==================== design 1
==> design_1/layer_met1.png <==
(4 px per um) Supply wires on this layer in gray.
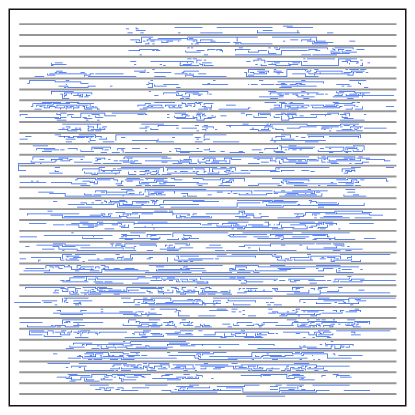

**src/rtl/coin_ejector_seq.sv**
```systemverilog
// Coin ejector back end: ejects latched Rs.5/Rs.2/Rs.1 coins one at a time with sensor confirmation.
// Optional feature: define COIN_EJECT_RETRY_EN to re-pulse a coin once after its first sensor timeout.
module coin_ejector_seq #(
    parameter int PULSE_CYCLES  = 4,
    parameter int SENSE_TIMEOUT = 255,
    parameter int CNT_W         = 9
) (
    input  logic             clk_in,
    input  logic             rst_in,
    input  logic             load_in,
    input  logic [CNT_W-1:0] rs5_count_in,
    input  logic [CNT_W-1:0] rs2_count_in,
    input  logic [CNT_W-1:0] rs1_count_in,
    input  logic             coin_sensed_in,
    input  logic             clr_fault_in,
    output logic             ready_out,
    output logic             busy_out,
    output logic             eject5_out,
    output logic             eject2_out,
    output logic             eject1_out,
    output logic [11:0]      total_out,
    output logic             done_out,
    output logic             jam_out
);

    localparam int TMR_MAX = (PULSE_CYCLES > SENSE_TIMEOUT) ? PULSE_CYCLES : SENSE_TIMEOUT;
    localparam int TMR_W   = $clog2(TMR_MAX + 1);
    localparam logic [TMR_W-1:0] PULSE_LAST = TMR_W'(PULSE_CYCLES - 1);
    localparam logic [TMR_W-1:0] SENSE_LAST = TMR_W'(SENSE_TIMEOUT - 1);

    typedef enum logic [2:0] {
        S_IDLE, S_PICK, S_PULSE, S_WAIT_SENSE, S_DONE, S_JAM
    } state_t;

    typedef enum logic [1:0] {
        SEL_NONE, SEL_5, SEL_2, SEL_1
    } sel_t;

    state_t           state_q, state_d;
    sel_t             sel_q, sel_d;
    logic [CNT_W-1:0] cnt5_q, cnt5_d;
    logic [CNT_W-1:0] cnt2_q, cnt2_d;
    logic [CNT_W-1:0] cnt1_q, cnt1_d;
    logic [TMR_W-1:0] timer_q, timer_d;
    logic             sensed_q, sensed_d;
    logic             retry_q, retry_d;
    logic [11:0]      total_q, total_d;
    logic [2:0]       eject_q, eject_d;
    logic             confirm;
    logic             timeout;

    always_ff @(posedge clk_in or negedge rst_in) begin
        if (!rst_in) begin
            state_q  <= S_IDLE;
            sel_q    <= SEL_NONE;
            cnt5_q   <= '0;
            cnt2_q   <= '0;
            cnt1_q   <= '0;
            timer_q  <= '0;
            sensed_q <= 1'b0;
            retry_q  <= 1'b0;
            total_q  <= '0;
            eject_q  <= '0;
        end else begin
            state_q  <= state_d;
            sel_q    <= sel_d;
            cnt5_q   <= cnt5_d;
            cnt2_q   <= cnt2_d;
            cnt1_q   <= cnt1_d;
            timer_q  <= timer_d;
            sensed_q <= sensed_d;
            retry_q  <= retry_d;
            total_q  <= total_d;
            eject_q  <= eject_d;
        end
    end

    always_comb begin
        state_d  = state_q;
        sel_d    = sel_q;
        cnt5_d   = cnt5_q;
        cnt2_d   = cnt2_q;
        cnt1_d   = cnt1_q;
        timer_d  = timer_q;
        sensed_d = sensed_q;
        retry_d  = retry_q;
        total_d  = total_q;
        confirm  = 1'b0;
        timeout  = 1'b0;

        case (state_q)
            S_IDLE: begin
                if (load_in) begin
                    state_d  = S_PICK;
                    cnt5_d   = rs5_count_in;
                    cnt2_d   = rs2_count_in;
                    cnt1_d   = rs1_count_in;
                    total_d  = '0;
                    sensed_d = 1'b0;
                    retry_d  = 1'b0;
                end
            end
            S_PICK: begin
                timer_d  = '0;
                sensed_d = 1'b0;
                if (cnt5_q != '0) begin
                    sel_d   = SEL_5;
                    state_d = S_PULSE;
                end else if (cnt2_q != '0) begin
                    sel_d   = SEL_2;
                    state_d = S_PULSE;
                end else if (cnt1_q != '0) begin
                    sel_d   = SEL_1;
                    state_d = S_PULSE;
                end else begin
                    sel_d   = SEL_NONE;
                    state_d = S_DONE;
                end
            end
            S_PULSE: begin
                timer_d = timer_q + 1'b1;
                if (coin_sensed_in) sensed_d = 1'b1;
                // A sensor hit on the final pulse cycle still counts for this pulse.
                if (timer_q == PULSE_LAST) begin
                    timer_d = '0;
                    if (sensed_q || coin_sensed_in) confirm = 1'b1;
                    else state_d = S_WAIT_SENSE;
                end
            end
            S_WAIT_SENSE: begin
                timer_d = timer_q + 1'b1;
                if (coin_sensed_in) confirm = 1'b1;
                else if (timer_q == SENSE_LAST) timeout = 1'b1;
            end
            S_DONE: begin
                state_d = S_IDLE;
            end
            S_JAM: begin
                if (clr_fault_in) begin
                    state_d  = S_IDLE;
                    sel_d    = SEL_NONE;
                    cnt5_d   = '0;
                    cnt2_d   = '0;
                    cnt1_d   = '0;
                    timer_d  = '0;
                    sensed_d = 1'b0;
                    retry_d  = 1'b0;
                end
            end
            default: state_d = S_IDLE;
        endcase

        // Confirmation only happens for a denomination PICK found nonzero, so no underflow.
        if (confirm) begin
            state_d  = S_PICK;
            sensed_d = 1'b0;
            retry_d  = 1'b0;
            case (sel_q)
                SEL_5: begin
                    cnt5_d  = cnt5_q - 1'b1;
                    total_d = total_q + 12'd5;
                end
                SEL_2: begin
                    cnt2_d  = cnt2_q - 1'b1;
                    total_d = total_q + 12'd2;
                end
                SEL_1: begin
                    cnt1_d  = cnt1_q - 1'b1;
                    total_d = total_q + 12'd1;
                end
                default: ;
            endcase
        end

        if (timeout) begin
`ifdef COIN_EJECT_RETRY_EN
            if (!retry_q) begin
                state_d  = S_PULSE;
                retry_d  = 1'b1;
                timer_d  = '0;
                sensed_d = 1'b0;
            end else begin
                state_d = S_JAM;
            end
`else
            state_d = S_JAM;
`endif
        end

        // Solenoid drive is registered from the next state so it aligns exactly with PULSE.
        eject_d = '0;
        if (state_d == S_PULSE) begin
            case (sel_d)
                SEL_5:   eject_d = 3'b100;
                SEL_2:   eject_d = 3'b010;
                SEL_1:   eject_d = 3'b001;
                default: eject_d = 3'b000;
            endcase
        end
    end

    assign ready_out  = (state_q == S_IDLE);
    assign busy_out   = (state_q == S_PICK) || (state_q == S_PULSE) ||
                        (state_q == S_WAIT_SENSE) || (state_q == S_DONE);
    assign done_out   = (state_q == S_DONE);
    assign jam_out    = (state_q == S_JAM);
    assign eject5_out = eject_q[2];
    assign eject2_out = eject_q[1];
    assign eject1_out = eject_q[0];
    assign total_out  = total_q;

endmodule

```
**config.mk**
```make
export PLATFORM = sky130hd
export DESIGN_NAME = coin_ejector_seq
export DESIGN_NICKNAME = d
export VERILOG_FILES = /design/src/rtl/coin_ejector_seq.sv
export SDC_FILE = /design/constraint.sdc
export NUM_CORES = 1
export LEC_CHECK = 0
export ABC_AREA = 1
export CORE_MARGIN = 2
export CORE_UTILIZATION = 50
export CTS_CLUSTER_DIAMETER = 60
export CTS_CLUSTER_SIZE = 10
export DETAILED_ROUTE_END_ITERATION = 8
export DONT_BUFFER_PORTS = 1
export GPL_ROUTABILITY_DRIVEN = 0
export PLACE_DENSITY = 0.68
export SETUP_SLACK_MARGIN = 0.15
export SYNTH_ARGS = -nofsm -noshare
export SYNTH_HDL_FRONTEND = slang
export SYNTH_SLANG_ARGS = --single-unit
export TNS_END_PERCENT = 30
```
**constraint.sdc**
```tcl
create_clock -name clk_in -period 1.8 [get_ports clk_in]
set_input_delay 0.27 -clock clk_in [delete_from_list [all_inputs] [get_ports clk_in]]
set_output_delay 0.27 -clock clk_in [all_outputs]
set_load 0.1 [all_outputs]
```
==================== design 2
### config.mk
export PLATFORM = sky130hd
export DESIGN_NAME = fetch_bundle_splitter
export DESIGN_NICKNAME = d
export VERILOG_FILES = /design/src/rtl/fetch_bundle_splitter.sv
export SDC_FILE = /design/constraint.sdc
export NUM_CORES = 1
export LEC_CHECK = 0
export CORE_MARGIN = 4
export CORE_UTILIZATION = 30
export CTS_CLUSTER_SIZE = 20
export DETAILED_ROUTE_END_ITERATION = 16
export GPL_TIMING_DRIVEN = 0
export HOLD_SLACK_MARGIN = 0.1
export PLACE_DENSITY = 0.7
export SYNTH_ARGS = -nofsm -noshare
export SYNTH_HDL_FRONTEND = slang
export SYNTH_SLANG_ARGS = --single-unit
export TNS_END_PERCENT = 20
### constraint.sdc
create_clock -name clk_i -period 2.3 [get_ports clk_i]
set_input_delay 0.46 -clock clk_i [delete_from_list [all_inputs] [get_ports clk_i]]
set_output_delay 0.46 -clock clk_i [all_outputs]
set_load 0.05 [all_outputs]
### src/rtl/fetch_bundle_splitter.sv
// -----------------------------------------------------------------------------
// fetch_bundle_splitter
//   Takes two-instruction fetch bundles from the head of a fetch FIFO and
//   presents them to decode one instruction at a time, low word first.
//   A bundle whose PC has bit 2 set was entered mid-bundle (branch target),
//   so its low word is skipped and only the high word is issued.
//
// Ports
//   clk_i          clock, all state on rising edge
//   rst_i          synchronous active-high reset
//   fifo_valid_i   fetch FIFO head bundle is valid
//   fifo_data_i    head bundle, low word in [WIDTH/2-1:0]
//   fifo_pc_i      PC of head bundle
//   fifo_pop_o     pop the head bundle this cycle (combinational)
//   flush_i        drop the held bundle (redirect), wins over everything
//   inst_valid_o   instruction presented to decode
//   inst_data_o    presented instruction
//   inst_pc_o      PC of presented instruction
//   inst_accept_i  decode takes the presented instruction this cycle
// -----------------------------------------------------------------------------
module fetch_bundle_splitter #(
   parameter int WIDTH    = 64,
   parameter int PC_WIDTH = 32
) (
   input  logic                clk_i,
   input  logic                rst_i,
   input  logic                fifo_valid_i,
   input  logic [WIDTH-1:0]    fifo_data_i,
   input  logic [PC_WIDTH-1:0] fifo_pc_i,
   output logic                fifo_pop_o,
   input  logic                flush_i,
   output logic                inst_valid_o,
   output logic [WIDTH/2-1:0]  inst_data_o,
   output logic [PC_WIDTH-1:0] inst_pc_o,
   input  logic                inst_accept_i
);

   localparam int HW = WIDTH / 2;

   typedef enum logic [1:0] {
      EMPTY = 2'd0,
      LO    = 2'd1,
      HI    = 2'd2
   } state_t;

   state_t               state_q, state_d;
   logic [WIDTH-1:0]     bundle_q;
   logic [PC_WIDTH-1:0]  pc_q;
   // Which half was presented last; kept while EMPTY so the outputs hold.
   logic                 hi_sel_q;
   logic                 pop;
   // Bits [2:0] of the stored PC are rebuilt from hi_sel_q, never read.
   logic                 pc_low_unused;

   assign pc_low_unused = ^pc_q[2:0];

   // A new bundle is taken when nothing is held, or when the high word
   // leaves this cycle -- the latter keeps issue bubble-free.
   assign pop = fifo_valid_i && !flush_i &&
                (state_q == EMPTY || (state_q == HI && inst_accept_i));

   // ---- state register ----
   always_ff @(posedge clk_i) begin
      if (rst_i) state_q <= EMPTY;
      else       state_q <= state_d;
   end

   // ---- next state ----
   always_comb begin
      state_d = state_q;
      if (flush_i)
         state_d = EMPTY;
      else if (pop)
         state_d = fifo_pc_i[2] ? HI : LO;
      else begin
         case (state_q)
            LO:      if (inst_accept_i) state_d = HI;
            HI:      if (inst_accept_i) state_d = EMPTY;
            default: state_d = state_q;
         endcase
      end
   end

   // ---- bundle / PC / half-select registers ----
   always_ff @(posedge clk_i) begin
      if (rst_i) begin
         bundle_q <= '0;
         pc_q     <= '0;
         hi_sel_q <= 1'b0;
      end else begin
         if (pop) begin
            bundle_q <= fifo_data_i;
            pc_q     <= fifo_pc_i;
         end
         if (state_d != EMPTY)
            hi_sel_q <= (state_d == HI);
      end
   end

   // ---- outputs ----
   always_comb begin
      fifo_pop_o   = pop;
      inst_valid_o = (state_q != EMPTY);
      inst_data_o  = hi_sel_q ? bundle_q[WIDTH-1:HW] : bundle_q[HW-1:0];
      inst_pc_o    = {pc_q[PC_WIDTH-1:3], hi_sel_q, 2'b00};
   end

endmodule


## Gallery

Met3 routing.
shot_01.png
(4 px per um)
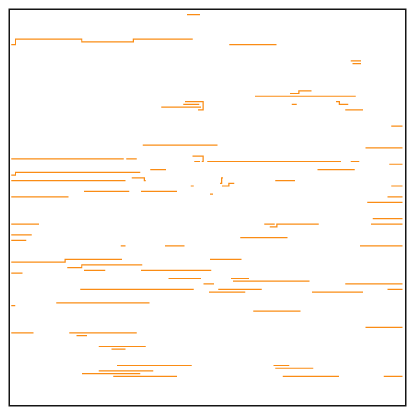
shot_02.png
(3 px per um)
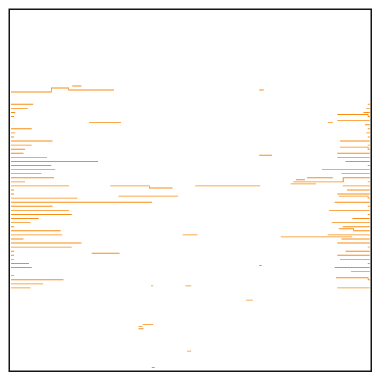
shot_02.png comes from design 2.
shot_01.png comes from design 1.
- largest die: shot_02.png

==> design_2/placement.png <==
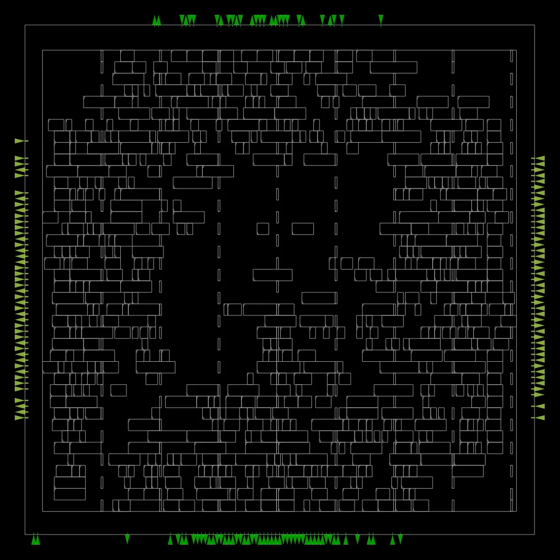
sequential portion of the cell area: 0.3257
Tapcells: 168
fin cells: 810
row count: 40

==> design_2/layer_met1.png <==
(3 px per um) Supply wires on this layer in gray.
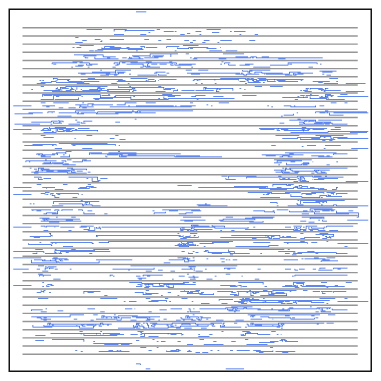
- nets with wire on the layer: 658
- share of all routed wire: 41%
- main direction: horizontal

==> flow_summary.ini, design 2 <==
; generated from flow reports
[yosys]
yosys.stat.seqShare = 0.5091
yosys_cells = 465
yosysTopAreaCell = dfxtp_1
edf_count = 0
yosys_area_sq_um = 3775
top_cell_area_share = 0.5091

[floorplan]
die_x_um = 120.2
initial_core_util = 0.3104
fp.dieH_um = 120.2

[run]
warnings = 32

[sta]
finalSetupTns_ps = 0

[cells_and_area]
nets = 740
final_area_sq_um = 5908
sh_comb_area = 0.2795

[run_status]
status = complete, no violations

[routing]
drtIter0Drc = 192

[worst_setup_path]
crit_path_start = hi_sel_q$_SDFFE_PP0P_
worst_ep_arrival_time_ps = 1800
required_ps = 1840
crit_path_max_fanout = 10
r2r_slack_ps = 310

[cts]
cts_htree_levels = 3
[design 2: placed cells by master, fill, tap and decap left out, drive strengths merged]
cell,instances
dfxtp,96
nand2,186
clkinv,3
ha,3
dlygate4sd2,34
nor2b,1
nor2,1
buf,16
conb,2
a31oi,1
nor3,1
clkbuf,35
nor4b,1
mux2,32
clkdlybuf4s50,126
inv,3
o22a,1
mux2i,1
a21oi,94
bufinv,1
or3b,1
diode,1
a2111oi,1
o21ai,1
[design 2: power breakdown]
part           internal, mW  leakage, nW  switching, mW
Sequential             1.74        0.785         0.0410
Clock                 0.900        0.150          0.603
Combinational         0.335         1.41          0.447
[design 2: flip-flops by register name (all words and copies together), names as in the netlist]
signal / flops
bundle_q: 64
hi_sel_q: 1
pc_q: 29
state_q: 2
[design 2: worst reg2reg max path: cells and delay by family (launching register included)]
| kind | cells | cell delay [ps] |
|---|---|---|
| AND-OR/OR-AND | 2 | 200 |
| flip-flops | 1 | 340 |
| adder cells (fa/ha/maj) | 1 | 170 |
| buffers and inverters | 5 | 730 |
| AND/OR/NAND/NOR | 2 | 480 |
[design 2: what timing repair did]
action | CTS | global route
endpoints found under the setup margin | 34 | 71
hold buffers | 0 | 0
gates resized | 52 | 18
==> design_1/layer_met2.png <==
(3 px per um) Cells faint in the background.
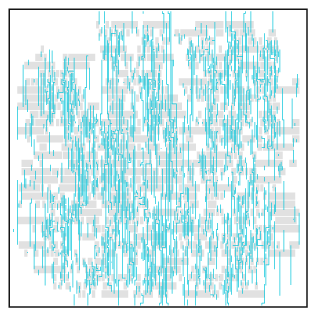
- nets with wire on the layer: 620
- share of all routed wire: 47%
- longest straight run: 36.2 um
- wire length on this layer: 5850 um
- main direction: vertical

About design_1/layer_met1.png:
- nets with wire on the layer: 750
- wire length on this layer: 5600 um
- main direction: horizontal
- share of all routed wire: 45%
- longest straight run: 42.8 um

==> flow_summary.ini, design 1 <==
; generated from flow reports
[worst_setup_path]
worstReg2RegStart = state_q[1]$_DFF_PN0_
crit_buf_inv = 2
worst_ep_arrival_time_ps = 1390
path_depth = 4
end_kind = output port
crit_end = busy_out
required_ps = 1530
crit_path_start = state_q[1]$_DFF_PN0_
crit_chain = nor2_4 > buf_6 > xor2_4 > buf_12

[cells_and_area]
flops = 56
seq_share = 0.2635
final-seq-area_sq_um = 1425
mi_logic_area_sq_um = 2954
final_area_sq_um = 5408
clockBufferCount = 7

[routing]
drtIter0Drc = 297
vias = 4821
viasPerCell = 5.405

[floorplan]
num_rows = 34

[global_route]
grt_max_degree = 57
gr-total-overflow = 0
met1_usage = 0.3423
grt_pass1_wl_um = 20420

[yosys]
synth.area.top_cells = dfrtp_1 31%, nand2_1 24%, nand3_1 8.8%, nor2_1 7.4%, o21ai_0 6.4%
top_cell_area_share = 0.3122
edf_count = 0
yosys.stat.seqShare = 0.3122
synthCells = 746
ys_sh_xor = 0.03122

[pwr]
power.internal_mw = 4.123
pg_clk_mw = 0.861
power_density_nw_per_um2 = 1609
power.switching_mw = 4.579
power_frac_seq = 0.251
comb_power_mw = 5.66
power_frac_clock = 0.099

[cts]
cts_buffers = 5
cts_resized = 12
clock_sinks = 56
cts_htree_levels = 2

[hold_path]
hold_class = in -> reg

[run]
warnings = 33

[sta]
whs_ps = 191.0
period_minus_slack_ps = 1660

[run_status]
status = complete, no violations
[design 1: worst min path at each step]
stage,cells past startpoint,end,slack [ps],start
floorplan,0,cnt1_q[0]$_DFF_PN0_,-30,rst_in
global placement,0,cnt1_q[5]$_DFF_PN0_,-20,rst_in
detailed placement,0,cnt1_q[0]$_DFF_PN0_,-20,rst_in
CTS,4,cnt2_q[2]$_DFF_PN0_,190,rs2_count_in[2]
global route,4,cnt2_q[5]$_DFF_PN0_,230,rs2_count_in[5]
finish,4,cnt2_q[5]$_DFF_PN0_,190,rs2_count_in[5]
[design 1: per-stage QoR]
step                      instances  setup TNS (ps)    util  total power, mW
after floorplan                 746          -611.5       -            5.851
after global placement          873               0  0.5648            7.045
after detailed placement        873               0  0.5648            7.150
after CTS                       886               0  0.5901            8.156
after global routing            892               0  0.6201            9.490
final                           892               0  0.6201            8.702
[design 1: worst reg2reg max path, delay by kind of cell, from the launching register on]
family / cells / cell delay [ps]
buffers and inverters: 2 / 420
DFF: 1 / 450
and+or+nand+nor: 6 / 720
[design 1: cell families after synthesis]
| logic type | count (synthesis) |
|---|---|
| compound gates | 88 |
| buf+inv | 92 |
| flops | 56 |
| fa+ha+maj | 11 |
| xor+xnor | 16 |
| simple gates | 483 |

==================== design 3
**src/rtl/prime_candidate_gen.sv**
```systemverilog
// prime_candidate_gen: gathers a random odd, MSB-set candidate, drives miller_rabin, and walks a
// +2 search (regathering after MAX_STEPS tests) until one verified prime is found per go request.
module prime_candidate_gen #(
    parameter int WORDSIZE  = 32,
    parameter int MAX_STEPS = 64
) (
    input  logic                clk,
    input  logic                reset,
    input  logic                go,
    input  logic [15:0]         rand_in,
    output logic [WORDSIZE-1:0] mr_number,
    output logic                mr_start,
    input  logic                mr_finish,
    input  logic                mr_prime,
    output logic [WORDSIZE-1:0] prime_out,
    output logic                prime_valid,
    output logic                busy,
    output logic [15:0]         attempts
);

    localparam int NWORDS = WORDSIZE / 16;
    localparam int IDX_W  = (NWORDS > 1) ? $clog2(NWORDS) : 1;
    localparam int STEP_W = (MAX_STEPS > 1) ? $clog2(MAX_STEPS) : 1;

    localparam logic [IDX_W-1:0]  LAST_IDX  = IDX_W'(NWORDS - 1);
    localparam logic [STEP_W-1:0] LAST_STEP = STEP_W'(MAX_STEPS - 1);

    typedef enum logic [2:0] {
        S_IDLE,
        S_GATHER,
        S_START,
        S_ARM,
        S_WAIT,
        S_STEP,
        S_DONE
    } state_e;

    state_e              state_q,    state_d;
    logic [WORDSIZE-1:0] number_q,   number_d;
    logic [WORDSIZE-1:0] prime_q,    prime_d;
    logic [15:0]         attempts_q, attempts_d;
    logic [IDX_W-1:0]    idx_q,      idx_d;
    logic [STEP_W-1:0]   step_q,     step_d;

    // NOTE: sequential state uses non-blocking assignments only, so every register samples
    // the pre-edge values computed by the combinational block below.
    always_ff @(posedge clk or negedge reset) begin
        if (!reset) begin
            state_q    <= S_IDLE;
            number_q   <= '0;
            prime_q    <= '0;
            attempts_q <= '0;
            idx_q      <= '0;
            step_q     <= '0;
        end else begin
            state_q    <= state_d;
            number_q   <= number_d;
            prime_q    <= prime_d;
            attempts_q <= attempts_d;
            idx_q      <= idx_d;
            step_q     <= step_d;
        end
    end

    // NOTE: every next-state variable is defaulted to its current value first, so no branch
    // can leave one unassigned and infer a latch.
    always_comb begin
        state_d    = state_q;
        number_d   = number_q;
        prime_d    = prime_q;
        attempts_d = attempts_q;
        idx_d      = idx_q;
        step_d     = step_q;

        case (state_q)
            S_IDLE: begin
                if (go) begin
                    attempts_d = '0;
                    idx_d      = '0;
                    step_d     = '0;
                    state_d    = S_GATHER;
                end
            end

            S_GATHER: begin
                for (int w = 0; w < NWORDS; w++) begin
                    if (idx_q == IDX_W'(w)) begin
                        number_d[w*16 +: 16] = rand_in;
                    end
                end
                // Force odd and full-width on the final word so the candidate is never trivially small.
                if (idx_q == LAST_IDX) begin
                    number_d[0]          = 1'b1;
                    number_d[WORDSIZE-1] = 1'b1;
                    idx_d                = '0;
                    state_d              = S_START;
                end else begin
                    idx_d = idx_q + 1'b1;
                end
            end

            S_START: state_d = S_ARM;

            // A finish left high by the previous test is deliberately not looked at here.
            S_ARM: state_d = S_WAIT;

            S_WAIT: begin
                if (mr_finish) begin
                    if (attempts_q != 16'hFFFF) begin
                        attempts_d = attempts_q + 16'd1;
                    end
                    if (mr_prime) begin
                        prime_d = number_q;
                        state_d = S_DONE;
                    end else begin
                        state_d = S_STEP;
                    end
                end
            end

            S_STEP: begin
                // The all-ones check also guards the +2 against wrapping to a small value.
                if (step_q == LAST_STEP || number_q == '1) begin
                    step_d  = '0;
                    idx_d   = '0;
                    state_d = S_GATHER;
                end else begin
                    number_d = number_q + WORDSIZE'(2);
                    step_d   = step_q + 1'b1;
                    state_d  = S_START;
                end
            end

            S_DONE: state_d = S_IDLE;

            default: state_d = S_IDLE;
        endcase
    end

    assign mr_number   = number_q;
    assign mr_start    = (state_q == S_START);
    assign prime_out   = prime_q;
    assign prime_valid = (state_q == S_DONE);
    assign busy        = (state_q != S_IDLE);
    assign attempts    = attempts_q;

endmodule
```
**config.mk**
```make
export PLATFORM = sky130hd
export DESIGN_NAME = prime_candidate_gen
export DESIGN_NICKNAME = d
export VERILOG_FILES = /design/src/rtl/prime_candidate_gen.sv
export SDC_FILE = /design/constraint.sdc
export NUM_CORES = 1
export LEC_CHECK = 0
export CORE_MARGIN = 10
export CORE_UTILIZATION = 60
export CTS_CLUSTER_SIZE = 28
export DETAILED_ROUTE_END_ITERATION = 8
export DONT_BUFFER_PORTS = 1
export GPL_ROUTABILITY_DRIVEN = 0
export PLACE_DENSITY_LB_ADDON = 0.1
export SYNTH_ARGS = -nofsm -noshare
export SYNTH_HDL_FRONTEND = slang
export SYNTH_SLANG_ARGS = --single-unit
export TNS_END_PERCENT = 20
```
**constraint.sdc**
```tcl
create_clock -name clk -period 3.1 [get_ports clk]
set_clock_uncertainty 0.15 [all_clocks]
set_input_delay 0.465 -clock clk [delete_from_list [all_inputs] [get_ports clk]]
set_output_delay 0.465 -clock clk [all_outputs]
set_load 0.01 [all_outputs]
```
==================== design 4
## src/rtl/key_filter_pkg.sv

```systemverilog
// Shared encoding and timing constants for the key_filter debounce front end.
// Default thresholds are derived from the 50 MHz board clock.
package key_filter_pkg;

    localparam int CLK_HZ      = 32'd50_000_000;
    localparam int DEBOUNCE_MS = 32'd20;
    localparam int LONG_MS     = 32'd1000;

    localparam int DEF_CNT_MAX  = (CLK_HZ / 32'd1000) * DEBOUNCE_MS - 32'd1;
    localparam int DEF_LONG_MAX = (CLK_HZ / 32'd1000) * LONG_MS - 32'd1;

    typedef enum logic [1:0] {
        IDLE       = 2'd0,
        PRESS_DB   = 2'd1,
        PRESSED    = 2'd2,
        RELEASE_DB = 2'd3
    } key_st_e;

endpackage

```

## src/rtl/key_filter_ch.sv

```systemverilog
// Single-key channel: 2-FF synchroniser, debounce FSM, debounce and long-press counters.
// All outputs are registered; key_in only reaches them through the synchroniser.
module key_filter_ch
    import key_filter_pkg::*;
#(
    parameter int CNT_MAX  = DEF_CNT_MAX,
    parameter int LONG_MAX = DEF_LONG_MAX
) (
    input  logic sys_clk,
    input  logic sys_rst_n,
    input  logic key_in,
    output logic key_flag,
    output logic key_long,
    output logic key_state
);

    localparam int CW = $clog2(LONG_MAX + 1);

    logic          sync1_q;
    logic          sync2_q;
    logic          k_s;
    key_st_e       state_q,     state_d;
    logic [CW-1:0] cnt_q,       cnt_d;
    logic [CW-1:0] long_cnt_q,  long_cnt_d;
    logic          long_done_q, long_done_d;
    logic          flag_q,      flag_d;
    logic          long_q,      long_d;
    logic          kstate_q,    kstate_d;
    logic [CW-1:0] cnt_inc_s;

    // Two-stage synchroniser; released level is 1.
    always_ff @(posedge sys_clk or negedge sys_rst_n) begin
        if (!sys_rst_n) begin
            sync1_q <= 1'b1;
            sync2_q <= 1'b1;
        end else begin
            sync1_q <= key_in;
            sync2_q <= sync1_q;
        end
    end

    assign k_s = sync2_q;
    // The sample that enters a debounce state is the first of CNT_MAX+1,
    // so the state changes when the incremented count reaches CNT_MAX.
    assign cnt_inc_s = cnt_q + {{(CW-1){1'b0}}, 1'b1};

    // FSM and counter state registers.
    always_ff @(posedge sys_clk or negedge sys_rst_n) begin
        if (!sys_rst_n) begin
            state_q     <= IDLE;
            cnt_q       <= {CW{1'b0}};
            long_cnt_q  <= {CW{1'b0}};
            long_done_q <= 1'b0;
            flag_q      <= 1'b0;
            long_q      <= 1'b0;
            kstate_q    <= 1'b0;
        end else begin
            state_q     <= state_d;
            cnt_q       <= cnt_d;
            long_cnt_q  <= long_cnt_d;
            long_done_q <= long_done_d;
            flag_q      <= flag_d;
            long_q      <= long_d;
            kstate_q    <= kstate_d;
        end
    end

    // Next-state, counter and pulse logic.
    always_comb begin
        state_d     = state_q;
        cnt_d       = {CW{1'b0}};
        long_cnt_d  = long_cnt_q;
        long_done_d = long_done_q;
        flag_d      = 1'b0;
        long_d      = 1'b0;
        kstate_d    = kstate_q;
        case (state_q)
            IDLE: begin
                kstate_d = 1'b0;
                if (!k_s) begin
                    state_d = PRESS_DB;
                end else begin
                    state_d = IDLE;
                end
            end
            PRESS_DB: begin
                if (k_s) begin
                    state_d = IDLE;
                end else if (cnt_inc_s == CW'(CNT_MAX)) begin
                    state_d     = PRESSED;
                    flag_d      = 1'b1;
                    kstate_d    = 1'b1;
                    long_cnt_d  = {CW{1'b0}};
                    long_done_d = 1'b0;
                end else begin
                    cnt_d = cnt_inc_s;
                end
            end
            PRESSED: begin
                // Saturate at LONG_MAX; long_done blocks a repeat pulse.
                if (long_cnt_q != CW'(LONG_MAX)) begin
                    long_cnt_d = long_cnt_q + {{(CW-1){1'b0}}, 1'b1};
                end else if (!long_done_q) begin
                    long_d      = 1'b1;
                    long_done_d = 1'b1;
                end else begin
                    long_cnt_d = long_cnt_q;
                end
                if (k_s) begin
                    state_d = RELEASE_DB;
                end else begin
                    state_d = PRESSED;
                end
            end
            RELEASE_DB: begin
                if (!k_s) begin
                    state_d = PRESSED;
                end else if (cnt_inc_s == CW'(CNT_MAX)) begin
                    state_d     = IDLE;
                    kstate_d    = 1'b0;
                    long_cnt_d  = {CW{1'b0}};
                    long_done_d = 1'b0;
                end else begin
                    cnt_d = cnt_inc_s;
                end
            end
            default: begin
                state_d  = IDLE;
                kstate_d = 1'b0;
            end
        endcase
    end

    assign key_flag  = flag_q;
    assign key_long  = long_q;
    assign key_state = kstate_q;

endmodule

```

## src/rtl/key_filter.sv

```systemverilog
// Debounced push-button front end: one independent key_filter_ch per key.
// Produces press pulses, long-press pulses and debounced levels.
module key_filter
    import key_filter_pkg::*;
#(
    parameter int KEY_W    = 32'd2,
    parameter int CNT_MAX  = DEF_CNT_MAX,
    parameter int LONG_MAX = DEF_LONG_MAX
) (
    input  logic             sys_clk,
    input  logic             sys_rst_n,
    input  logic [KEY_W-1:0] key_in,
    output logic [KEY_W-1:0] key_flag,
    output logic [KEY_W-1:0] key_long,
    output logic [KEY_W-1:0] key_state
);

    for (genvar g = 0; g < KEY_W; g++) begin : g_ch
        key_filter_ch #(
            .CNT_MAX  (CNT_MAX),
            .LONG_MAX (LONG_MAX)
        ) u_ch (
            .sys_clk   (sys_clk),
            .sys_rst_n (sys_rst_n),
            .key_in    (key_in[g]),
            .key_flag  (key_flag[g]),
            .key_long  (key_long[g]),
            .key_state (key_state[g])
        );
    end

endmodule

```

## config.mk

```make
export PLATFORM = sky130hd
export DESIGN_NAME = key_filter
export DESIGN_NICKNAME = d
export VERILOG_FILES = /design/src/rtl/key_filter_pkg.sv /design/src/rtl/key_filter_ch.sv /design/src/rtl/key_filter.sv
export SDC_FILE = /design/constraint.sdc
export NUM_CORES = 1
export LEC_CHECK = 0
export CAP_MARGIN = 20
export CORE_ASPECT_RATIO = 1.2
export CORE_UTILIZATION = 35
export CTS_CLUSTER_SIZE = 24
export DETAILED_ROUTE_END_ITERATION = 10
export PLACE_DENSITY_LB_ADDON = 0.15
export SETUP_SLACK_MARGIN = 0.15
export SYNTH_ARGS = -nofsm -noshare
export SYNTH_HDL_FRONTEND = slang
export SYNTH_SLANG_ARGS = --single-unit
```

## constraint.sdc

```tcl
create_clock -name sys_clk -period 2.6 [get_ports sys_clk]
set_clock_uncertainty 0.15 [all_clocks]
set_input_delay 0.52 -clock sys_clk [delete_from_list [all_inputs] [get_ports sys_clk]]
set_output_delay 0.52 -clock sys_clk [all_outputs]
set_load 0.05 [all_outputs]
```

==================== design 5
[src/rtl/spi_arb_pkg.sv]
// spi_arb_pkg
//   Shared definitions for the SPI master arbiter: FSM state encoding and
//   default timing parameters.
//   Optional watchdog macro: SPI_ARB_TIMEOUT_EN (see spi_arbiter.sv).
package spi_arb_pkg;

  typedef enum logic [2:0] {
    ST_IDLE = 3'd0,
    ST_TRIG = 3'd1,
    ST_BUSY = 3'd2,
    ST_DONE = 3'd3,
    ST_GAP  = 3'd4
  } state_t;

  localparam int GAP_CYCLES_DEF     = 4;
  localparam int TIMEOUT_CYCLES_DEF = 4096;
  localparam int TMO_CNT_W          = 16;
  localparam int GAP_CNT_W          = 8;

endpackage

[src/rtl/spi_arbiter_if.sv]
// spi_arbiter_if
//   Bundles the requester-side and SPI-master-side signals of the arbiter.
//   slave  : arbiter view (drives grant/done/rsp_data/err and the master's
//            trig/data/reset, steers cs_n)
//   master : environment view (requesters plus the shared SPI master)
//   Requester side : req, req_data, grant, done, rsp_data, err
//   Master side    : spi_data_in, spi_trig, spi_done, spi_data_out, spi_cs,
//                    cs_n, spi_rst
interface spi_arbiter_if #(
  parameter int WIDTH = 32,
  parameter int NREQ  = 2
);

  logic [NREQ-1:0]       req;
  logic [NREQ*WIDTH-1:0] req_data;
  logic [NREQ-1:0]       grant;
  logic [NREQ-1:0]       done;
  logic [WIDTH-1:0]      rsp_data;
  logic                  err;

  logic [WIDTH-1:0]      spi_data_in;
  logic                  spi_trig;
  logic                  spi_done;
  logic [WIDTH-1:0]      spi_data_out;
  logic                  spi_cs;
  logic [NREQ-1:0]       cs_n;
  logic                  spi_rst;

  modport slave (
    input  req, req_data, spi_done, spi_data_out, spi_cs,
    output grant, done, rsp_data, err, spi_data_in, spi_trig, cs_n, spi_rst
  );

  modport master (
    output req, req_data, spi_done, spi_data_out, spi_cs,
    input  grant, done, rsp_data, err, spi_data_in, spi_trig, cs_n, spi_rst
  );

endinterface

[src/rtl/spi_arbiter_rr_pick.sv]
// rr_pick
//   Combinational round-robin priority picker. Searches req upward starting
//   at rr_ptr, wrapping modulo NREQ, and returns the first set bit.
//   Ports:
//     req     in  NREQ   request vector
//     rr_ptr  in  PTR_W  index with highest priority this round
//     win_oh  out NREQ   one-hot winner (0 when no request)
//     win_idx out PTR_W  binary index of the winner
//     valid   out 1      at least one request is set
module rr_pick #(
  parameter int NREQ  = 2,
  parameter int PTR_W = 1
) (
  input  logic [NREQ-1:0]  req,
  input  logic [PTR_W-1:0] rr_ptr,
  output logic [NREQ-1:0]  win_oh,
  output logic [PTR_W-1:0] win_idx,
  output logic             valid
);

  logic [PTR_W-1:0] sel;

  always_comb begin
    win_oh  = '0;
    win_idx = '0;
    valid   = 1'b0;
    sel     = '0;
    for (int k = 0; k < NREQ; k++) begin
      // Modulo keeps the search in range even for non power-of-two NREQ.
      sel = PTR_W'((int'(rr_ptr) + k) % NREQ);
      if (!valid && req[sel]) begin
        valid       = 1'b1;
        win_oh[sel] = 1'b1;
        win_idx     = sel;
      end
    end
  end

endmodule

[src/rtl/spi_arbiter.sv]
// spi_arbiter
//   Shares one SPI master (trig/done handshake) between NREQ requesters
//   with round-robin arbitration, per-requester chip-select steering and a
//   fixed CS-high gap between transactions.
//   Optional feature macro: SPI_ARB_TIMEOUT_EN -- BUSY watchdog that aborts
//   a transaction after TIMEOUT_CYCLES, pulsing err/spi_rst with done.
//   Ports:
//     CLK50MHZ  in   system clock, rising edge
//     RST       in   asynchronous active-high reset
//     bus       slave modport of spi_arbiter_if (requester and master sides)
//
//   state   | meaning
//   --------+-----------------------------------------------------------
//   IDLE    | waiting for any request; picks a winner round-robin
//   TRIG    | spi_trig high for one cycle, owner word on spi_data_in
//   BUSY    | waiting for spi_done (or watchdog expiry when built)
//   DONE    | done[owner] pulse, rsp_data valid, rr_ptr advances
//   GAP     | CS-high gap of GAP_CYCLES; requests are not sampled
module spi_arbiter
  import spi_arb_pkg::*;
#(
  parameter int WIDTH          = 32,
  parameter int NREQ           = 2,
  parameter int GAP_CYCLES     = GAP_CYCLES_DEF,
  parameter int TIMEOUT_CYCLES = TIMEOUT_CYCLES_DEF
) (
  input  logic          CLK50MHZ,
  input  logic          RST,
  spi_arbiter_if.slave  bus
);

  localparam int PTR_W = (NREQ > 1) ? $clog2(NREQ) : 1;
  localparam logic [GAP_CNT_W-1:0] GAP_LOAD = GAP_CNT_W'(GAP_CYCLES - 1);

  state_t                 state_q,    state_d;
  logic [PTR_W-1:0]       rr_ptr_q,   rr_ptr_d;
  logic [PTR_W-1:0]       owner_q,    owner_d;
  logic [NREQ-1:0]        grant_q,    grant_d;
  logic [NREQ-1:0]        done_q,     done_d;
  logic [WIDTH-1:0]       rsp_data_q, rsp_data_d;
  logic                   spi_trig_q, spi_trig_d;
  logic [GAP_CNT_W-1:0]   gap_cnt_q,  gap_cnt_d;

  logic [NREQ-1:0]        pick_oh;
  logic [PTR_W-1:0]       pick_idx;
  logic                   pick_valid;

  logic                   data_phase;
  logic [WIDTH-1:0]       spi_data_in_c;
  logic [NREQ-1:0]        cs_n_c;

`ifdef SPI_ARB_TIMEOUT_EN
  localparam logic [TMO_CNT_W-1:0] TMO_LIMIT = TMO_CNT_W'(TIMEOUT_CYCLES - 1);

  logic [TMO_CNT_W-1:0]   tmo_cnt_q,  tmo_cnt_d;
  logic                   err_q,      err_d;
  logic                   spi_rst_q,  spi_rst_d;
`else
  // Watchdog limit has no hardware behind it in this build.
  if (TIMEOUT_CYCLES > 0) begin : g_no_watchdog
  end
`endif

  rr_pick #(
    .NREQ  (NREQ),
    .PTR_W (PTR_W)
  ) u_rr_pick (
    .req     (bus.req),
    .rr_ptr  (rr_ptr_q),
    .win_oh  (pick_oh),
    .win_idx (pick_idx),
    .valid   (pick_valid)
  );

  always_comb begin
    state_d    = state_q;
    rr_ptr_d   = rr_ptr_q;
    owner_d    = owner_q;
    grant_d    = grant_q;
    done_d     = '0;
    rsp_data_d = rsp_data_q;
    spi_trig_d = 1'b0;
    gap_cnt_d  = gap_cnt_q;
`ifdef SPI_ARB_TIMEOUT_EN
    tmo_cnt_d  = tmo_cnt_q;
    err_d      = 1'b0;
    spi_rst_d  = 1'b0;
`endif
    case (state_q)
      ST_IDLE: begin
        if (pick_valid) begin
          owner_d    = pick_idx;
          grant_d    = pick_oh;
          spi_trig_d = 1'b1;
          state_d    = ST_TRIG;
        end
      end
      ST_TRIG: begin
`ifdef SPI_ARB_TIMEOUT_EN
        tmo_cnt_d = '0;
`endif
        state_d = ST_BUSY;
      end
      ST_BUSY: begin
        // grant_q is the one-hot form of owner_q, so it doubles as done[owner].
        if (bus.spi_done) begin
          rsp_data_d = bus.spi_data_out;
          done_d     = grant_q;
          state_d    = ST_DONE;
        end
`ifdef SPI_ARB_TIMEOUT_EN
        else if (tmo_cnt_q == TMO_LIMIT) begin
          rsp_data_d = '0;
          done_d     = grant_q;
          err_d      = 1'b1;
          spi_rst_d  = 1'b1;
          state_d    = ST_DONE;
        end else begin
          tmo_cnt_d = tmo_cnt_q + 1'b1;
        end
`endif
      end
      ST_DONE: begin
        rr_ptr_d  = (int'(owner_q) == NREQ - 1) ? '0 : owner_q + 1'b1;
        grant_d   = '0;
        gap_cnt_d = GAP_LOAD;
        state_d   = ST_GAP;
      end
      ST_GAP: begin
        if (gap_cnt_q == '0) begin
          state_d = ST_IDLE;
        end else begin
          gap_cnt_d = gap_cnt_q - 1'b1;
        end
      end
      default: begin
        state_d = ST_IDLE;
        grant_d = '0;
      end
    endcase
  end

  always_ff @(posedge CLK50MHZ or posedge RST) begin
    if (RST) begin
      state_q    <= ST_IDLE;
      rr_ptr_q   <= '0;
      owner_q    <= '0;
      grant_q    <= '0;
      done_q     <= '0;
      rsp_data_q <= '0;
      spi_trig_q <= 1'b0;
      gap_cnt_q  <= '0;
`ifdef SPI_ARB_TIMEOUT_EN
      tmo_cnt_q  <= '0;
      err_q      <= 1'b0;
      spi_rst_q  <= 1'b0;
`endif
    end else begin
      state_q    <= state_d;
      rr_ptr_q   <= rr_ptr_d;
      owner_q    <= owner_d;
      grant_q    <= grant_d;
      done_q     <= done_d;
      rsp_data_q <= rsp_data_d;
      spi_trig_q <= spi_trig_d;
      gap_cnt_q  <= gap_cnt_d;
`ifdef SPI_ARB_TIMEOUT_EN
      tmo_cnt_q  <= tmo_cnt_d;
      err_q      <= err_d;
      spi_rst_q  <= spi_rst_d;
`endif
    end
  end

  assign data_phase = (state_q == ST_TRIG) || (state_q == ST_BUSY) ||
                      (state_q == ST_DONE);

  always_comb begin
    spi_data_in_c = '0;
    for (int i = 0; i < NREQ; i++) begin
      if (data_phase && (owner_q == PTR_W'(i))) begin
        spi_data_in_c = bus.req_data[i*WIDTH +: WIDTH];
      end
    end
  end

  // Combinational so the steered CS edges line up with the master's SCK.
  always_comb begin
    cs_n_c = '1;
    for (int i = 0; i < NREQ; i++) begin
      if (grant_q[i]) begin
        cs_n_c[i] = bus.spi_cs;
      end
    end
  end

  assign bus.grant       = grant_q;
  assign bus.done        = done_q;
  assign bus.rsp_data    = rsp_data_q;
  assign bus.spi_trig    = spi_trig_q;
  assign bus.spi_data_in = spi_data_in_c;
  assign bus.cs_n        = cs_n_c;

`ifdef SPI_ARB_TIMEOUT_EN
  assign bus.err     = err_q;
  assign bus.spi_rst = spi_rst_q;
`else
  assign bus.err     = 1'b0;
  assign bus.spi_rst = 1'b0;
`endif

endmodule

[src/flat_wrapper.sv]
// flat-port wrapper written by rule: the top's interface ports become plain ports
module spi_arbiter_flat import spi_arb_pkg::*;
#(
  parameter int WIDTH          = 32,
  parameter int NREQ           = 2,
  parameter int GAP_CYCLES     = GAP_CYCLES_DEF,
  parameter int TIMEOUT_CYCLES = TIMEOUT_CYCLES_DEF
)
  (CLK50MHZ, RST, bus_req, bus_req_data, bus_spi_done, bus_spi_data_out, bus_spi_cs, bus_grant, bus_done, bus_rsp_data, bus_err, bus_spi_data_in, bus_spi_trig, bus_cs_n, bus_spi_rst);
  spi_arbiter_if #(.WIDTH(WIDTH), .NREQ(NREQ)) bus_i ();
  input  logic CLK50MHZ;
  input  logic RST;
  input wire logic [$bits(bus_i.req)-1:0] bus_req;
  input wire logic [$bits(bus_i.req_data)-1:0] bus_req_data;
  input wire logic [$bits(bus_i.spi_done)-1:0] bus_spi_done;
  input wire logic [$bits(bus_i.spi_data_out)-1:0] bus_spi_data_out;
  input wire logic [$bits(bus_i.spi_cs)-1:0] bus_spi_cs;
  output wire logic [$bits(bus_i.grant)-1:0] bus_grant;
  output wire logic [$bits(bus_i.done)-1:0] bus_done;
  output wire logic [$bits(bus_i.rsp_data)-1:0] bus_rsp_data;
  output wire logic [$bits(bus_i.err)-1:0] bus_err;
  output wire logic [$bits(bus_i.spi_data_in)-1:0] bus_spi_data_in;
  output wire logic [$bits(bus_i.spi_trig)-1:0] bus_spi_trig;
  output wire logic [$bits(bus_i.cs_n)-1:0] bus_cs_n;
  output wire logic [$bits(bus_i.spi_rst)-1:0] bus_spi_rst;
  assign bus_i.req = bus_req;
  assign bus_i.req_data = bus_req_data;
  assign bus_i.spi_done = bus_spi_done;
  assign bus_i.spi_data_out = bus_spi_data_out;
  assign bus_i.spi_cs = bus_spi_cs;
  assign bus_grant = bus_i.grant;
  assign bus_done = bus_i.done;
  assign bus_rsp_data = bus_i.rsp_data;
  assign bus_err = bus_i.err;
  assign bus_spi_data_in = bus_i.spi_data_in;
  assign bus_spi_trig = bus_i.spi_trig;
  assign bus_cs_n = bus_i.cs_n;
  assign bus_spi_rst = bus_i.spi_rst;
  spi_arbiter #(.WIDTH(WIDTH), .NREQ(NREQ), .GAP_CYCLES(GAP_CYCLES), .TIMEOUT_CYCLES(TIMEOUT_CYCLES)) u_core (.CLK50MHZ(CLK50MHZ), .RST(RST), .bus(bus_i));
endmodule
[config.mk]
export PLATFORM = sky130hd
export DESIGN_NAME = spi_arbiter_flat
export DESIGN_NICKNAME = d
export VERILOG_FILES = /design/src/rtl/spi_arb_pkg.sv /design/src/rtl/spi_arbiter_if.sv /design/src/rtl/spi_arbiter_rr_pick.sv /design/src/rtl/spi_arbiter.sv /design/src/flat_wrapper.sv
export SDC_FILE = /design/constraint.sdc
export NUM_CORES = 1
export LEC_CHECK = 0
export CAP_MARGIN = 20
export CELL_PAD_IN_SITES_DETAIL_PLACEMENT = 0
export CELL_PAD_IN_SITES_GLOBAL_PLACEMENT = 2
export CORE_AREA = 2 2 115 117
export CTS_BUF_LIST = sky130_fd_sc_hd__clkbuf_16
export CTS_CLUSTER_SIZE = 40
export DETAILED_ROUTE_END_ITERATION = 7
export DIE_AREA = 0 0 117 119
export PLACE_DENSITY = 0.81
export SLEW_MARGIN = 0
export SYNTH_ARGS = -nofsm -noshare
export SYNTH_HDL_FRONTEND = slang
export SYNTH_SLANG_ARGS = --single-unit
[constraint.sdc]
create_clock -name CLK50MHZ -period 1.9 [get_ports CLK50MHZ]
set_input_delay 0.19 -clock CLK50MHZ [delete_from_list [all_inputs] [get_ports CLK50MHZ]]
set_output_delay 0.19 -clock CLK50MHZ [all_outputs]
set_load 0.05 [all_outputs]
==================== design 6
==> src/rtl/dmem_access_ctrl_pkg.sv <==
// Shared definitions for the data-memory access controller: funct3 codes,
// FSM state encoding, byte-enable patterns and request decode helpers.
package dmem_access_ctrl_pkg;

   localparam logic [2:0] F3_B  = 3'b000;
   localparam logic [2:0] F3_H  = 3'b001;
   localparam logic [2:0] F3_W  = 3'b010;
   localparam logic [2:0] F3_BU = 3'b100;
   localparam logic [2:0] F3_HU = 3'b101;

   typedef enum logic [1:0] {
      ST_IDLE   = 2'd0,
      ST_REQ    = 2'd1,
      ST_WAIT_R = 2'd2,
      ST_RESP   = 2'd3
   } state_t;

   localparam logic [3:0] BE_NONE = 4'b0000;
   localparam logic [3:0] BE_B0   = 4'b0001;
   localparam logic [3:0] BE_LO_H = 4'b0011;
   localparam logic [3:0] BE_HI_H = 4'b1100;
   localparam logic [3:0] BE_ALL  = 4'b1111;

   // Stores only know sb/sh/sw; loads additionally have the unsigned forms.
   function automatic logic f3_legal(input logic is_store, input logic [2:0] f3);
      logic ok;
      ok = 1'b0;
      if (is_store) begin
         ok = (f3 == F3_B) || (f3 == F3_H) || (f3 == F3_W);
      end else begin
         ok = (f3 == F3_B) || (f3 == F3_H) || (f3 == F3_W) ||
              (f3 == F3_BU) || (f3 == F3_HU);
      end
      return ok;
   endfunction

   // Access size lives in funct3[1:0]: 01 = half, 10 = word.
   function automatic logic misaligned(input logic [2:0] f3, input logic [1:0] addr_lo);
      logic bad;
      bad = 1'b0;
      case (f3[1:0])
         2'b01:   bad = addr_lo[0];
         2'b10:   bad = (addr_lo != 2'b00);
         default: bad = 1'b0;
      endcase
      return bad;
   endfunction

endpackage

==> src/rtl/dmem_lane_fmt.sv <==
// Byte-lane formatting: store replication and byte enables, plus load lane
// selection with sign or zero extension. Purely combinational.
module dmem_lane_fmt
   import dmem_access_ctrl_pkg::*;
(
   input  logic        is_store,
   input  logic [2:0]  funct3,
   input  logic [1:0]  addr_lo,
   input  logic [31:0] wdata,
   input  logic [31:0] rdata,
   output logic [3:0]  be,
   output logic [31:0] wdata_rep,
   output logic [31:0] rdata_ext
);

   logic signed [7:0]  byte_sel;
   logic signed [15:0] half_sel;

   // Store side: replicate the source across all lanes it may land in.
   always_comb begin
      be        = BE_ALL;
      wdata_rep = '0;
      if (is_store) begin
         case (funct3[1:0])
            2'b00: begin
               wdata_rep = {4{wdata[7:0]}};
               be        = BE_B0 << addr_lo;
            end
            2'b01: begin
               wdata_rep = {2{wdata[15:0]}};
               be        = addr_lo[1] ? BE_HI_H : BE_LO_H;
            end
            default: begin
               wdata_rep = wdata;
               be        = BE_ALL;
            end
         endcase
      end
   end

   // Load side: pick the addressed lane, then extend according to funct3.
   always_comb begin
      case (addr_lo)
         2'd0:    byte_sel = rdata[7:0];
         2'd1:    byte_sel = rdata[15:8];
         2'd2:    byte_sel = rdata[23:16];
         default: byte_sel = rdata[31:24];
      endcase
      half_sel = addr_lo[1] ? rdata[31:16] : rdata[15:0];
      case (funct3)
         F3_B:    rdata_ext = {{24{byte_sel[7]}}, byte_sel};
         F3_H:    rdata_ext = {{16{half_sel[15]}}, half_sel};
         F3_BU:   rdata_ext = {24'b0, byte_sel};
         F3_HU:   rdata_ext = {16'b0, half_sel};
         default: rdata_ext = rdata;
      endcase
   end

endmodule

==> src/rtl/dmem_access_ctrl.sv <==
// Load/store sequencer: accepts one access at a time, runs the memory
// req/gnt/rvalid handshake with a timeout, and returns a one-cycle response.
module dmem_access_ctrl
   import dmem_access_ctrl_pkg::*;
#(
   parameter int TIMEOUT_CYCLES = 16,
   parameter int CNT_W          = 8
)
(
   input  logic        i_clk,
   input  logic        i_rst_n,
   input  logic        i_req_valid,
   output logic        o_req_ready,
   input  logic        i_is_store,
   input  logic [2:0]  iv_funct3,
   input  logic [31:0] iv_addr,
   input  logic [31:0] iv_wdata,
   output logic        o_rsp_valid,
   output logic        o_rsp_err,
   output logic [31:0] ov_rdata,
   output logic        o_mem_req,
   input  logic        i_mem_gnt,
   output logic [31:0] ov_mem_addr,
   output logic        o_mem_we,
   output logic [3:0]  ov_mem_be,
   output logic [31:0] ov_mem_wdata,
   input  logic        i_mem_rvalid,
   input  logic [31:0] iv_mem_rdata
);

   state_t            state_q, state_d;
   logic [CNT_W-1:0]  cnt_q;
   logic              ready_q;
   logic              is_store_q;
   logic [2:0]        f3_q;
   logic [31:0]       addr_q;
   logic [31:0]       wdata_q;
   logic [31:0]       rdata_q;
   logic              err_q;

   logic              accept;
   logic              bad_req;
   logic              cnt_done;
   logic [3:0]        be_fmt;
   logic [31:0]       wdata_fmt;
   logic [31:0]       rdata_fmt;

   assign accept   = (state_q == ST_IDLE) && ready_q && i_req_valid;
   assign bad_req  = !f3_legal(i_is_store, iv_funct3) || misaligned(iv_funct3, iv_addr[1:0]);
   assign cnt_done = (cnt_q == CNT_W'(TIMEOUT_CYCLES - 1));

   dmem_lane_fmt u_lane_fmt (
      .is_store  (is_store_q),
      .funct3    (f3_q),
      .addr_lo   (addr_q[1:0]),
      .wdata     (wdata_q),
      .rdata     (iv_mem_rdata),
      .be        (be_fmt),
      .wdata_rep (wdata_fmt),
      .rdata_ext (rdata_fmt)
   );

   // Next state and outputs; memory and response outputs are zero outside their states.
   always_comb begin
      state_d      = state_q;
      o_req_ready  = ready_q;
      o_mem_req    = 1'b0;
      ov_mem_addr  = '0;
      o_mem_we     = 1'b0;
      ov_mem_be    = BE_NONE;
      ov_mem_wdata = '0;
      o_rsp_valid  = 1'b0;
      o_rsp_err    = 1'b0;
      ov_rdata     = '0;
      case (state_q)
         ST_IDLE: begin
            if (accept) state_d = bad_req ? ST_RESP : ST_REQ;
         end
         ST_REQ: begin
            o_mem_req    = 1'b1;
            ov_mem_addr  = {addr_q[31:2], 2'b00};
            o_mem_we     = is_store_q;
            ov_mem_be    = be_fmt;
            ov_mem_wdata = is_store_q ? wdata_fmt : '0;
            if (i_mem_gnt)     state_d = is_store_q ? ST_RESP : ST_WAIT_R;
            else if (cnt_done) state_d = ST_RESP;
         end
         ST_WAIT_R: begin
            if (i_mem_rvalid || cnt_done) state_d = ST_RESP;
         end
         ST_RESP: begin
            o_rsp_valid = 1'b1;
            o_rsp_err   = err_q;
            ov_rdata    = rdata_q;
            state_d     = ST_IDLE;
         end
         default: state_d = ST_IDLE;
      endcase
   end

   // Control state: FSM, timeout counter and the registered ready flag.
   always_ff @(posedge i_clk or negedge i_rst_n) begin
      if (!i_rst_n) begin
         state_q <= ST_IDLE;
         cnt_q   <= '0;
         ready_q <= 1'b0;
      end else begin
         state_q <= state_d;
         ready_q <= (state_d == ST_IDLE);
         if ((state_d != state_q) && ((state_d == ST_REQ) || (state_d == ST_WAIT_R)))
            cnt_q <= '0;
         else if ((state_q == ST_REQ) || (state_q == ST_WAIT_R))
            cnt_q <= cnt_q + CNT_W'(1);
      end
   end

   // Transaction data: captured at accept, result filled in as the access completes.
   always_ff @(posedge i_clk) begin
      if (accept) begin
         is_store_q <= i_is_store;
         f3_q       <= iv_funct3;
         addr_q     <= iv_addr;
         wdata_q    <= iv_wdata;
         err_q      <= bad_req;
         rdata_q    <= '0;
      end else if (state_q == ST_REQ) begin
         if (!i_mem_gnt && cnt_done) err_q <= 1'b1;
      end else if (state_q == ST_WAIT_R) begin
         if (i_mem_rvalid)  rdata_q <= rdata_fmt;
         else if (cnt_done) err_q   <= 1'b1;
      end
   end

endmodule

==> config.mk <==
export PLATFORM = sky130hd
export DESIGN_NAME = dmem_access_ctrl
export DESIGN_NICKNAME = d
export VERILOG_FILES = /design/src/rtl/dmem_access_ctrl_pkg.sv /design/src/rtl/dmem_lane_fmt.sv /design/src/rtl/dmem_access_ctrl.sv
export SDC_FILE = /design/constraint.sdc
export NUM_CORES = 1
export LEC_CHECK = 0
export CAP_MARGIN = 20
export CORE_MARGIN = 3
export CORE_UTILIZATION = 46
export CTS_CLUSTER_DIAMETER = 40
export DETAILED_ROUTE_END_ITERATION = 12
export GPL_TIMING_DRIVEN = 0
export PLACE_DENSITY = 0.88
export SETUP_SLACK_MARGIN = 0.05
export SLEW_MARGIN = 20
export SYNTH_ARGS = -nofsm -noshare
export SYNTH_HDL_FRONTEND = slang
export SYNTH_HIERARCHICAL = 1
export SYNTH_SLANG_ARGS = --single-unit
==> constraint.sdc <==
create_clock -name i_clk -period 4.3 [get_ports i_clk]
set_input_delay 0.645 -clock i_clk [delete_from_list [all_inputs] [get_ports i_clk]]
set_output_delay 0.645 -clock i_clk [all_outputs]
set_load 0.005 [all_outputs]

==> layout pictures side by side <==
Met3 routing.
picture 1
(3 px per um)
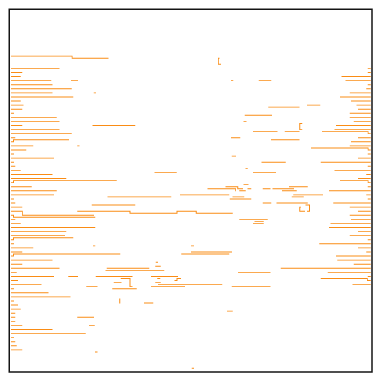
picture 2
(2 px per um)
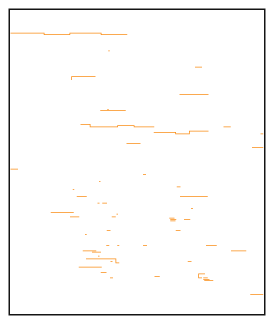
picture 3
(3 px per um)
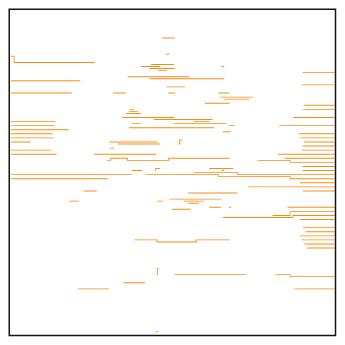
picture 4
(3 px per um)
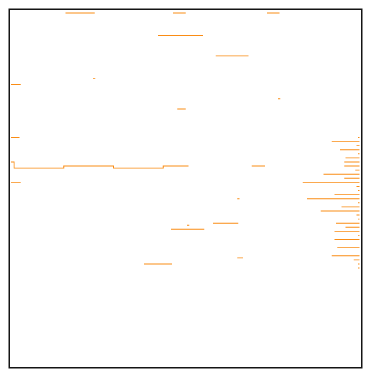
Of these, smallest die: picture 3
Of these, largest die: picture 2
Picture 4 comes from design 5.
Picture 2 comes from design 4.
Picture 3 comes from design 3.
Picture 1 comes from design 6.

Key to picture 2:
- main direction: horizontal
- nets with wire on the layer: 32
- longest straight run: 16.6 um
- wire length on this layer: 335 um
- share of all routed wire: 2.0%

==> design_3/layer_met4.png <==
(3 px per um) Supply wires on this layer in gray.
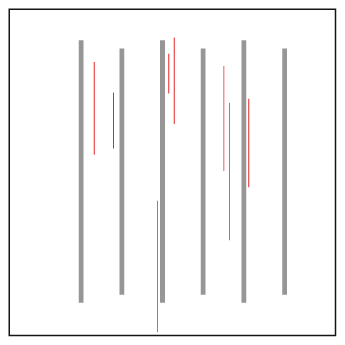
- wire length on this layer: 243 um
- main direction: vertical
- share of all routed wire: 2.0%
- nets with wire on the layer: 7

==> flow_summary.ini, design 3 <==
; generated from flow reports
[run_status]
status = complete, no violations

[floorplan]
die_x_um = 108.3
io_pins = 104

[pwr]
pg_clk_mw = 0.831
p_sw_frac = 0.4370
top_power_group = registers
ir_drop_mv = 0.4209

[yosys]
synth.distinct_cells = 59
ys_sh_xor = 0.02811
top_cell_area_share = 0.4819
synthCells = 476
synth_area_sq_um = 4673

[worst_setup_path]
worst_ep_arrival_time_ps = 2580
critical_path_class = reg -> reg
worstReg2RegStart = state_q[0]$_DFFE_PN0P_
cp-start-kind = register
required_ps = 3210
crit_buf_inv = 1
cpLargestDelayFamily = simple AND/OR/NAND/NOR gates

[routing]
top_layer_used = met4
wl_met2_um = 5636

[global_route]
met1_usage = 0.2883
grtUsageMet3 = 0.07496
grt_pass1_wl_um = 19690

[placement]
dp_cells = 564
numPortBuffers = 0

[cells_and_area]
finish.utilization = 0.6536

[sta]
setup_violations = 0

[run]
warnings = 26
[design 3: how the worst max path moves through the flow]
stage                             start                         to  slack, ps  cells past startpoint
2_1_floorplan  mr_number[1]$_DFFE_PN0P_  mr_number[21]$_DFFE_PN0P_        860                      7
5_1_grt          state_q[0]$_DFFE_PN0P_  mr_number[25]$_DFFE_PN0P_        410                      6
3_3_place_gp   mr_number[3]$_DFFE_PN0P_  mr_number[30]$_DFFE_PN0P_        710                      7
3_5_place_dp   mr_number[5]$_DFFE_PN0P_  mr_number[29]$_DFFE_PN0P_        660                      7
6_report         state_q[0]$_DFFE_PN0P_  mr_number[25]$_DFFE_PN0P_        620                      6
4_1_cts        mr_number[5]$_DFFE_PN0P_  mr_number[29]$_DFFE_PN0P_        650                      7
[design 3: cell type report]
class	count	area, sq um	share of cell area
Inverter	10	37.54	0.007509
Sequential cell	90	2252	0.4506
Clock buffer	10	127.6	0.02553
Timing Repair Buffer	12	125.1	0.02503
Tap cell	102	127.6	0.02553
Multi-Input combinational cell	352	2256	0.4513
Clock inverter	6	72.57	0.01452
[design 3: sequential cells by signal, indices dropped and copies added, names as in the netlist]
register	count
attempts	16
idx_q	1
mr_number	32
prime_out	32
state_q	3
step_q	6
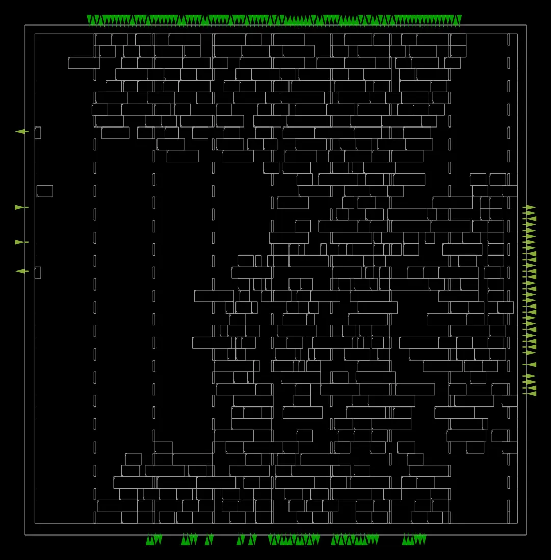
(design_5/placement.png)
Core ar.: 12870 sq um
sequential portion of the cell area: 0.2300

==> flow_summary.ini, design 5 <==
; generated from flow reports
[run_status]
status = complete, no violations

[sta]
timing.fmax_mhz = 529.4
setup_violations = 0

[yosys]
yosys_warnings = 0
synth.distinct_cells = 43
synthFlopType = dfrtp_1
common_cells = 50 x dfrtp_1, 32 x a22o_1, 32 x mux2_2

[floorplan]
initial_core_util = 0.1937

[routing]
antenna_left = 0
viasPerCell = 4.189
top_layer_used = met4
drtIter0Drc = 67

[placement]
gp_congestion = 0.7284

[global_route]
grt-busiest-layer = met2

[pwr]
ir_drop_mv = 0.5965

[worst_setup_path]
crit_path_max_incr_delay_ps = 390

[run]
drv_cap = 0
## design 5: cells by family (layout without fill, tap and decap cells)
logic type                 count (synthesis)  after routing  synth area share
AOI/OAI and AO/OA                         49             49            0.1621
adders and majority gates                  3              3           0.01405
other                                      1              2          0.001504
and+or+nand+nor                           40             40            0.1069
xor gates and xnor gates                   1              1          0.003513
muxes                                     37             37            0.1646
DFF                                       50             50            0.5018
buffers and inverters                     20            209           0.04566
## design 5: sequential cells by signal (all words and copies together) (netlist names)
register	count
u_core.bus.rsp_data	32
u_core.gap_cnt_q	8
u_core.state_q	3
u_core.bus.done	2
u_core.bus.grant	2
u_core.bus.spi_trig	1
u_core.owner_q	1
u_core.rr_ptr_q	1
## design 5: metrics by stage
stage	instances	util	worst slack, ps	power, mW
floorplan	202	-	223.1	6.171
global placement	544	0.3710	-139.3	9.305
detailed placement	545	0.3722	125.3	9.413
CTS	560	0.4036	16.36	11.05
global route	567	0.4224	-63.79	12.05
finish	567	0.4224	10.95	11.54
## design 5: timing repair
action / 4_1_cts / 5_1_grt
gates resized: 18 / 19
buffers inserted: 5 / 5
gates cloned: 2 / 4
endpoints found under the setup margin: 32 / 29
hold endpoints to repair: 0 / 0
pin swaps: 4 / 10
==> design_6/placement.png <==
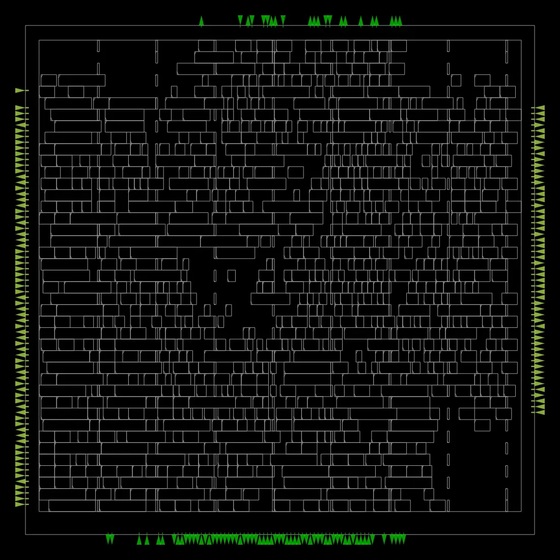
row count: 41
Tapcells: 172
sequential portion of the cell area: 0.3449
Core ar.: 12720 sq um

==> flow_summary.ini, design 6 <==
; generated from flow reports
[sta]
worst_slew_pin_slew_ps = 576.5
whs_ps = 451.0
timing.fmax_mhz = 265.6

[run_status]
status = complete, no violations

[yosys]
adder_share = 0.02077
top_cell_area_share = 0.3439
yosys.area_share.simple = 0.2621
ys_sh_mux = 0.03863
synthAoiAreaFrac = 0.1250

[worst_setup_path]
required_ps = 3650
cp-start-kind = register
worstReg2RegStart = state_q[1]$_DFF_PN0_

[global_route]
grt_antenna_before_repair = 1
globalRouteTotalUtil = 0.2482
grt_max_degree = 57

[cts]
clock_sinks = 112
cts_htree_levels = 3

[cells_and_area]
mi_logic_area_sq_um = 2759
finish.utilization = 0.6809
final_area_sq_um = 8662

[pwr]
p_sw_frac = 0.3307
pg_clk_mw = 0.868

[routing]
wl_per_cell_um = 17.71

[floorplan]
die_area_sq_um = 14510
## design 6: sequential cells by signal, summed over array words and instances, names as in the netlist
signal       cells
is_store_q       1
err_q            1
f3_q             3
rdata_q         32
state_q          2
wdata_q         32
o_req_ready      1
addr_q          32
cnt_q            8
## design 6: layer usage
layer  share of wire  wire length, um  global-route usage  up-vias
met5         0.00066               12                   0        -
met1            0.39             7085              0.2923     2500
met4           0.021              371             0.08499        2
li1                -                -                   -     2598
met3           0.089             1608             0.07717       30
met2            0.50             9000              0.4293      253
## design 6: cells in the final DEF (no fill, tap or decap), types with 10 or more instances in the layout
| master | instances |
|---|---|
| dfrtp_1 | 11 |
| mux2i_1 | 21 |
| and2_1 | 84 |
| nand2_1 | 106 |
| clkbuf_16 | 11 |
| ha_1 | 10 |
| nor2_1 | 11 |
| nor2b_1 | 29 |
| dfxtp_1 | 32 |
| clkbuf_1 | 29 |
| o21ai_0 | 32 |
| a21oi_1 | 44 |
| and3_1 | 36 |
| edfxtp_1 | 69 |
| nor4_1 | 11 |
| inv_1 | 11 |
| clkdlybuf4s50_1 | 207 |
==> design_4/layer_met2.png <==
(2 px per um) Cells faint in the background.
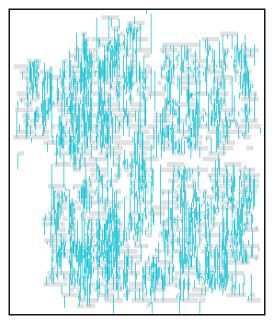
- wire length on this layer: 8890 um
- longest straight run: 43.9 um
- main direction: vertical
- nets with wire on the layer: 752

==> design_4/layer_met4.png <==
(2 px per um) Supply wires on this layer in gray.
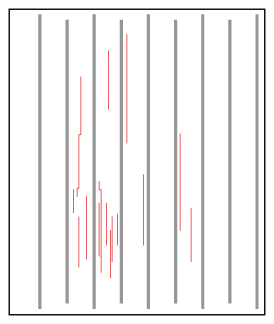
- share of all routed wire: 2.8%
- longest straight run: 54.4 um
final WL: 17150 um
via count: 5869

==> flow_summary.ini, design 4 <==
; generated from flow reports
[run_status]
status = finished with violations
violations = negative setup slack

[global_route]
grt_pass1_vias = 6092
gr-total-overflow = 0

[sta]
setup_violations = 53
whs_ps = 0.4551
timing.fmax_mhz = 351.4
layout_setup_ws_ps = -245.6

[cts]
insertion_delay_ps = 420
cts_buffers = 17

[cells_and_area]
clkCellAreaFrac = 0.06538
logic_gates = 543

[placement]
pre_cts_slack_ps = -306.1

[hold_path]
hold_class = in -> async

[pwr]
pg_clk_mw = 2.53

[yosys]
floorplan.nets = 721

[floorplan]
initial_core_util = 0.3597
design 4: through the flow:
stage / power (mW) / instance area, sq um / utilization
2_1_floorplan: 1.950 / 6648 / -
3_3_place_gp: 2.017 / 7710 / 0.4226
3_5_place_dp: 2.021 / 7710 / 0.4226
4_1_cts: 4.621 / 9114 / 0.4996
5_1_grt: 4.713 / 9625 / 0.5276
6_report: 4.572 / 9625 / 0.5276
design 4: worst max-delay path, stage by stage, from the launching register on:
cell and delay, ps:
dfrtp_1 370, ha_2 210, and3_4 190, nand4_1 240, or3_4 510, mux2i_4 210
o21ai_4 100, nand4_4 90, buf_6 150, nand3_4 140, buf_12 180, buf_16 130
a21oi_4 100
design 4: kinds of logic (layout without fill, tap and decap cells):
kind of cell / count (synthesis) / in the layout / synth area share
buf+inv: 49 / 202 / 0.03489
fa+ha+maj: 6 / 6 / 0.01144
compound gates: 115 / 116 / 0.1174
flops: 120 / 120 / 0.4583
xor+xnor: 51 / 51 / 0.06807
mux: 9 / 9 / 0.01506
simple gates: 361 / 361 / 0.2948

==================== design 7
==> design_7/layer_met1.png <==
(4 px per um) Supply wires on this layer in gray.
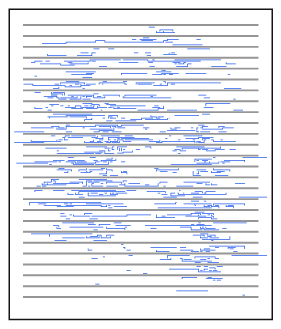

## src/rtl/vga_timing_pkg.sv

```systemverilog
// rtl/vga_timing_pkg.sv - 640x480@60 raster timing constants and scan FSM encoding
package vga_timing_pkg;

  // Every position counter and coordinate is this wide.
  localparam int CNT_W = 10;

  localparam int H_DISPLAY = 640;
  localparam int H_FRONT   = 16;
  localparam int H_SYNC    = 96;
  localparam int H_BACK    = 48;
  localparam int V_DISPLAY = 480;
  localparam int V_FRONT   = 10;
  localparam int V_SYNC    = 2;
  localparam int V_BACK    = 33;

  localparam int H_TOTAL = H_DISPLAY + H_FRONT + H_SYNC + H_BACK;
  localparam int V_TOTAL = V_DISPLAY + V_FRONT + V_SYNC + V_BACK;

  // Sync pulses sit right after the front porch.
  localparam int H_SYNC_START = H_DISPLAY + H_FRONT;
  localparam int H_SYNC_END   = H_SYNC_START + H_SYNC - 1;
  localparam int V_SYNC_START = V_DISPLAY + V_FRONT;
  localparam int V_SYNC_END   = V_SYNC_START + V_SYNC - 1;

  typedef enum logic [1:0] {
    ST_IDLE  = 2'd0,
    ST_RUN   = 2'd1,
    ST_DRAIN = 2'd2
  } state_t;

endpackage

```

## src/rtl/vga_axis_counter.sv

```systemverilog
// rtl/vga_axis_counter.sv - mod-N position counter with terminal count and window decode
module vga_axis_counter
  import vga_timing_pkg::*;
#(
  parameter int N      = H_TOTAL,
  parameter int WIN_LO = H_SYNC_START,
  parameter int WIN_HI = H_SYNC_END,
  parameter int VIS    = H_DISPLAY
) (
  input  logic             clk,
  input  logic             rst,
  input  logic             clr,
  input  logic             inc,
  output logic [CNT_W-1:0] count,
  output logic             tc,
  output logic             win_nxt,
  output logic             vis_nxt
);

  logic [CNT_W-1:0] count_nxt;

  // Terminal count is the last position of the axis, independent of inc.
  assign tc = (count == CNT_W'(N - 1));

  // Next position: clear wins, otherwise wrap or step on inc, else hold.
  always_comb begin
    count_nxt = count;
    if (clr) begin
      count_nxt = '0;
    end else if (inc) begin
      count_nxt = tc ? '0 : count + CNT_W'(1);
    end
  end

  // Decodes of the next position, so registered users line up with count.
  assign win_nxt = (count_nxt >= CNT_W'(WIN_LO)) && (count_nxt <= CNT_W'(WIN_HI));
  assign vis_nxt = (count_nxt < CNT_W'(VIS));

  // Position register.
  always_ff @(posedge clk or posedge rst) begin
    if (rst) begin
      count <= '0;
    end else begin
      count <= count_nxt;
    end
  end

endmodule

```

## src/rtl/vga_sync_ctrl.sv

```systemverilog
// rtl/vga_sync_ctrl.sv - frame-aligned VGA raster scan controller
module vga_sync_ctrl
  import vga_timing_pkg::*;
#(
  parameter int   H_DISPLAY = vga_timing_pkg::H_DISPLAY,
  parameter int   H_FRONT   = vga_timing_pkg::H_FRONT,
  parameter int   H_SYNC    = vga_timing_pkg::H_SYNC,
  parameter int   H_BACK    = vga_timing_pkg::H_BACK,
  parameter int   V_DISPLAY = vga_timing_pkg::V_DISPLAY,
  parameter int   V_FRONT   = vga_timing_pkg::V_FRONT,
  parameter int   V_SYNC    = vga_timing_pkg::V_SYNC,
  parameter int   V_BACK    = vga_timing_pkg::V_BACK,
  parameter logic SYNC_ACT  = 1'b0
) (
  input  logic             clk,
  input  logic             rst,
  input  logic             pix_tick,
  input  logic             en,
  output logic             hsync,
  output logic             vsync,
  output logic             video_on,
  output logic [CNT_W-1:0] pixel_x,
  output logic [CNT_W-1:0] pixel_y,
  output logic             line_end,
  output logic             frame_end,
  output logic             busy
);

  localparam int HTOT    = H_DISPLAY + H_FRONT + H_SYNC + H_BACK;
  localparam int VTOT    = V_DISPLAY + V_FRONT + V_SYNC + V_BACK;
  localparam int HS_LO   = H_DISPLAY + H_FRONT;
  localparam int HS_HI   = HS_LO + H_SYNC - 1;
  localparam int VS_LO   = V_DISPLAY + V_FRONT;
  localparam int VS_HI   = VS_LO + V_SYNC - 1;

  state_t state, state_nxt;
  logic   active;
  logic   h_inc, h_tc, h_win, h_vis;
  logic   v_tc, v_win, v_vis;
  logic   cnt_clr;

  assign h_inc   = pix_tick & active;
  assign cnt_clr = (state_nxt == ST_IDLE);

  vga_axis_counter #(
    .N(HTOT), .WIN_LO(HS_LO), .WIN_HI(HS_HI), .VIS(H_DISPLAY)
  ) u_hcnt (
    .clk(clk), .rst(rst), .clr(cnt_clr), .inc(h_inc),
    .count(pixel_x), .tc(h_tc), .win_nxt(h_win), .vis_nxt(h_vis)
  );

  vga_axis_counter #(
    .N(VTOT), .WIN_LO(VS_LO), .WIN_HI(VS_HI), .VIS(V_DISPLAY)
  ) u_vcnt (
    .clk(clk), .rst(rst), .clr(cnt_clr), .inc(line_end),
    .count(pixel_y), .tc(v_tc), .win_nxt(v_win), .vis_nxt(v_vis)
  );

  // Scan state register.
  always_ff @(posedge clk or posedge rst) begin
    if (rst) begin
      state <= ST_IDLE;
    end else begin
      state <= state_nxt;
    end
  end

  // Start/stop transitions; leaving the scan only happens at the end of a frame.
  always_comb begin
    state_nxt = state;
    case (state)
      ST_IDLE:  if (en) state_nxt = ST_RUN;
      ST_RUN:   if (!en) state_nxt = ST_DRAIN;
      ST_DRAIN: begin
        if (en) begin
          state_nxt = ST_RUN;
        end else if (frame_end) begin
          state_nxt = ST_IDLE;
        end
      end
      default:  state_nxt = ST_IDLE;
    endcase
  end

  // State-derived strobes and status.
  always_comb begin
    active    = (state != ST_IDLE);
    busy      = active;
    line_end  = pix_tick & h_tc & active;
    frame_end = line_end & v_tc;
  end

  // Sync and visible-area flags registered from the next position for zero lag.
  always_ff @(posedge clk or posedge rst) begin
    if (rst) begin
      hsync    <= ~SYNC_ACT;
      vsync    <= ~SYNC_ACT;
      video_on <= 1'b0;
    end else if (state_nxt == ST_IDLE) begin
      hsync    <= ~SYNC_ACT;
      vsync    <= ~SYNC_ACT;
      video_on <= 1'b0;
    end else begin
      hsync    <= h_win ? SYNC_ACT : ~SYNC_ACT;
      vsync    <= v_win ? SYNC_ACT : ~SYNC_ACT;
      video_on <= h_vis & v_vis;
    end
  end

endmodule

```

## config.mk

```make
export PLATFORM = sky130hd
export DESIGN_NAME = vga_sync_ctrl
export DESIGN_NICKNAME = d
export VERILOG_FILES = /design/src/rtl/vga_timing_pkg.sv /design/src/rtl/vga_axis_counter.sv /design/src/rtl/vga_sync_ctrl.sv
export SDC_FILE = /design/constraint.sdc
export NUM_CORES = 1
export LEC_CHECK = 0
export CAP_MARGIN = 25
export CORE_ASPECT_RATIO = 1.2
export CORE_MARGIN = 3
export CORE_UTILIZATION = 40
export DETAILED_ROUTE_END_ITERATION = 8
export PLACE_DENSITY = 0.66
export SLEW_MARGIN = 20
export SYNTH_ARGS = -nofsm -noshare
export SYNTH_HDL_FRONTEND = slang
export SYNTH_HIERARCHICAL = 1
export SYNTH_SLANG_ARGS = --single-unit
```

## constraint.sdc

```tcl
create_clock -name clk -period 3.2 [get_ports clk]
set_clock_uncertainty 0.15 [all_clocks]
set_input_delay 0.96 -clock clk [delete_from_list [all_inputs] [get_ports clk]]
set_output_delay 0.96 -clock clk [all_outputs]
set_load 0.05 [all_outputs]
```

==================== design 8
===== src/rtl/priority_encoder_8_3.sv =====
// priority_encoder_8_3: registered 8-to-3 priority encoder (bit 7 highest) with valid, one-hot and multi flags
module priority_encoder_8_3 (
  input  logic       clk,
  input  logic       rst_n,
  input  logic       en,
  input  logic [7:0] in,
  output logic [2:0] out,
  output logic       valid,
  output logic [7:0] onehot,
  output logic       multi
);
  logic [2:0] idx;
  logic       any;
  logic [7:0] hot;
  logic       many;
  always_comb begin
    idx  = in[7] ? 3'd7 : in[6] ? 3'd6 : in[5] ? 3'd5 : in[4] ? 3'd4 :
           in[3] ? 3'd3 : in[2] ? 3'd2 : in[1] ? 3'd1 : 3'd0;
    any  = |in;
    hot  = any ? 8'd1 << idx : 8'd0;
    many = |(in & (in - 8'd1));
  end
  always_ff @(posedge clk) begin
    if (!rst_n) begin
      out    <= 3'd0;
      valid  <= 1'b0;
      onehot <= 8'd0;
      multi  <= 1'b0;
    end else if (en) begin
      out    <= idx;
      valid  <= any;
      onehot <= hot;
      multi  <= many;
    end
  end
endmodule


===== config.mk =====
export PLATFORM = sky130hd
export DESIGN_NAME = priority_encoder_8_3
export DESIGN_NICKNAME = d
export VERILOG_FILES = /design/src/rtl/priority_encoder_8_3.sv
export SDC_FILE = /design/constraint.sdc
export NUM_CORES = 1
export LEC_CHECK = 0
export ABC_AREA = 1
export CAP_MARGIN = 20
export CORE_MARGIN = 3
export CORE_UTILIZATION = 47
export DETAILED_ROUTE_END_ITERATION = 8
export GPL_TIMING_DRIVEN = 0
export PLACE_DENSITY = 0.8
export SLEW_MARGIN = 20
export SYNTH_ARGS = -nofsm -noshare
export SYNTH_HDL_FRONTEND = slang
export SYNTH_SLANG_ARGS = --single-unit
export TNS_END_PERCENT = 10

===== constraint.sdc =====
create_clock -name clk -period 2.85 [get_ports clk]
set_input_delay 0.7125 -clock clk [delete_from_list [all_inputs] [get_ports clk]]
set_output_delay 0.7125 -clock clk [all_outputs]
set_load 0.02 [all_outputs]

==================== design 9
File: config.mk
export PLATFORM = sky130hd
export DESIGN_NAME = hand_tracker_flat
export DESIGN_NICKNAME = d
export VERILOG_FILES = /design/src/rtl/ballplayer_pkg.sv /design/src/rtl/hand_tracker_if.sv /design/src/rtl/hand_avg4.sv /design/src/rtl/hand_tracker.sv /design/src/flat_wrapper.sv
export SDC_FILE = /design/constraint.sdc
export NUM_CORES = 1
export LEC_CHECK = 0
export CORE_MARGIN = 3
export CORE_UTILIZATION = 25
export CTS_CLUSTER_DIAMETER = 50
export DETAILED_ROUTE_END_ITERATION = 8
export SYNTH_ARGS = -nofsm -noshare
export SYNTH_HDL_FRONTEND = slang
export SYNTH_SLANG_ARGS = --single-unit
File: constraint.sdc
create_clock -name clk -period 5.85 [get_ports clk]
set_input_delay 1.17 -clock clk [delete_from_list [all_inputs] [get_ports clk]]
set_output_delay 1.17 -clock clk [all_outputs]
set_load 0.02 [all_outputs]
File: src/rtl/ballplayer_pkg.sv
// Shared types and constants for the ball-player blocks: screen geometry,
// row/velocity widths, hand-tracker FSM encoding and the distance clamp.
package ballplayer_pkg;

  localparam int MAX_Y = 309;
  localparam int ROW_W = 9;
  localparam int VEL_W = 8;

  typedef enum logic [2:0] {
    ST_IDLE = 3'd0,
    ST_TRIG = 3'd1,
    ST_WAIT = 3'd2,
    ST_FILT = 3'd3,
    ST_OUT  = 3'd4
  } state_e;

  // Clamp a raw distance into [min_mm, min_mm+MAX_Y] and rebase it to a row.
  function automatic logic [ROW_W-1:0] clamp_row(input logic [11:0] mm, input int min_mm);
    int d;
    d = int'(mm);
    if (d < min_mm) begin
      return '0;
    end else if (d > min_mm + MAX_Y) begin
      return ROW_W'(MAX_Y);
    end else begin
      return ROW_W'(d - min_mm);
    end
  endfunction

endpackage

File: src/rtl/hand_tracker_if.sv
// Link between the hand tracker and the range sensor: trigger pulse out,
// one distance sample back per frame.
//
// Handshake: a sample transfers on a rising clk edge where sample_valid and
// sample_ready are both high. sample_ready is driven by the tracker and is
// high only while it waits for a sample; sample_valid seen while sample_ready
// is low is ignored and nothing is latched.
interface hand_tracker_if;

  logic [11:0] sample_data;
  logic        sample_valid;
  logic        sample_ready;
  logic        trigger;

  modport master (
    input  sample_data,
    input  sample_valid,
    output sample_ready,
    output trigger
  );

  modport slave (
    output sample_data,
    output sample_valid,
    input  sample_ready,
    input  trigger
  );

endinterface

File: src/rtl/hand_avg4.sv
// Four-tap moving average of hand rows. The first sample after reset fills
// every tap so the output starts at the measured row instead of ramping.
module hand_avg4
  import ballplayer_pkg::*;
(
  input  logic             clk,
  input  logic             rst,
  input  logic             load,
  input  logic             prefill,
  input  logic [ROW_W-1:0] din,
  output logic [ROW_W-1:0] avg
);

  logic [3:0][ROW_W-1:0] taps;
  logic [3:0][ROW_W-1:0] taps_n;
  logic [ROW_W+1:0]      sum_n;

  // avg is registered from the incoming taps so it is valid the cycle after load.
  always_comb begin
    taps_n = taps;
    if (load) begin
      if (prefill) begin
        taps_n = {4{din}};
      end else begin
        taps_n = {taps[2], taps[1], taps[0], din};
      end
    end
    sum_n = (ROW_W+2)'(taps_n[0]) + (ROW_W+2)'(taps_n[1])
          + (ROW_W+2)'(taps_n[2]) + (ROW_W+2)'(taps_n[3]);
  end

  always_ff @(posedge clk) begin
    if (!rst) begin
      taps <= '0;
      avg  <= '0;
    end else if (load) begin
      taps <= taps_n;
      avg  <= sum_n[ROW_W+1:2];
    end
  end

endmodule

File: src/rtl/hand_tracker.sv
// Hand tracker: triggers the range sensor once per frame, takes one distance
// sample, filters it into a screen row and derives the downward hand speed.
module hand_tracker
  import ballplayer_pkg::*;
#(
  parameter int TICK_DIV    = 219089,
  parameter int TRIG_CYCLES = 120,
  parameter int TIMEOUT     = 200000,
  parameter int MIN_MM      = 50,
  parameter int VEL_SHIFT   = 1
) (
  input  logic             clk,
  input  logic             rst,
  hand_tracker_if.master   sen,
  output logic [ROW_W-1:0] handline,
  output logic [VEL_W-1:0] hand_velocity,
  output logic             hand_valid,
  output state_e           fsm_state
);

  localparam int TW = (TICK_DIV > 1) ? $clog2(TICK_DIV) : 1;
  localparam int GW = (TRIG_CYCLES > 1) ? $clog2(TRIG_CYCLES) : 1;
  localparam int WW = (TIMEOUT > 1) ? $clog2(TIMEOUT) : 1;

  state_e           state, state_n;
  logic [TW-1:0]    tick_cnt;
  logic [GW-1:0]    trig_cnt;
  logic [WW-1:0]    wait_cnt;
  logic             tick;
  logic             accept;
  logic             timeout;
  logic [11:0]      sample_q;
  logic             first;
  logic             vel_zero;
  logic [ROW_W-1:0] prev_line;
  logic [ROW_W-1:0] avg;
  logic [ROW_W-1:0] row_in;
  logic [ROW_W-1:0] delta;
  logic [15:0]      shifted;
  logic [VEL_W-1:0] vel_sat;

  assign tick             = (tick_cnt == TW'(TICK_DIV - 1));
  assign accept           = (state == ST_WAIT) && sen.sample_valid;
  assign timeout          = (state == ST_WAIT) && !sen.sample_valid
                            && (wait_cnt == WW'(TIMEOUT - 1));
  assign sen.sample_ready = (state == ST_WAIT);
  assign sen.trigger      = (state == ST_TRIG);
  assign fsm_state        = state;
  assign row_in           = clamp_row(sample_q, MIN_MM);

  always_comb begin
    state_n = state;
    case (state)
      ST_IDLE: if (tick) state_n = ST_TRIG;
      ST_TRIG: if (trig_cnt == GW'(TRIG_CYCLES - 1)) state_n = ST_WAIT;
      ST_WAIT: begin
        if (accept) begin
          state_n = ST_FILT;
        end else if (timeout) begin
          state_n = ST_IDLE;
        end
      end
      ST_FILT: state_n = ST_OUT;
      ST_OUT:  state_n = ST_IDLE;
      default: state_n = ST_IDLE;
    endcase
  end

  // Only downward motion (growing row) produces speed; the shift scales it.
  always_comb begin
    delta   = (avg > prev_line) ? (avg - prev_line) : '0;
    shifted = 16'(delta) << VEL_SHIFT;
    vel_sat = (shifted > 16'd255) ? 8'd255 : shifted[VEL_W-1:0];
  end

  always_ff @(posedge clk) begin
    if (!rst) begin
      state    <= ST_IDLE;
      tick_cnt <= '0;
      trig_cnt <= '0;
      wait_cnt <= '0;
    end else begin
      state    <= state_n;
      tick_cnt <= tick ? '0 : tick_cnt + TW'(1);
      trig_cnt <= (state == ST_TRIG) ? trig_cnt + GW'(1) : '0;
      wait_cnt <= (state == ST_WAIT) ? wait_cnt + WW'(1) : '0;
    end
  end

  // vel_zero remembers that the sample being output was the prefill one.
  always_ff @(posedge clk) begin
    if (!rst) begin
      sample_q      <= '0;
      first         <= 1'b1;
      vel_zero      <= 1'b0;
      prev_line     <= '0;
      handline      <= '0;
      hand_velocity <= '0;
      hand_valid    <= 1'b0;
    end else begin
      if (accept) begin
        sample_q <= sen.sample_data;
      end
      if (state == ST_FILT) begin
        vel_zero <= first;
        first    <= 1'b0;
      end
      if (timeout) begin
        hand_valid    <= 1'b0;
        hand_velocity <= '0;
      end
      if (state == ST_OUT) begin
        handline      <= avg;
        hand_velocity <= vel_zero ? '0 : vel_sat;
        hand_valid    <= 1'b1;
        prev_line     <= avg;
      end
    end
  end

  hand_avg4 u_avg (
    .clk     (clk),
    .rst     (rst),
    .load    (state == ST_FILT),
    .prefill (first),
    .din     (row_in),
    .avg     (avg)
  );

endmodule
File: src/flat_wrapper.sv
// flat-port wrapper written by rule: the top's interface ports become plain ports
module hand_tracker_flat import ballplayer_pkg::*;
#(
  parameter int TICK_DIV    = 219089,
  parameter int TRIG_CYCLES = 120,
  parameter int TIMEOUT     = 200000,
  parameter int MIN_MM      = 50,
  parameter int VEL_SHIFT   = 1
)
  (clk, rst, handline, hand_velocity, hand_valid, fsm_state, sen_sample_data, sen_sample_valid, sen_sample_ready, sen_trigger);
  hand_tracker_if sen_i ();
  input  logic clk;
  input  logic rst;
  output logic [ROW_W-1:0] handline;
  output logic [VEL_W-1:0] hand_velocity;
  output logic hand_valid;
  output state_e fsm_state;
  input wire logic [$bits(sen_i.sample_data)-1:0] sen_sample_data;
  input wire logic [$bits(sen_i.sample_valid)-1:0] sen_sample_valid;
  output wire logic [$bits(sen_i.sample_ready)-1:0] sen_sample_ready;
  output wire logic [$bits(sen_i.trigger)-1:0] sen_trigger;
  assign sen_i.sample_data = sen_sample_data;
  assign sen_i.sample_valid = sen_sample_valid;
  assign sen_sample_ready = sen_i.sample_ready;
  assign sen_trigger = sen_i.trigger;
  hand_tracker #(.TICK_DIV(TICK_DIV), .TRIG_CYCLES(TRIG_CYCLES), .TIMEOUT(TIMEOUT), .MIN_MM(MIN_MM), .VEL_SHIFT(VEL_SHIFT)) u_core (.clk(clk), .rst(rst), .sen(sen_i), .handline(handline), .hand_velocity(hand_velocity), .hand_valid(hand_valid), .fsm_state(fsm_state));
endmodule
==================== design 10
$ cat src/rtl/i2s_pkg.sv
// Shared constants and the framing state type for the I2S receive path.
package i2s_pkg;

    // Default number of bits captured per channel slot.
    localparam int I2S_DEFAULT_WIDTH = 16;

    // Channel encoding, which is the LRCLK level of the slot.
    localparam logic I2S_LEFT  = 1'b0;
    localparam logic I2S_RIGHT = 1'b1;

    // Framing states:
    //   ST_IDLE  - receiver disabled
    //   ST_SYNC  - waiting for the first LRCLK edge
    //   ST_SHIFT - capturing slots
    typedef enum logic [1:0] {
        ST_IDLE  = 2'd0,
        ST_SYNC  = 2'd1,
        ST_SHIFT = 2'd2
    } i2s_state_e;

endpackage : i2s_pkg

$ cat src/rtl/i2s_pin_sync.sv
// Per-pin conditioning for the I2S receiver. The pin passes through a
// two-flop synchronizer and then one history flop.
// 'level' is the synchronized pin value.
// 'rise' flags a 0->1 transition of that value.
module i2s_pin_sync (
    input  logic clk,
    input  logic reset_n,
    input  logic din,
    output logic level,
    output logic rise
);

    logic sync1_q, sync1_d;
    logic sync2_q, sync2_d;
    logic hist_q,  hist_d;

    // Next-state for the synchronizer chain and the history flop.
    always_comb begin
        sync1_d = din;
        sync2_d = sync1_q;
        hist_d  = sync2_q;
    end

    // Synchronizer and history registers.
    always_ff @(posedge clk or negedge reset_n) begin
        if (!reset_n) begin
            sync1_q <= 1'b0;
            sync2_q <= 1'b0;
            hist_q  <= 1'b0;
        end else begin
            sync1_q <= sync1_d;
            sync2_q <= sync2_d;
            hist_q  <= hist_d;
        end
    end

    assign level = sync2_q;
    assign rise  = sync2_q & ~hist_q;

endmodule : i2s_pin_sync

$ cat src/rtl/i2s_rx.sv
// I2S receiver. It oversamples SCLK/LRCLK/SDATA on the system clock and
// delivers stereo sample pairs with a one-cycle sample_valid strobe.
// Optional feature: define I2S_RX_ERR_EN to add the frame_err and err_count
// outputs, which report short slots.
module i2s_rx
    import i2s_pkg::*;
#(
    parameter int WIDTH = I2S_DEFAULT_WIDTH
) (
    input  logic             clk,
    input  logic             reset_n,
    input  logic             enable,
    input  logic             sclk,
    input  logic             lrclk,
    input  logic             sdata,
    output logic [WIDTH-1:0] left_chan,
    output logic [WIDTH-1:0] right_chan,
    output logic             sample_valid
`ifdef I2S_RX_ERR_EN
    ,
    output logic             frame_err,
    output logic [7:0]       err_count
`endif
);

    localparam int               CW        = $clog2(WIDTH + 1);
    localparam logic [CW-1:0]    BITS_FULL = CW'(WIDTH);
    localparam logic [CW-1:0]    BITS_LAST = CW'(WIDTH - 1);

    // Conditioned pins. All three come from the same synchronizer stage,
    // so LRCLK and SDATA line up with the SCLK rise that samples them.
    logic sclk_lvl_unused, sclk_rise;
    logic lr_lvl,          lr_rise_unused;
    logic sd_lvl,          sd_rise_unused;

    i2s_pin_sync u_sync_sclk (
        .clk     (clk),
        .reset_n (reset_n),
        .din     (sclk),
        .level   (sclk_lvl_unused),
        .rise    (sclk_rise)
    );

    i2s_pin_sync u_sync_lrclk (
        .clk     (clk),
        .reset_n (reset_n),
        .din     (lrclk),
        .level   (lr_lvl),
        .rise    (lr_rise_unused)
    );

    i2s_pin_sync u_sync_sdata (
        .clk     (clk),
        .reset_n (reset_n),
        .din     (sdata),
        .level   (sd_lvl),
        .rise    (sd_rise_unused)
    );

    i2s_state_e       state_q,        state_d;
    logic             prev_lr_q,      prev_lr_d;
    logic             have_prev_q,    have_prev_d;
    logic             chan_q,         chan_d;
    logic [CW-1:0]    bitcnt_q,       bitcnt_d;
    logic [WIDTH-1:0] shift_q,        shift_d;
    logic             done_q,         done_d;
    logic [WIDTH-1:0] left_hold_q,    left_hold_d;
    logic             left_ok_q,      left_ok_d;
    logic [WIDTH-1:0] left_chan_q,    left_chan_d;
    logic [WIDTH-1:0] right_chan_q,   right_chan_d;
    logic             sample_valid_q, sample_valid_d;
`ifdef I2S_RX_ERR_EN
    logic             frame_err_q,    frame_err_d;
    logic [7:0]       err_count_q,    err_count_d;
`endif

    logic lr_changed;
    logic slot_short;

    // The LRCLK edge is judged against the level seen at the previous SCLK
    // rise. A remembered level is therefore required before SYNC can lock.
    assign lr_changed = sclk_rise && have_prev_q && (lr_lvl != prev_lr_q);
    assign slot_short = (state_q == ST_SHIFT) && (bitcnt_q != BITS_FULL);

    // Framing, shifting and output hand-off.
    always_comb begin
        state_d        = state_q;
        prev_lr_d      = prev_lr_q;
        have_prev_d    = have_prev_q;
        chan_d         = chan_q;
        bitcnt_d       = bitcnt_q;
        shift_d        = shift_q;
        done_d         = 1'b0;
        left_hold_d    = left_hold_q;
        left_ok_d      = left_ok_q;
        left_chan_d    = left_chan_q;
        right_chan_d   = right_chan_q;
        sample_valid_d = 1'b0;
`ifdef I2S_RX_ERR_EN
        frame_err_d    = frame_err_q;
        err_count_d    = err_count_q;
`endif

        if (!enable) begin
            // Disabled: drop all framing context; the visible samples are held.
            state_d     = ST_IDLE;
            have_prev_d = 1'b0;
            bitcnt_d    = '0;
            shift_d     = '0;
            left_hold_d = '0;
            left_ok_d   = 1'b0;
`ifdef I2S_RX_ERR_EN
            frame_err_d = 1'b0;
            err_count_d = '0;
`endif
        end else begin
            // A slot that completed on the previous cycle is handed on one
            // edge after its final shift.
            if (done_q) begin
                if (chan_q == I2S_LEFT) begin
                    left_hold_d = shift_q;
                    left_ok_d   = 1'b1;
                end else if (left_ok_q) begin
                    left_chan_d    = left_hold_q;
                    right_chan_d   = shift_q;
                    sample_valid_d = 1'b1;
                    left_ok_d      = 1'b0;
                end
            end

            unique case (state_q)
                ST_IDLE: begin
                    state_d = ST_SYNC;
                end
                ST_SYNC, ST_SHIFT: begin
                    if (lr_changed) begin
                        // The bit sampled here is the previous slot's LSB.
                        if (slot_short) begin
                            if (chan_q == I2S_LEFT) begin
                                left_ok_d = 1'b0;
                            end
`ifdef I2S_RX_ERR_EN
                            frame_err_d = 1'b1;
                            if (err_count_q != 8'hFF) begin
                                err_count_d = err_count_q + 8'd1;
                            end
`endif
                        end
                        state_d  = ST_SHIFT;
                        chan_d   = lr_lvl;
                        bitcnt_d = '0;
                        shift_d  = '0;
                    end else if (sclk_rise && slot_short) begin
                        shift_d  = {shift_q[WIDTH-2:0], sd_lvl};
                        bitcnt_d = bitcnt_q + CW'(1);
                        done_d   = (bitcnt_q == BITS_LAST);
                    end
                end
                default: begin
                    state_d = ST_IDLE;
                end
            endcase

            if (sclk_rise) begin
                prev_lr_d   = lr_lvl;
                have_prev_d = 1'b1;
            end
        end
    end

    // State and datapath registers.
    always_ff @(posedge clk or negedge reset_n) begin
        if (!reset_n) begin
            state_q        <= ST_IDLE;
            prev_lr_q      <= 1'b0;
            have_prev_q    <= 1'b0;
            chan_q         <= I2S_LEFT;
            bitcnt_q       <= '0;
            shift_q        <= '0;
            done_q         <= 1'b0;
            left_hold_q    <= '0;
            left_ok_q      <= 1'b0;
            left_chan_q    <= '0;
            right_chan_q   <= '0;
            sample_valid_q <= 1'b0;
`ifdef I2S_RX_ERR_EN
            frame_err_q    <= 1'b0;
            err_count_q    <= '0;
`endif
        end else begin
            state_q        <= state_d;
            prev_lr_q      <= prev_lr_d;
            have_prev_q    <= have_prev_d;
            chan_q         <= chan_d;
            bitcnt_q       <= bitcnt_d;
            shift_q        <= shift_d;
            done_q         <= done_d;
            left_hold_q    <= left_hold_d;
            left_ok_q      <= left_ok_d;
            left_chan_q    <= left_chan_d;
            right_chan_q   <= right_chan_d;
            sample_valid_q <= sample_valid_d;
`ifdef I2S_RX_ERR_EN
            frame_err_q    <= frame_err_d;
            err_count_q    <= err_count_d;
`endif
        end
    end

    assign left_chan    = left_chan_q;
    assign right_chan   = right_chan_q;
    assign sample_valid = sample_valid_q;
`ifdef I2S_RX_ERR_EN
    assign frame_err    = frame_err_q;
    assign err_count    = err_count_q;
`endif

endmodule : i2s_rx

$ cat config.mk
export PLATFORM = sky130hd
export DESIGN_NAME = i2s_rx
export DESIGN_NICKNAME = d
export VERILOG_FILES = /design/src/rtl/i2s_pkg.sv /design/src/rtl/i2s_pin_sync.sv /design/src/rtl/i2s_rx.sv
export SDC_FILE = /design/constraint.sdc
export NUM_CORES = 1
export LEC_CHECK = 0
export ABC_AREA = 1
export CORE_MARGIN = 1
export CORE_UTILIZATION = 60
export DETAILED_ROUTE_END_ITERATION = 10
export MAX_ROUTING_LAYER = met4
export PLACE_DENSITY_LB_ADDON = 0.1
export SETUP_SLACK_MARGIN = 0.5
export SYNTH_ARGS = -nofsm -noshare
export SYNTH_HDL_FRONTEND = slang
export SYNTH_SLANG_ARGS = --single-unit
$ cat constraint.sdc
create_clock -name clk -period 2.4 [get_ports clk]
set_input_delay 0.36 -clock clk [delete_from_list [all_inputs] [get_ports clk]]
set_output_delay 0.36 -clock clk [all_outputs]
set_load 0.05 [all_outputs]
==> design_8/layer_met2.png <==
(6 px per um) Cells faint in the background.
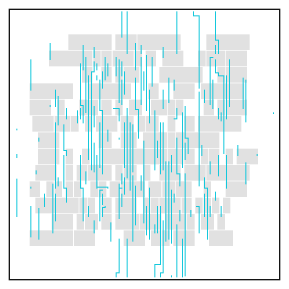
- wire length on this layer: 732 um
- longest straight run: 17.0 um
- share of all routed wire: 48%
- main direction: vertical
- nets with wire on the layer: 106
final WL: 1520 um
via count: 669
met2 usage: 0.2923

==> flow_summary.ini, design 8 <==
; generated from flow reports
[run_status]
status = complete, no violations

[worst_setup_path]
crit_path_max_incr_delay_ps = 610
crit_end = multi
worstReg2RegStart = onehot[4]$_SDFFE_PN0P_
worst_ep_arrival_time_ps = 1220
crit_buf_inv = 1
critical_path_class = reg -> out
reg2reg_to = onehot[4]$_SDFFE_PN0P_

[cells_and_area]
clkCellAreaFrac = 0.02699
layout-drive-gt1-share = 0.2500
seq_share = 0.2674
buf_share = 0.2404
signal_buffers = 25

[global_route]
grtUsageMet3 = 0.04781
grt-busiest-layer = met2
globalRouteTotalUtil = 0.1785
gr-total-overflow = 0

[yosys]
yosys.stat.seqShare = 0.3675
common_cells = 21 x nand2_1, 13 x dfxtp_1, 8 x a21oi_1
top_cell = nand2_1
ys_sh_mux = 0

[floorplan]
io_pins = 24
n_tap_cell = 15
die_area_sq_um = 2008
core_area_sq_um = 1350

[sta]
rsz0062_at_grt = no

[placement]
numPortBuffers = 22

[cts]
cts_resized = 0
cts_buffers = 3

[routing]
drtIter0Drc = 8
viasPerCell = 4.956
## design 8: where the power goes
| group | internal (mW) | total (mW) | switching [mW] | leakage [nW] |
|---|---|---|---|---|
| clock | 0.0542 | 0.112 | 0.0582 | 0.0150 |
| combinational | 0.0403 | 0.0919 | 0.0515 | 0.286 |
| sequential | 0.189 | 0.193 | 0.00357 | 0.107 |
## design 8: layout by cell type, fill, tap and decap left out, drive strengths merged, types with 2 or more instances in the layout
master / count
dfxtp: 13
nand4: 2
clkbuf: 5
o21ai: 3
nor2: 11
clkdlybuf4s50: 22
a21oi: 10
nand3: 6
inv: 13
buf: 2
nand2: 28
## design 8: sequential cells by signal (all words and copies together), names as in the netlist
signal	cells
valid	1
multi	1
onehot	8
out	3
## design 8: through the flow
stage	hold WS, ps	instances	utilization	power (mW)	instance area, sq um
5_1_grt	499.7	135	0.7210	0.4219	973.4
2_1_floorplan	536.8	94	-	0.2510	708.2
3_3_place_gp	447.2	131	0.7016	0.2869	947.2
4_1_cts	469.4	135	0.7210	0.4046	973.4
6_report	464.6	135	0.7210	0.3968	973.4
3_5_place_dp	457.7	131	0.7016	0.2889	947.2
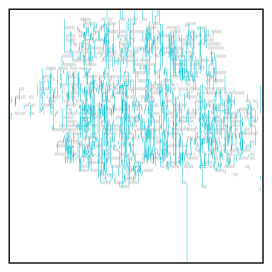
(design_9/layer_met2.png)
(1.5 px per um) Cells faint in the background.
- main direction: vertical
- share of all routed wire: 43%
- wire length on this layer: 6630 um
- longest straight run: 51.7 um

==> flow_summary.ini, design 9 <==
; generated from flow reports
[worst_setup_path]
r2r_slack_ps = 910
end_kind = register
crit_chain = and3b_1 > nand3_4 > nor3_1 > a221o_1 > ha_1 > a21o_1 > a21oi_1 > nor2b_1 > o21a_1 > nor2_1 > xnor2_1 > fa_1 > ha_1 > nand2_1 > nor2_1 > o211ai_2 > a31oi_1 > xnor2_1 > o21ai_1
path_depth = 19
worst_ep_arrival_time_ps = 5250
crit_end = u_core.u_avg.avg[6]$_SDFFE_PN0P_
crit_path_max_fanout = 15
required_ps = 6160

[run]
drv_cap = 0

[sta]
final-hold-violation-count = 0
period_minus_slack_ps = 4942
maxSlewViolCount = 0
worst_slew_pin_slew_ps = 773.7

[cts]
cts_hold_buf = 0
insertion_delay_ps = 420
postCtsSetupBuffers = 0
cts_buffers = 17
clk_transition_reported_paths_ps = 60
cts_resized = 0
cts_buffer_depth = 2
clock_sinks = 123
clock-root-buffer = clkbuf_16

[floorplan]
num_rows = 58
core_area_sq_um = 25540

[global_route]
grt.met2_usage = 0.1675
met1_usage = 0.1558
grt_pass1_vias = 5115

[yosys]
synthCells = 775
synth_area_sq_um = 6574
adder_share = 0.09440
synthAoiAreaFrac = 0.1703
syn_avg_cell_area_sq_um = 8.482

[placement]
gp_congestion = 0.8038
pre_cts_slack_ps = 963.7

[pwr]
pwr-share-comb = 0.013
power_frac_seq = 0.405
pg_seq_mw = 0.842

[routing]
wl_met3_um = 688
antenna_left = 0
wl_um = 15320

[cells_and_area]
diodes = 0
synthToLayoutAreaGrowth_pct = 20.80
finish.utilization = 0.3109

[hold_path]
hold_path_end = u_core.trig_cnt[0]$_SDFF_PN0_

[run_status]
status = complete, no violations
## design 9: placed cells by master (no fill, tap or decap), types with 13 or more instances in the layout
cell type and n:
dfxtp_1 123, nand2_1 118, nor2_1 70, a21oi_1 54, clkdlybuf4s50_1 37, ha_1 32, xor2_1 30, and2_1 30
o21ai_0 26, inv_1 25, xnor2_1 24, nand3_1 22, and3_1 21, clkbuf_16 17, nor3_1 13, a31oi_1 13
## design 9: cells in the mapped netlist, types with 9 or more instances
master and instances:
fa_1 11, xnor2_1 24, a31oi_1 13, nor3_1 13, dfxtp_1 123, xor2_1 30
and3_1 21, nand2_1 118, nand3_1 22, a21oi_1 54, clkbuf_1 22, nor2_1 70
o31ai_1 9, nand4_1 10, inv_1 25, o21ai_1 10, ha_1 32, o21ai_0 26
and2_1 30
## design 9: cell type report
type	count	area [sq um]
timing repair buffer	41	400.4
clock inverter	11	214.0
sequential	123	2462
fill	2700	17600
tap	330	412.9
multi-input combinational	596	3884
clock buffer	21	470.5
inverter	26	97.59
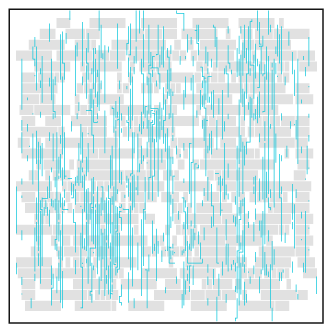
(design_10/layer_met2.png)
(4 px per um) Cells faint in the background.
- nets with wire on the layer: 332
- main direction: vertical
- share of all routed wire: 47%
- longest straight run: 37.1 um
final WL: 6674 um
via count: 2521
met2 usage: 0.3816

==> design_10/layer_met4.png <==
(4 px per um) Supply wires on this layer in gray.
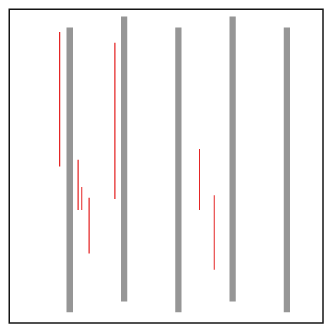
- longest straight run: 38.8 um
- main direction: vertical
- wire length on this layer: 137 um

==> flow_summary.ini, design 10 <==
; generated from flow reports
[worst_setup_path]
cpLargestDelayFamily = buffers and inverters
cp-start-kind = register
end_kind = output port
reg2reg_depth = 10
crit_buf_inv = 1
worstReg2RegStart = bitcnt_q[0]$_DFFE_PN0P_
crit_path_max_fanout = 2
reg2reg_to = shift_q[3]$_DFFE_PN0P_

[cts]
cts_hold_buf = 0
cts_tree = built

[global_route]
grt-busiest-layer = met2

[yosys]
ys_ff = 84
synthCells = 357
yosys_cells = 357
synth.area.top_cells = dfrtp_1 61%, nand2_1 8.0%, nand3_1 6.1%, mux2_2 4.5%, nor2_1 4.1%

[cells_and_area]
synthToLayoutAreaGrowth_pct = 18.67
lay_top_count = dfrtp_1
dominant_cells = sequential cells
signal_buffers = 46
mi_logic_area_sq_um = 1139
flops = 84
n_all_inverters = 32
buf_share = 0.1115

[sta]
final-hold-violation-count = 0
rsz0062_at_grt = no
finalCritPeriodShare = 0.7793
finalSetupTns_ps = 0

[pwr]
power_frac_clock = 0.399
power_density_nw_per_um2 = 660.5
power_frac_seq = 0.541
p_leak_nw = 2.234
top_power_group = registers
ir_drop_mv = 0.3775
pg_clk_mw = 1.08

[routing]
viasPerCell = 5.341
wl_per_cell_um = 14.14

[floorplan]
die_area_sq_um = 6093
fp.dieH_um = 78.06
initial_core_util = 0.6265

[run_status]
status = complete, no violations

[hold_path]
hold_class = in -> async

[placement]
numPortBuffers = 38
## design 10: state kept, by name (all words and copies together), names as in the netlist, 2 cells and up
register	flops
shift_q	16
left_chan	16
left_hold_q	16
right_chan	16
bitcnt_q	5
state_q	2
## design 10: worst reg2reg max path, cell delays in order, from the launching register on
cell,delay (ps)
dfrtp_1,430
inv_1,100
ha_1,150
nand2_1,50
inv_1,50
nand2_1,60
nand3_1,120
nand3_2,200
buf_4,260
nand3_1,90
nand2_1,60
## design 10: cells by family (layout without fill, tap and decap cells)
kind of cell	count (synthesis)	count (layout)	share of synthesized area
adder cells (fa/ha/maj)	5	5	0.01802
multiplexers	16	16	0.05191
XOR/XNOR	1	1	0.002524
buffers and inverters	51	94	0.06777
AND/OR/NAND/NOR	160	160	0.1954
AND-OR/OR-AND	40	40	0.05876
flip-flops	84	84	0.6056
## design 10: metrics by stage
step	cell area, sq um	power (mW)	setup WS, ps	cells	hold slack [ps]
3_3_place_gp	3889	1.655	582.4	456	332.7
6_report	4119	2.721	529.6	472	169.6
4_1_cts	4091	2.733	509.0	472	216.0
2_1_floorplan	3471	1.598	942.3	357	64.41
3_5_place_dp	3889	1.663	505.2	456	338.1
5_1_grt	4119	2.811	501.6	472	280.7
==> design_7/layer_met2.png <==
(4 px per um) Cells faint in the background.
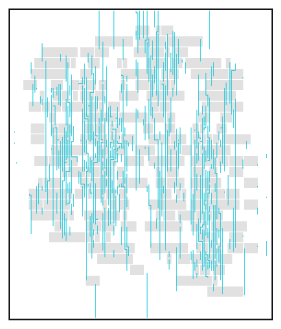
- main direction: vertical
- share of all routed wire: 54%
- nets with wire on the layer: 203

About design_7/layer_met1.png:
- wire length on this layer: 1580 um
- main direction: horizontal
- longest straight run: 17.9 um
- nets with wire on the layer: 202
met1 usage: 0.1949
via count: 1500
final WL: 3916 um

==> flow_summary.ini, design 7 <==
; generated from flow reports
[run_status]
status = complete, no violations

[cells_and_area]
seq_share = 0.2900
signal_buffers = 42
synthToLayoutAreaGrowth_pct = 29.90
final_cells = 275
n_all_inverters = 12
n_fill_cell = 386

[routing]
drtIter0Drc = 98

[hold_path]
hold_class = reg -> reg

[cts]
cts_resized = 2
cts_htree_levels = 1
clock-root-buffer = clkbuf_8

[pwr]
power.internal_mw = 0.4595
pwr-share-comb = 0.190
p_leak_nw = 0.9182
comb_power_mw = 0.121
ir_drop_mv = 0.1700

[yosys]
synth_area_sq_um = 1690
edf_count = 0
synth.area.top_cells = dfrtp_1 34%, nor2_1 6.2%, xnor2_1 5.2%, xor2_1 3.6%, dfstp_2 3.1%
synthCells = 181
yosys.stat.seqShare = 0.3716
common_cells = 28 x nor2_1, 23 x dfrtp_1, 14 x nand2_1
yosysTopAreaCell = dfrtp_1
synth.distinct_cells = 60

[global_route]
globalRouteTotalUtil = 0.1695
gr-total-overflow = 0

[placement]
dpl_cell_area_sq_um = 2125
hpwl_um = 3083

[worst_setup_path]
crit_chain = clkdlybuf4s50_1 > nor2b_1 > and2_2 > buf_12
end_kind = output port
required_ps = 2090

[floorplan]
io_pins = 30
num_rows = 25

[run]
drv_cap = 0
-- design 7: per-layer routing --
metal	vias to the layer above	GRT usage	share of wire	routed length (um)
met4	0	0.04979	0.014	53
met2	42	0.3141	0.54	2100
met5	-	0	0	0
met3	6	0.02635	0.046	181
li1	716	-	-	-
met1	736	0.1949	0.40	1581
-- design 7: registers in the layout, summed over array words and instances (netlist names) --
register,count
vsync,1
u_hcnt/count,10
video_on,1
u_vcnt/count,10
hsync,1
state,2
-- design 7: final timing paths --
kind / depth (start not counted) / startpoint / slack, ps / end
worst max-delay path: 4 / pix_tick / 40 / line_end
worst min-delay path: 1 / state[1]$_DFF_PP0_ / 370 / state[0]$_DFF_PP0_
worst max register to register: 10 / u_vcnt/count[6]$_DFF_PP0_ / 240 / hsync$_DFF_PP1_
worst min register to register: 1 / state[1]$_DFF_PP0_ / 370 / state[0]$_DFF_PP0_
max in group asynchronous: 2 / rst / 1700 / u_vcnt/count[6]$_DFF_PP0_
min in group asynchronous: 2 / rst / 800 / state[0]$_DFF_PP0_
-- design 7: critical path: cells and delay by family --
family	cells	cell delay, ps
buffers and inverters	2	660
and+or+nand+nor	2	430

## Gallery

Met3 routing.
image #1
(2 px per um)
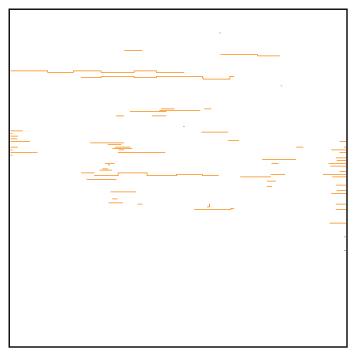
image #2
(4 px per um)
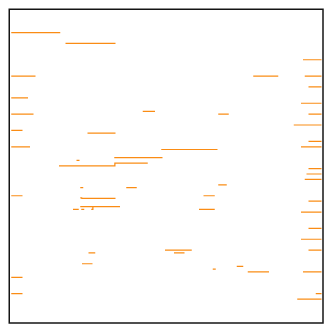
image #3
(4 px per um)
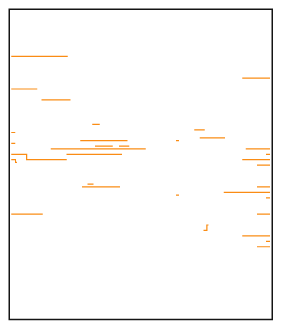
image #4
(8 px per um)
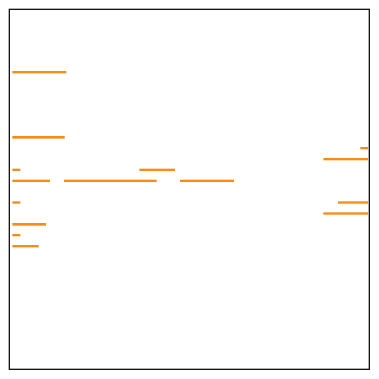
- smallest die: image #4
- largest die: image #1
image #2 -> design 10
image #3 -> design 7
image #4 -> design 8
image #1 -> design 9


==================== design 11
==> design_11/layer_met1.png <==
(3 px per um) Supply wires on this layer in gray.
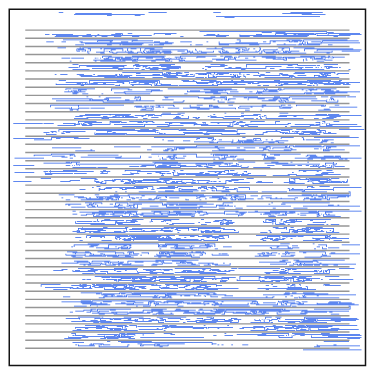
==> design_11/layer_met2.png <==
(2 px per um) Cells faint in the background.
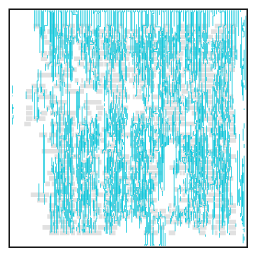
`src/rtl/lbdr_output_arbiter_pkg.sv`:
```
// Shared definitions for the LBDR output-port arbiter.
//   - flit_id encodings carried in the top 3 bits of every flit
//   - input port indices and port count
//   - lock FSM state encoding
//   - port_wrap(): modulo-5 "base + step" used by the round-robin search
package lbdr_output_arbiter_pkg;

   localparam int NUM_PORTS = 5;
   localparam int FLIT_ID_W = 3;

   // Input port indices (bit positions in req/empty/grant/rd_en)
   localparam int N = 0;
   localparam int E = 1;
   localparam int W = 2;
   localparam int S = 3;
   localparam int L = 4;

   // flit_id encodings
   localparam logic [FLIT_ID_W-1:0] HEADER  = 3'b001;
   localparam logic [FLIT_ID_W-1:0] PAYLOAD = 3'b010;
   localparam logic [FLIT_ID_W-1:0] TAIL    = 3'b100;

   // Pointer value after reset: the search starts at ptr+1 = N
   localparam logic [2:0] RR_PTR_RESET = 3'd4;

   typedef enum logic [0:0] {
      IDLE   = 1'b0,
      LOCKED = 1'b1
   } state_e;

   // (base + step) mod 5 for base in 0..4 and step in 0..5
   function automatic logic [2:0] port_wrap(input logic [2:0] base, input logic [2:0] step);
      logic [3:0] sum_v;
      sum_v = {1'b0, base} + {1'b0, step};
      if (sum_v >= 4'd5) begin
         sum_v = sum_v - 4'd5;
      end else begin
         sum_v = sum_v;
      end
      return sum_v[2:0];
   endfunction

endpackage

```
`src/rtl/lbdr_output_arbiter_rr.sv`:
```
// rr_arbiter5: combinational round-robin pick among 5 candidates.
//   cand   : candidate vector, bit i = input i may be granted
//   rr_ptr : index of the last winner; search starts at rr_ptr+1 (mod 5)
//   winner : one-hot first candidate found, 0 if none
//   found  : at least one candidate present
module rr_arbiter5
   import lbdr_output_arbiter_pkg::*;
(
   input  logic [NUM_PORTS-1:0] cand,
   input  logic [2:0]           rr_ptr,
   output logic [NUM_PORTS-1:0] winner,
   output logic                 found
);

   logic [2:0] idx_s;
   logic       take_s;

   // Walk rr_ptr+1 .. rr_ptr+5; the first hit latches found and blocks later hits.
   always_comb begin
      winner = 5'b00000;
      found  = 1'b0;
      idx_s  = 3'd0;
      take_s = 1'b0;
      for (int k = 1; k <= NUM_PORTS; k++) begin
         idx_s         = port_wrap(rr_ptr, 3'(k));
         take_s        = !found && cand[idx_s];
         winner[idx_s] = winner[idx_s] | take_s;
         found         = found | take_s;
      end
   end

endmodule

```
`src/rtl/lbdr_output_arbiter.sv`:
```
// lbdr_output_arbiter: output-port arbiter with wormhole lock and credit flow control.
//   clk, rst     : clock, asynchronous active-low reset
//   req[4:0]     : per-input request for this output (0=N,1=E,2=W,3=S,4=L)
//   empty[4:0]   : per-input FIFO empty flags
//   data_in      : FWFT head flit of each input FIFO, input i at [i*FLIT_W +: FLIT_W]
//   credit_in    : one-cycle pulse, downstream freed a slot
//   rd_en[4:0]   : one-hot pop of the owner FIFO (combinational from registered state)
//   grant[4:0]   : one-hot owner, 0 when idle
//   data_out     : registered forwarded flit
//   valid_out    : data_out carries a new flit this cycle
//   credit_err   : sticky credit-overflow flag
module lbdr_output_arbiter
   import lbdr_output_arbiter_pkg::*;
#(
   parameter int FLIT_W    = 32,
   parameter int BUF_DEPTH = 4,
   parameter int CRED_W    = 3
)(
   input  logic                        clk,
   input  logic                        rst,
   input  logic [NUM_PORTS-1:0]        req,
   input  logic [NUM_PORTS-1:0]        empty,
   input  logic [NUM_PORTS*FLIT_W-1:0] data_in,
   input  logic                        credit_in,
   output logic [NUM_PORTS-1:0]        rd_en,
   output logic [NUM_PORTS-1:0]        grant,
   output logic [FLIT_W-1:0]           data_out,
   output logic                        valid_out,
   output logic                        credit_err
);

   localparam logic [CRED_W-1:0] CRED_FULL = CRED_W'(BUF_DEPTH);
   localparam logic [CRED_W-1:0] CRED_ONE  = {{(CRED_W-1){1'b0}}, 1'b1};
   localparam logic [CRED_W-1:0] CRED_ZERO = {CRED_W{1'b0}};

   state_e                 state_r, state_nxt_s;
   logic [NUM_PORTS-1:0]   grant_r, grant_nxt_s;
   logic [2:0]             rr_ptr_r, rr_ptr_nxt_s;
   logic [CRED_W-1:0]      credit_cnt_r, credit_nxt_s;
   logic                   credit_err_r, credit_err_nxt_s;
   logic [FLIT_W-1:0]      data_out_r;
   logic                   valid_out_r;

   logic [NUM_PORTS-1:0]   cand_s;
   logic [NUM_PORTS-1:0]   winner_s;
   logic                   found_s;
   logic [FLIT_W-1:0]      owner_flit_s;
   logic [2:0]             owner_idx_s;
   logic                   owner_empty_s;
   logic [NUM_PORTS-1:0]   rd_en_s;
   logic                   pop_s;
   logic                   tail_pop_s;

   // Candidates: requesting, non-empty inputs whose head flit opens a packet.
   always_comb begin
      cand_s = 5'b00000;
      for (int i = 0; i < NUM_PORTS; i++) begin
         cand_s[i] = req[i] && !empty[i] &&
                     (data_in[i*FLIT_W + FLIT_W - 1 -: FLIT_ID_W] == HEADER);
      end
   end

   rr_arbiter5 u_rr (
      .cand   (cand_s),
      .rr_ptr (rr_ptr_r),
      .winner (winner_s),
      .found  (found_s)
   );

   // Crossbar column mux: AND-OR select of the owner's head flit and its index.
   always_comb begin
      owner_flit_s = {FLIT_W{1'b0}};
      owner_idx_s  = 3'd0;
      for (int i = 0; i < NUM_PORTS; i++) begin
         owner_flit_s = owner_flit_s | (data_in[i*FLIT_W +: FLIT_W] & {FLIT_W{grant_r[i]}});
         owner_idx_s  = owner_idx_s | (grant_r[i] ? 3'(i) : 3'd0);
      end
   end

   assign owner_empty_s = |(grant_r & empty);

   // Pop the owner whenever it has a flit and downstream has room; grant is kept when blocked.
   always_comb begin
      if ((state_r == LOCKED) && !owner_empty_s && (credit_cnt_r != CRED_ZERO)) begin
         rd_en_s = grant_r;
      end else begin
         rd_en_s = 5'b00000;
      end
   end

   assign pop_s      = |rd_en_s;
   assign tail_pop_s = pop_s && (owner_flit_s[FLIT_W-1 -: FLIT_ID_W] == TAIL);

   // Lock FSM next state: grant a header in IDLE, release on the popped TAIL.
   always_comb begin
      state_nxt_s  = state_r;
      grant_nxt_s  = grant_r;
      rr_ptr_nxt_s = rr_ptr_r;
      case (state_r)
         IDLE: begin
            if (found_s) begin
               state_nxt_s = LOCKED;
               grant_nxt_s = winner_s;
            end else begin
               grant_nxt_s = 5'b00000;
            end
         end
         LOCKED: begin
            if (tail_pop_s) begin
               state_nxt_s  = IDLE;
               grant_nxt_s  = 5'b00000;
               rr_ptr_nxt_s = owner_idx_s;
            end else begin
               state_nxt_s = LOCKED;
            end
         end
         default: begin
            state_nxt_s = IDLE;
            grant_nxt_s = 5'b00000;
         end
      endcase
   end

   // Credit counter next value; a credit at full count with no pop saturates and flags an error.
   always_comb begin
      credit_nxt_s     = credit_cnt_r;
      credit_err_nxt_s = credit_err_r;
      case ({pop_s, credit_in})
         2'b10: begin
            credit_nxt_s = credit_cnt_r - CRED_ONE;
         end
         2'b01: begin
            if (credit_cnt_r == CRED_FULL) begin
               credit_err_nxt_s = 1'b1;
            end else begin
               credit_nxt_s = credit_cnt_r + CRED_ONE;
            end
         end
         default: begin
            credit_nxt_s = credit_cnt_r;
         end
      endcase
   end

   // State, pointer, credit and output registers.
   always_ff @(posedge clk or negedge rst) begin
      if (!rst) begin
         state_r      <= IDLE;
         grant_r      <= 5'b00000;
         rr_ptr_r     <= RR_PTR_RESET;
         credit_cnt_r <= CRED_FULL;
         credit_err_r <= 1'b0;
         data_out_r   <= {FLIT_W{1'b0}};
         valid_out_r  <= 1'b0;
      end else begin
         state_r      <= state_nxt_s;
         grant_r      <= grant_nxt_s;
         rr_ptr_r     <= rr_ptr_nxt_s;
         credit_cnt_r <= credit_nxt_s;
         credit_err_r <= credit_err_nxt_s;
         valid_out_r  <= pop_s;
         if (pop_s) begin
            data_out_r <= owner_flit_s;
         end else begin
            data_out_r <= data_out_r;
         end
      end
   end

   assign rd_en      = rd_en_s;
   assign grant      = grant_r;
   assign data_out   = data_out_r;
   assign valid_out  = valid_out_r;
   assign credit_err = credit_err_r;

endmodule
```
`config.mk`:
```
export PLATFORM = sky130hd
export DESIGN_NAME = lbdr_output_arbiter
export DESIGN_NICKNAME = d
export VERILOG_FILES = /design/src/rtl/lbdr_output_arbiter_pkg.sv /design/src/rtl/lbdr_output_arbiter_rr.sv /design/src/rtl/lbdr_output_arbiter.sv
export SDC_FILE = /design/constraint.sdc
export NUM_CORES = 1
export LEC_CHECK = 0
export ABC_AREA = 0
export CORE_MARGIN = 5
export CORE_UTILIZATION = 38
export DETAILED_ROUTE_END_ITERATION = 6
export GPL_TIMING_DRIVEN = 0
export PLACE_DENSITY = 0.87
export SYNTH_ARGS = -nofsm -noshare
export SYNTH_HDL_FRONTEND = slang
export SYNTH_SLANG_ARGS = --single-unit
export TNS_END_PERCENT = 1
```
`constraint.sdc`:
```
create_clock -name clk -period 3.6 [get_ports clk]
set_clock_uncertainty 0.1 [all_clocks]
set_input_delay 0.72 -clock clk [delete_from_list [all_inputs] [get_ports clk]]
set_output_delay 0.72 -clock clk [all_outputs]
set_load 0.1 [all_outputs]
```
==> flow_summary.ini <==
; generated from flow reports
[sta]
setup_violations = 4
max_slew_margin = 0.2748
layout_setup_ws_ps = -111.1
finalCritPeriodShare = 1.031

[cells_and_area]
final-seq-area_sq_um = 1156
dominant_cells = combinational gates
nets = 972

[yosys]
top_cell = nor2_1
yosys_area_sq_um = 4451
yosys_warnings = 0
adder_share = 0.03711

[worst_setup_path]
cpLargestDelayFamily = AND-OR/OR-AND gates
crit_path_start = data_in[157]
worst_path_max_delay_cell = clkdlybuf4s50_1

[run_status]
status = finished with violations
violations = negative setup slack

[routing]
wl_met2_um = 10860
top_layer_used = met4
wl_per_cell_um = 23.90
About design_11/layer_met1.png:
- wire length on this layer: 9100 um
- main direction: horizontal
- longest straight run: 42.3 um
- nets with wire on the layer: 897
- share of all routed wire: 41%

About design_11/layer_met2.png:
- main direction: vertical
- nets with wire on the layer: 873
- wire length on this layer: 10900 um
- longest straight run: 55.1 um
- share of all routed wire: 49%
met2 usage: 0.5011
final WL: 22250 um
via count: 5857

[layout by cell type (no fill, tap or decap), drive strengths merged, types with 5 or more instances in the layout]
cell | netlist | layout
a21oi | 19 | 19
a221oi | 5 | 5
a222oi | 32 | 32
a22oi | 36 | 36
a31oi | 34 | 34
and2 | 10 | 10
buf | 13 | 43
clkbuf | 29 | 38
clkdlybuf4s50 | 0 | 209
dfrtp | 44 | 44
ha | 10 | 10
inv | 15 | 13
mux2i | 8 | 8
nand2 | 33 | 33
nand2b | 10 | 10
nand3 | 10 | 10
nand3b | 6 | 6
nor2 | 60 | 60
nor2b | 15 | 15
nor3 | 14 | 14
nor3b | 9 | 9
o211ai | 12 | 12
o21a | 8 | 8
o21ai | 32 | 32
or2 | 6 | 6
[worst register-to-register path: stages (launching register included)]
cell,delay (ps)
dfrtp_2,500
clkinvlp_4,220
ha_1,260
ha_4,330
buf_6,170
clkinvlp_4,150
buf_4,170
nor3_2,320
nor3b_2,290
buf_4,160
nor3b_4,40
a221oi_4,350
buf_4,180
a211oi_2,70
a22oi_1,160
o21ai_1,110


## Gallery

The metal 4 layer.
(a)
(4 px per um) Supply wires on this layer in gray.
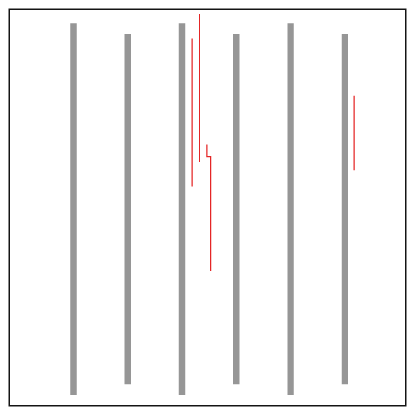
(b)
(2 px per um) Supply wires on this layer in gray.
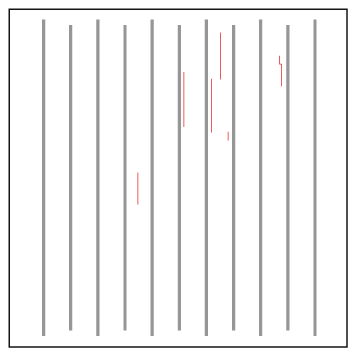
(c)
(3 px per um) Supply wires on this layer in gray.
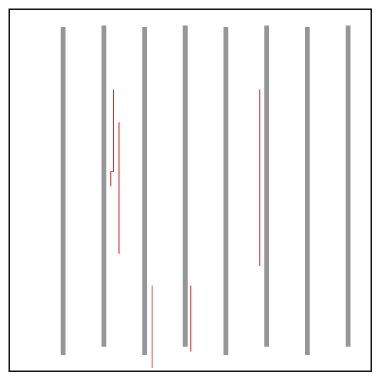
(d)
(3 px per um) Supply wires on this layer in gray.
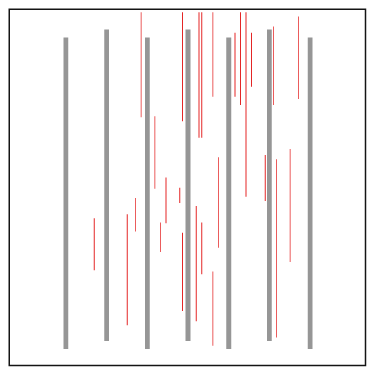
(e)
(3 px per um) Supply wires on this layer in gray.
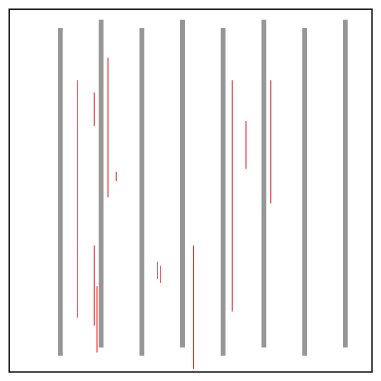
design 9: (b)
design 6: (e)
design 2: (c)
design 1: (a)
design 11: (d)
The one with the smallest die is (a).
The one with the largest die is (b).

Key to (e):
- wire length on this layer: 372 um
- share of all routed wire: 2.1%
- longest straight run: 78.9 um


==> notes/layouts.md <==
Pictures saved along the way, in no particular order.

M1 wires.
panel A
(3 px per um) Supply wires on this layer in gray.
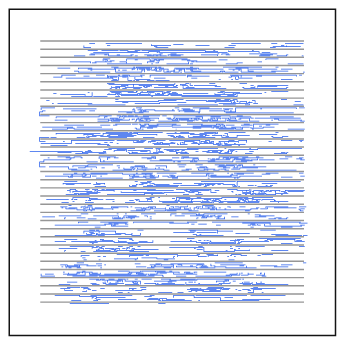
panel B
(2 px per um) Supply wires on this layer in gray.
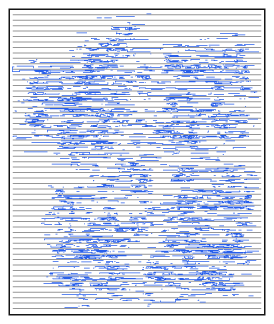
panel C
(3 px per um) Supply wires on this layer in gray.
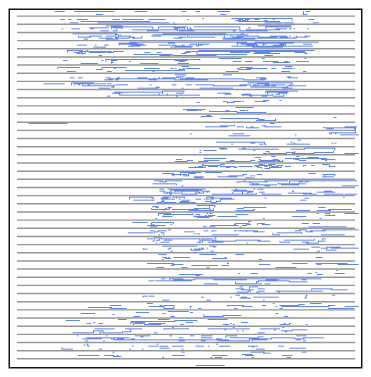
panel D
(3 px per um) Supply wires on this layer in gray.
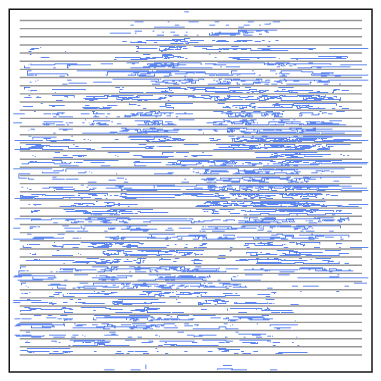
panel E
(4 px per um) Supply wires on this layer in gray.
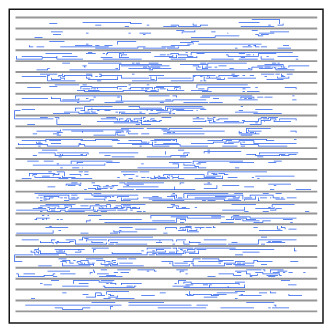
panel F
(8 px per um) Supply wires on this layer in gray.
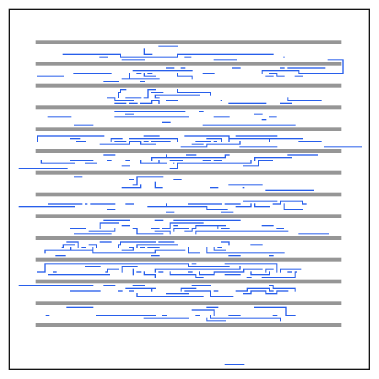
Panel C is design 5.
Panel D is design 6.
Panel A is design 3.
Panel E is design 10.
Panel F is design 8.
Panel B is design 4.
- largest die: panel B
- smallest die: panel F

Power figures rest on the tool's default switching activity, not on a simulated workload.
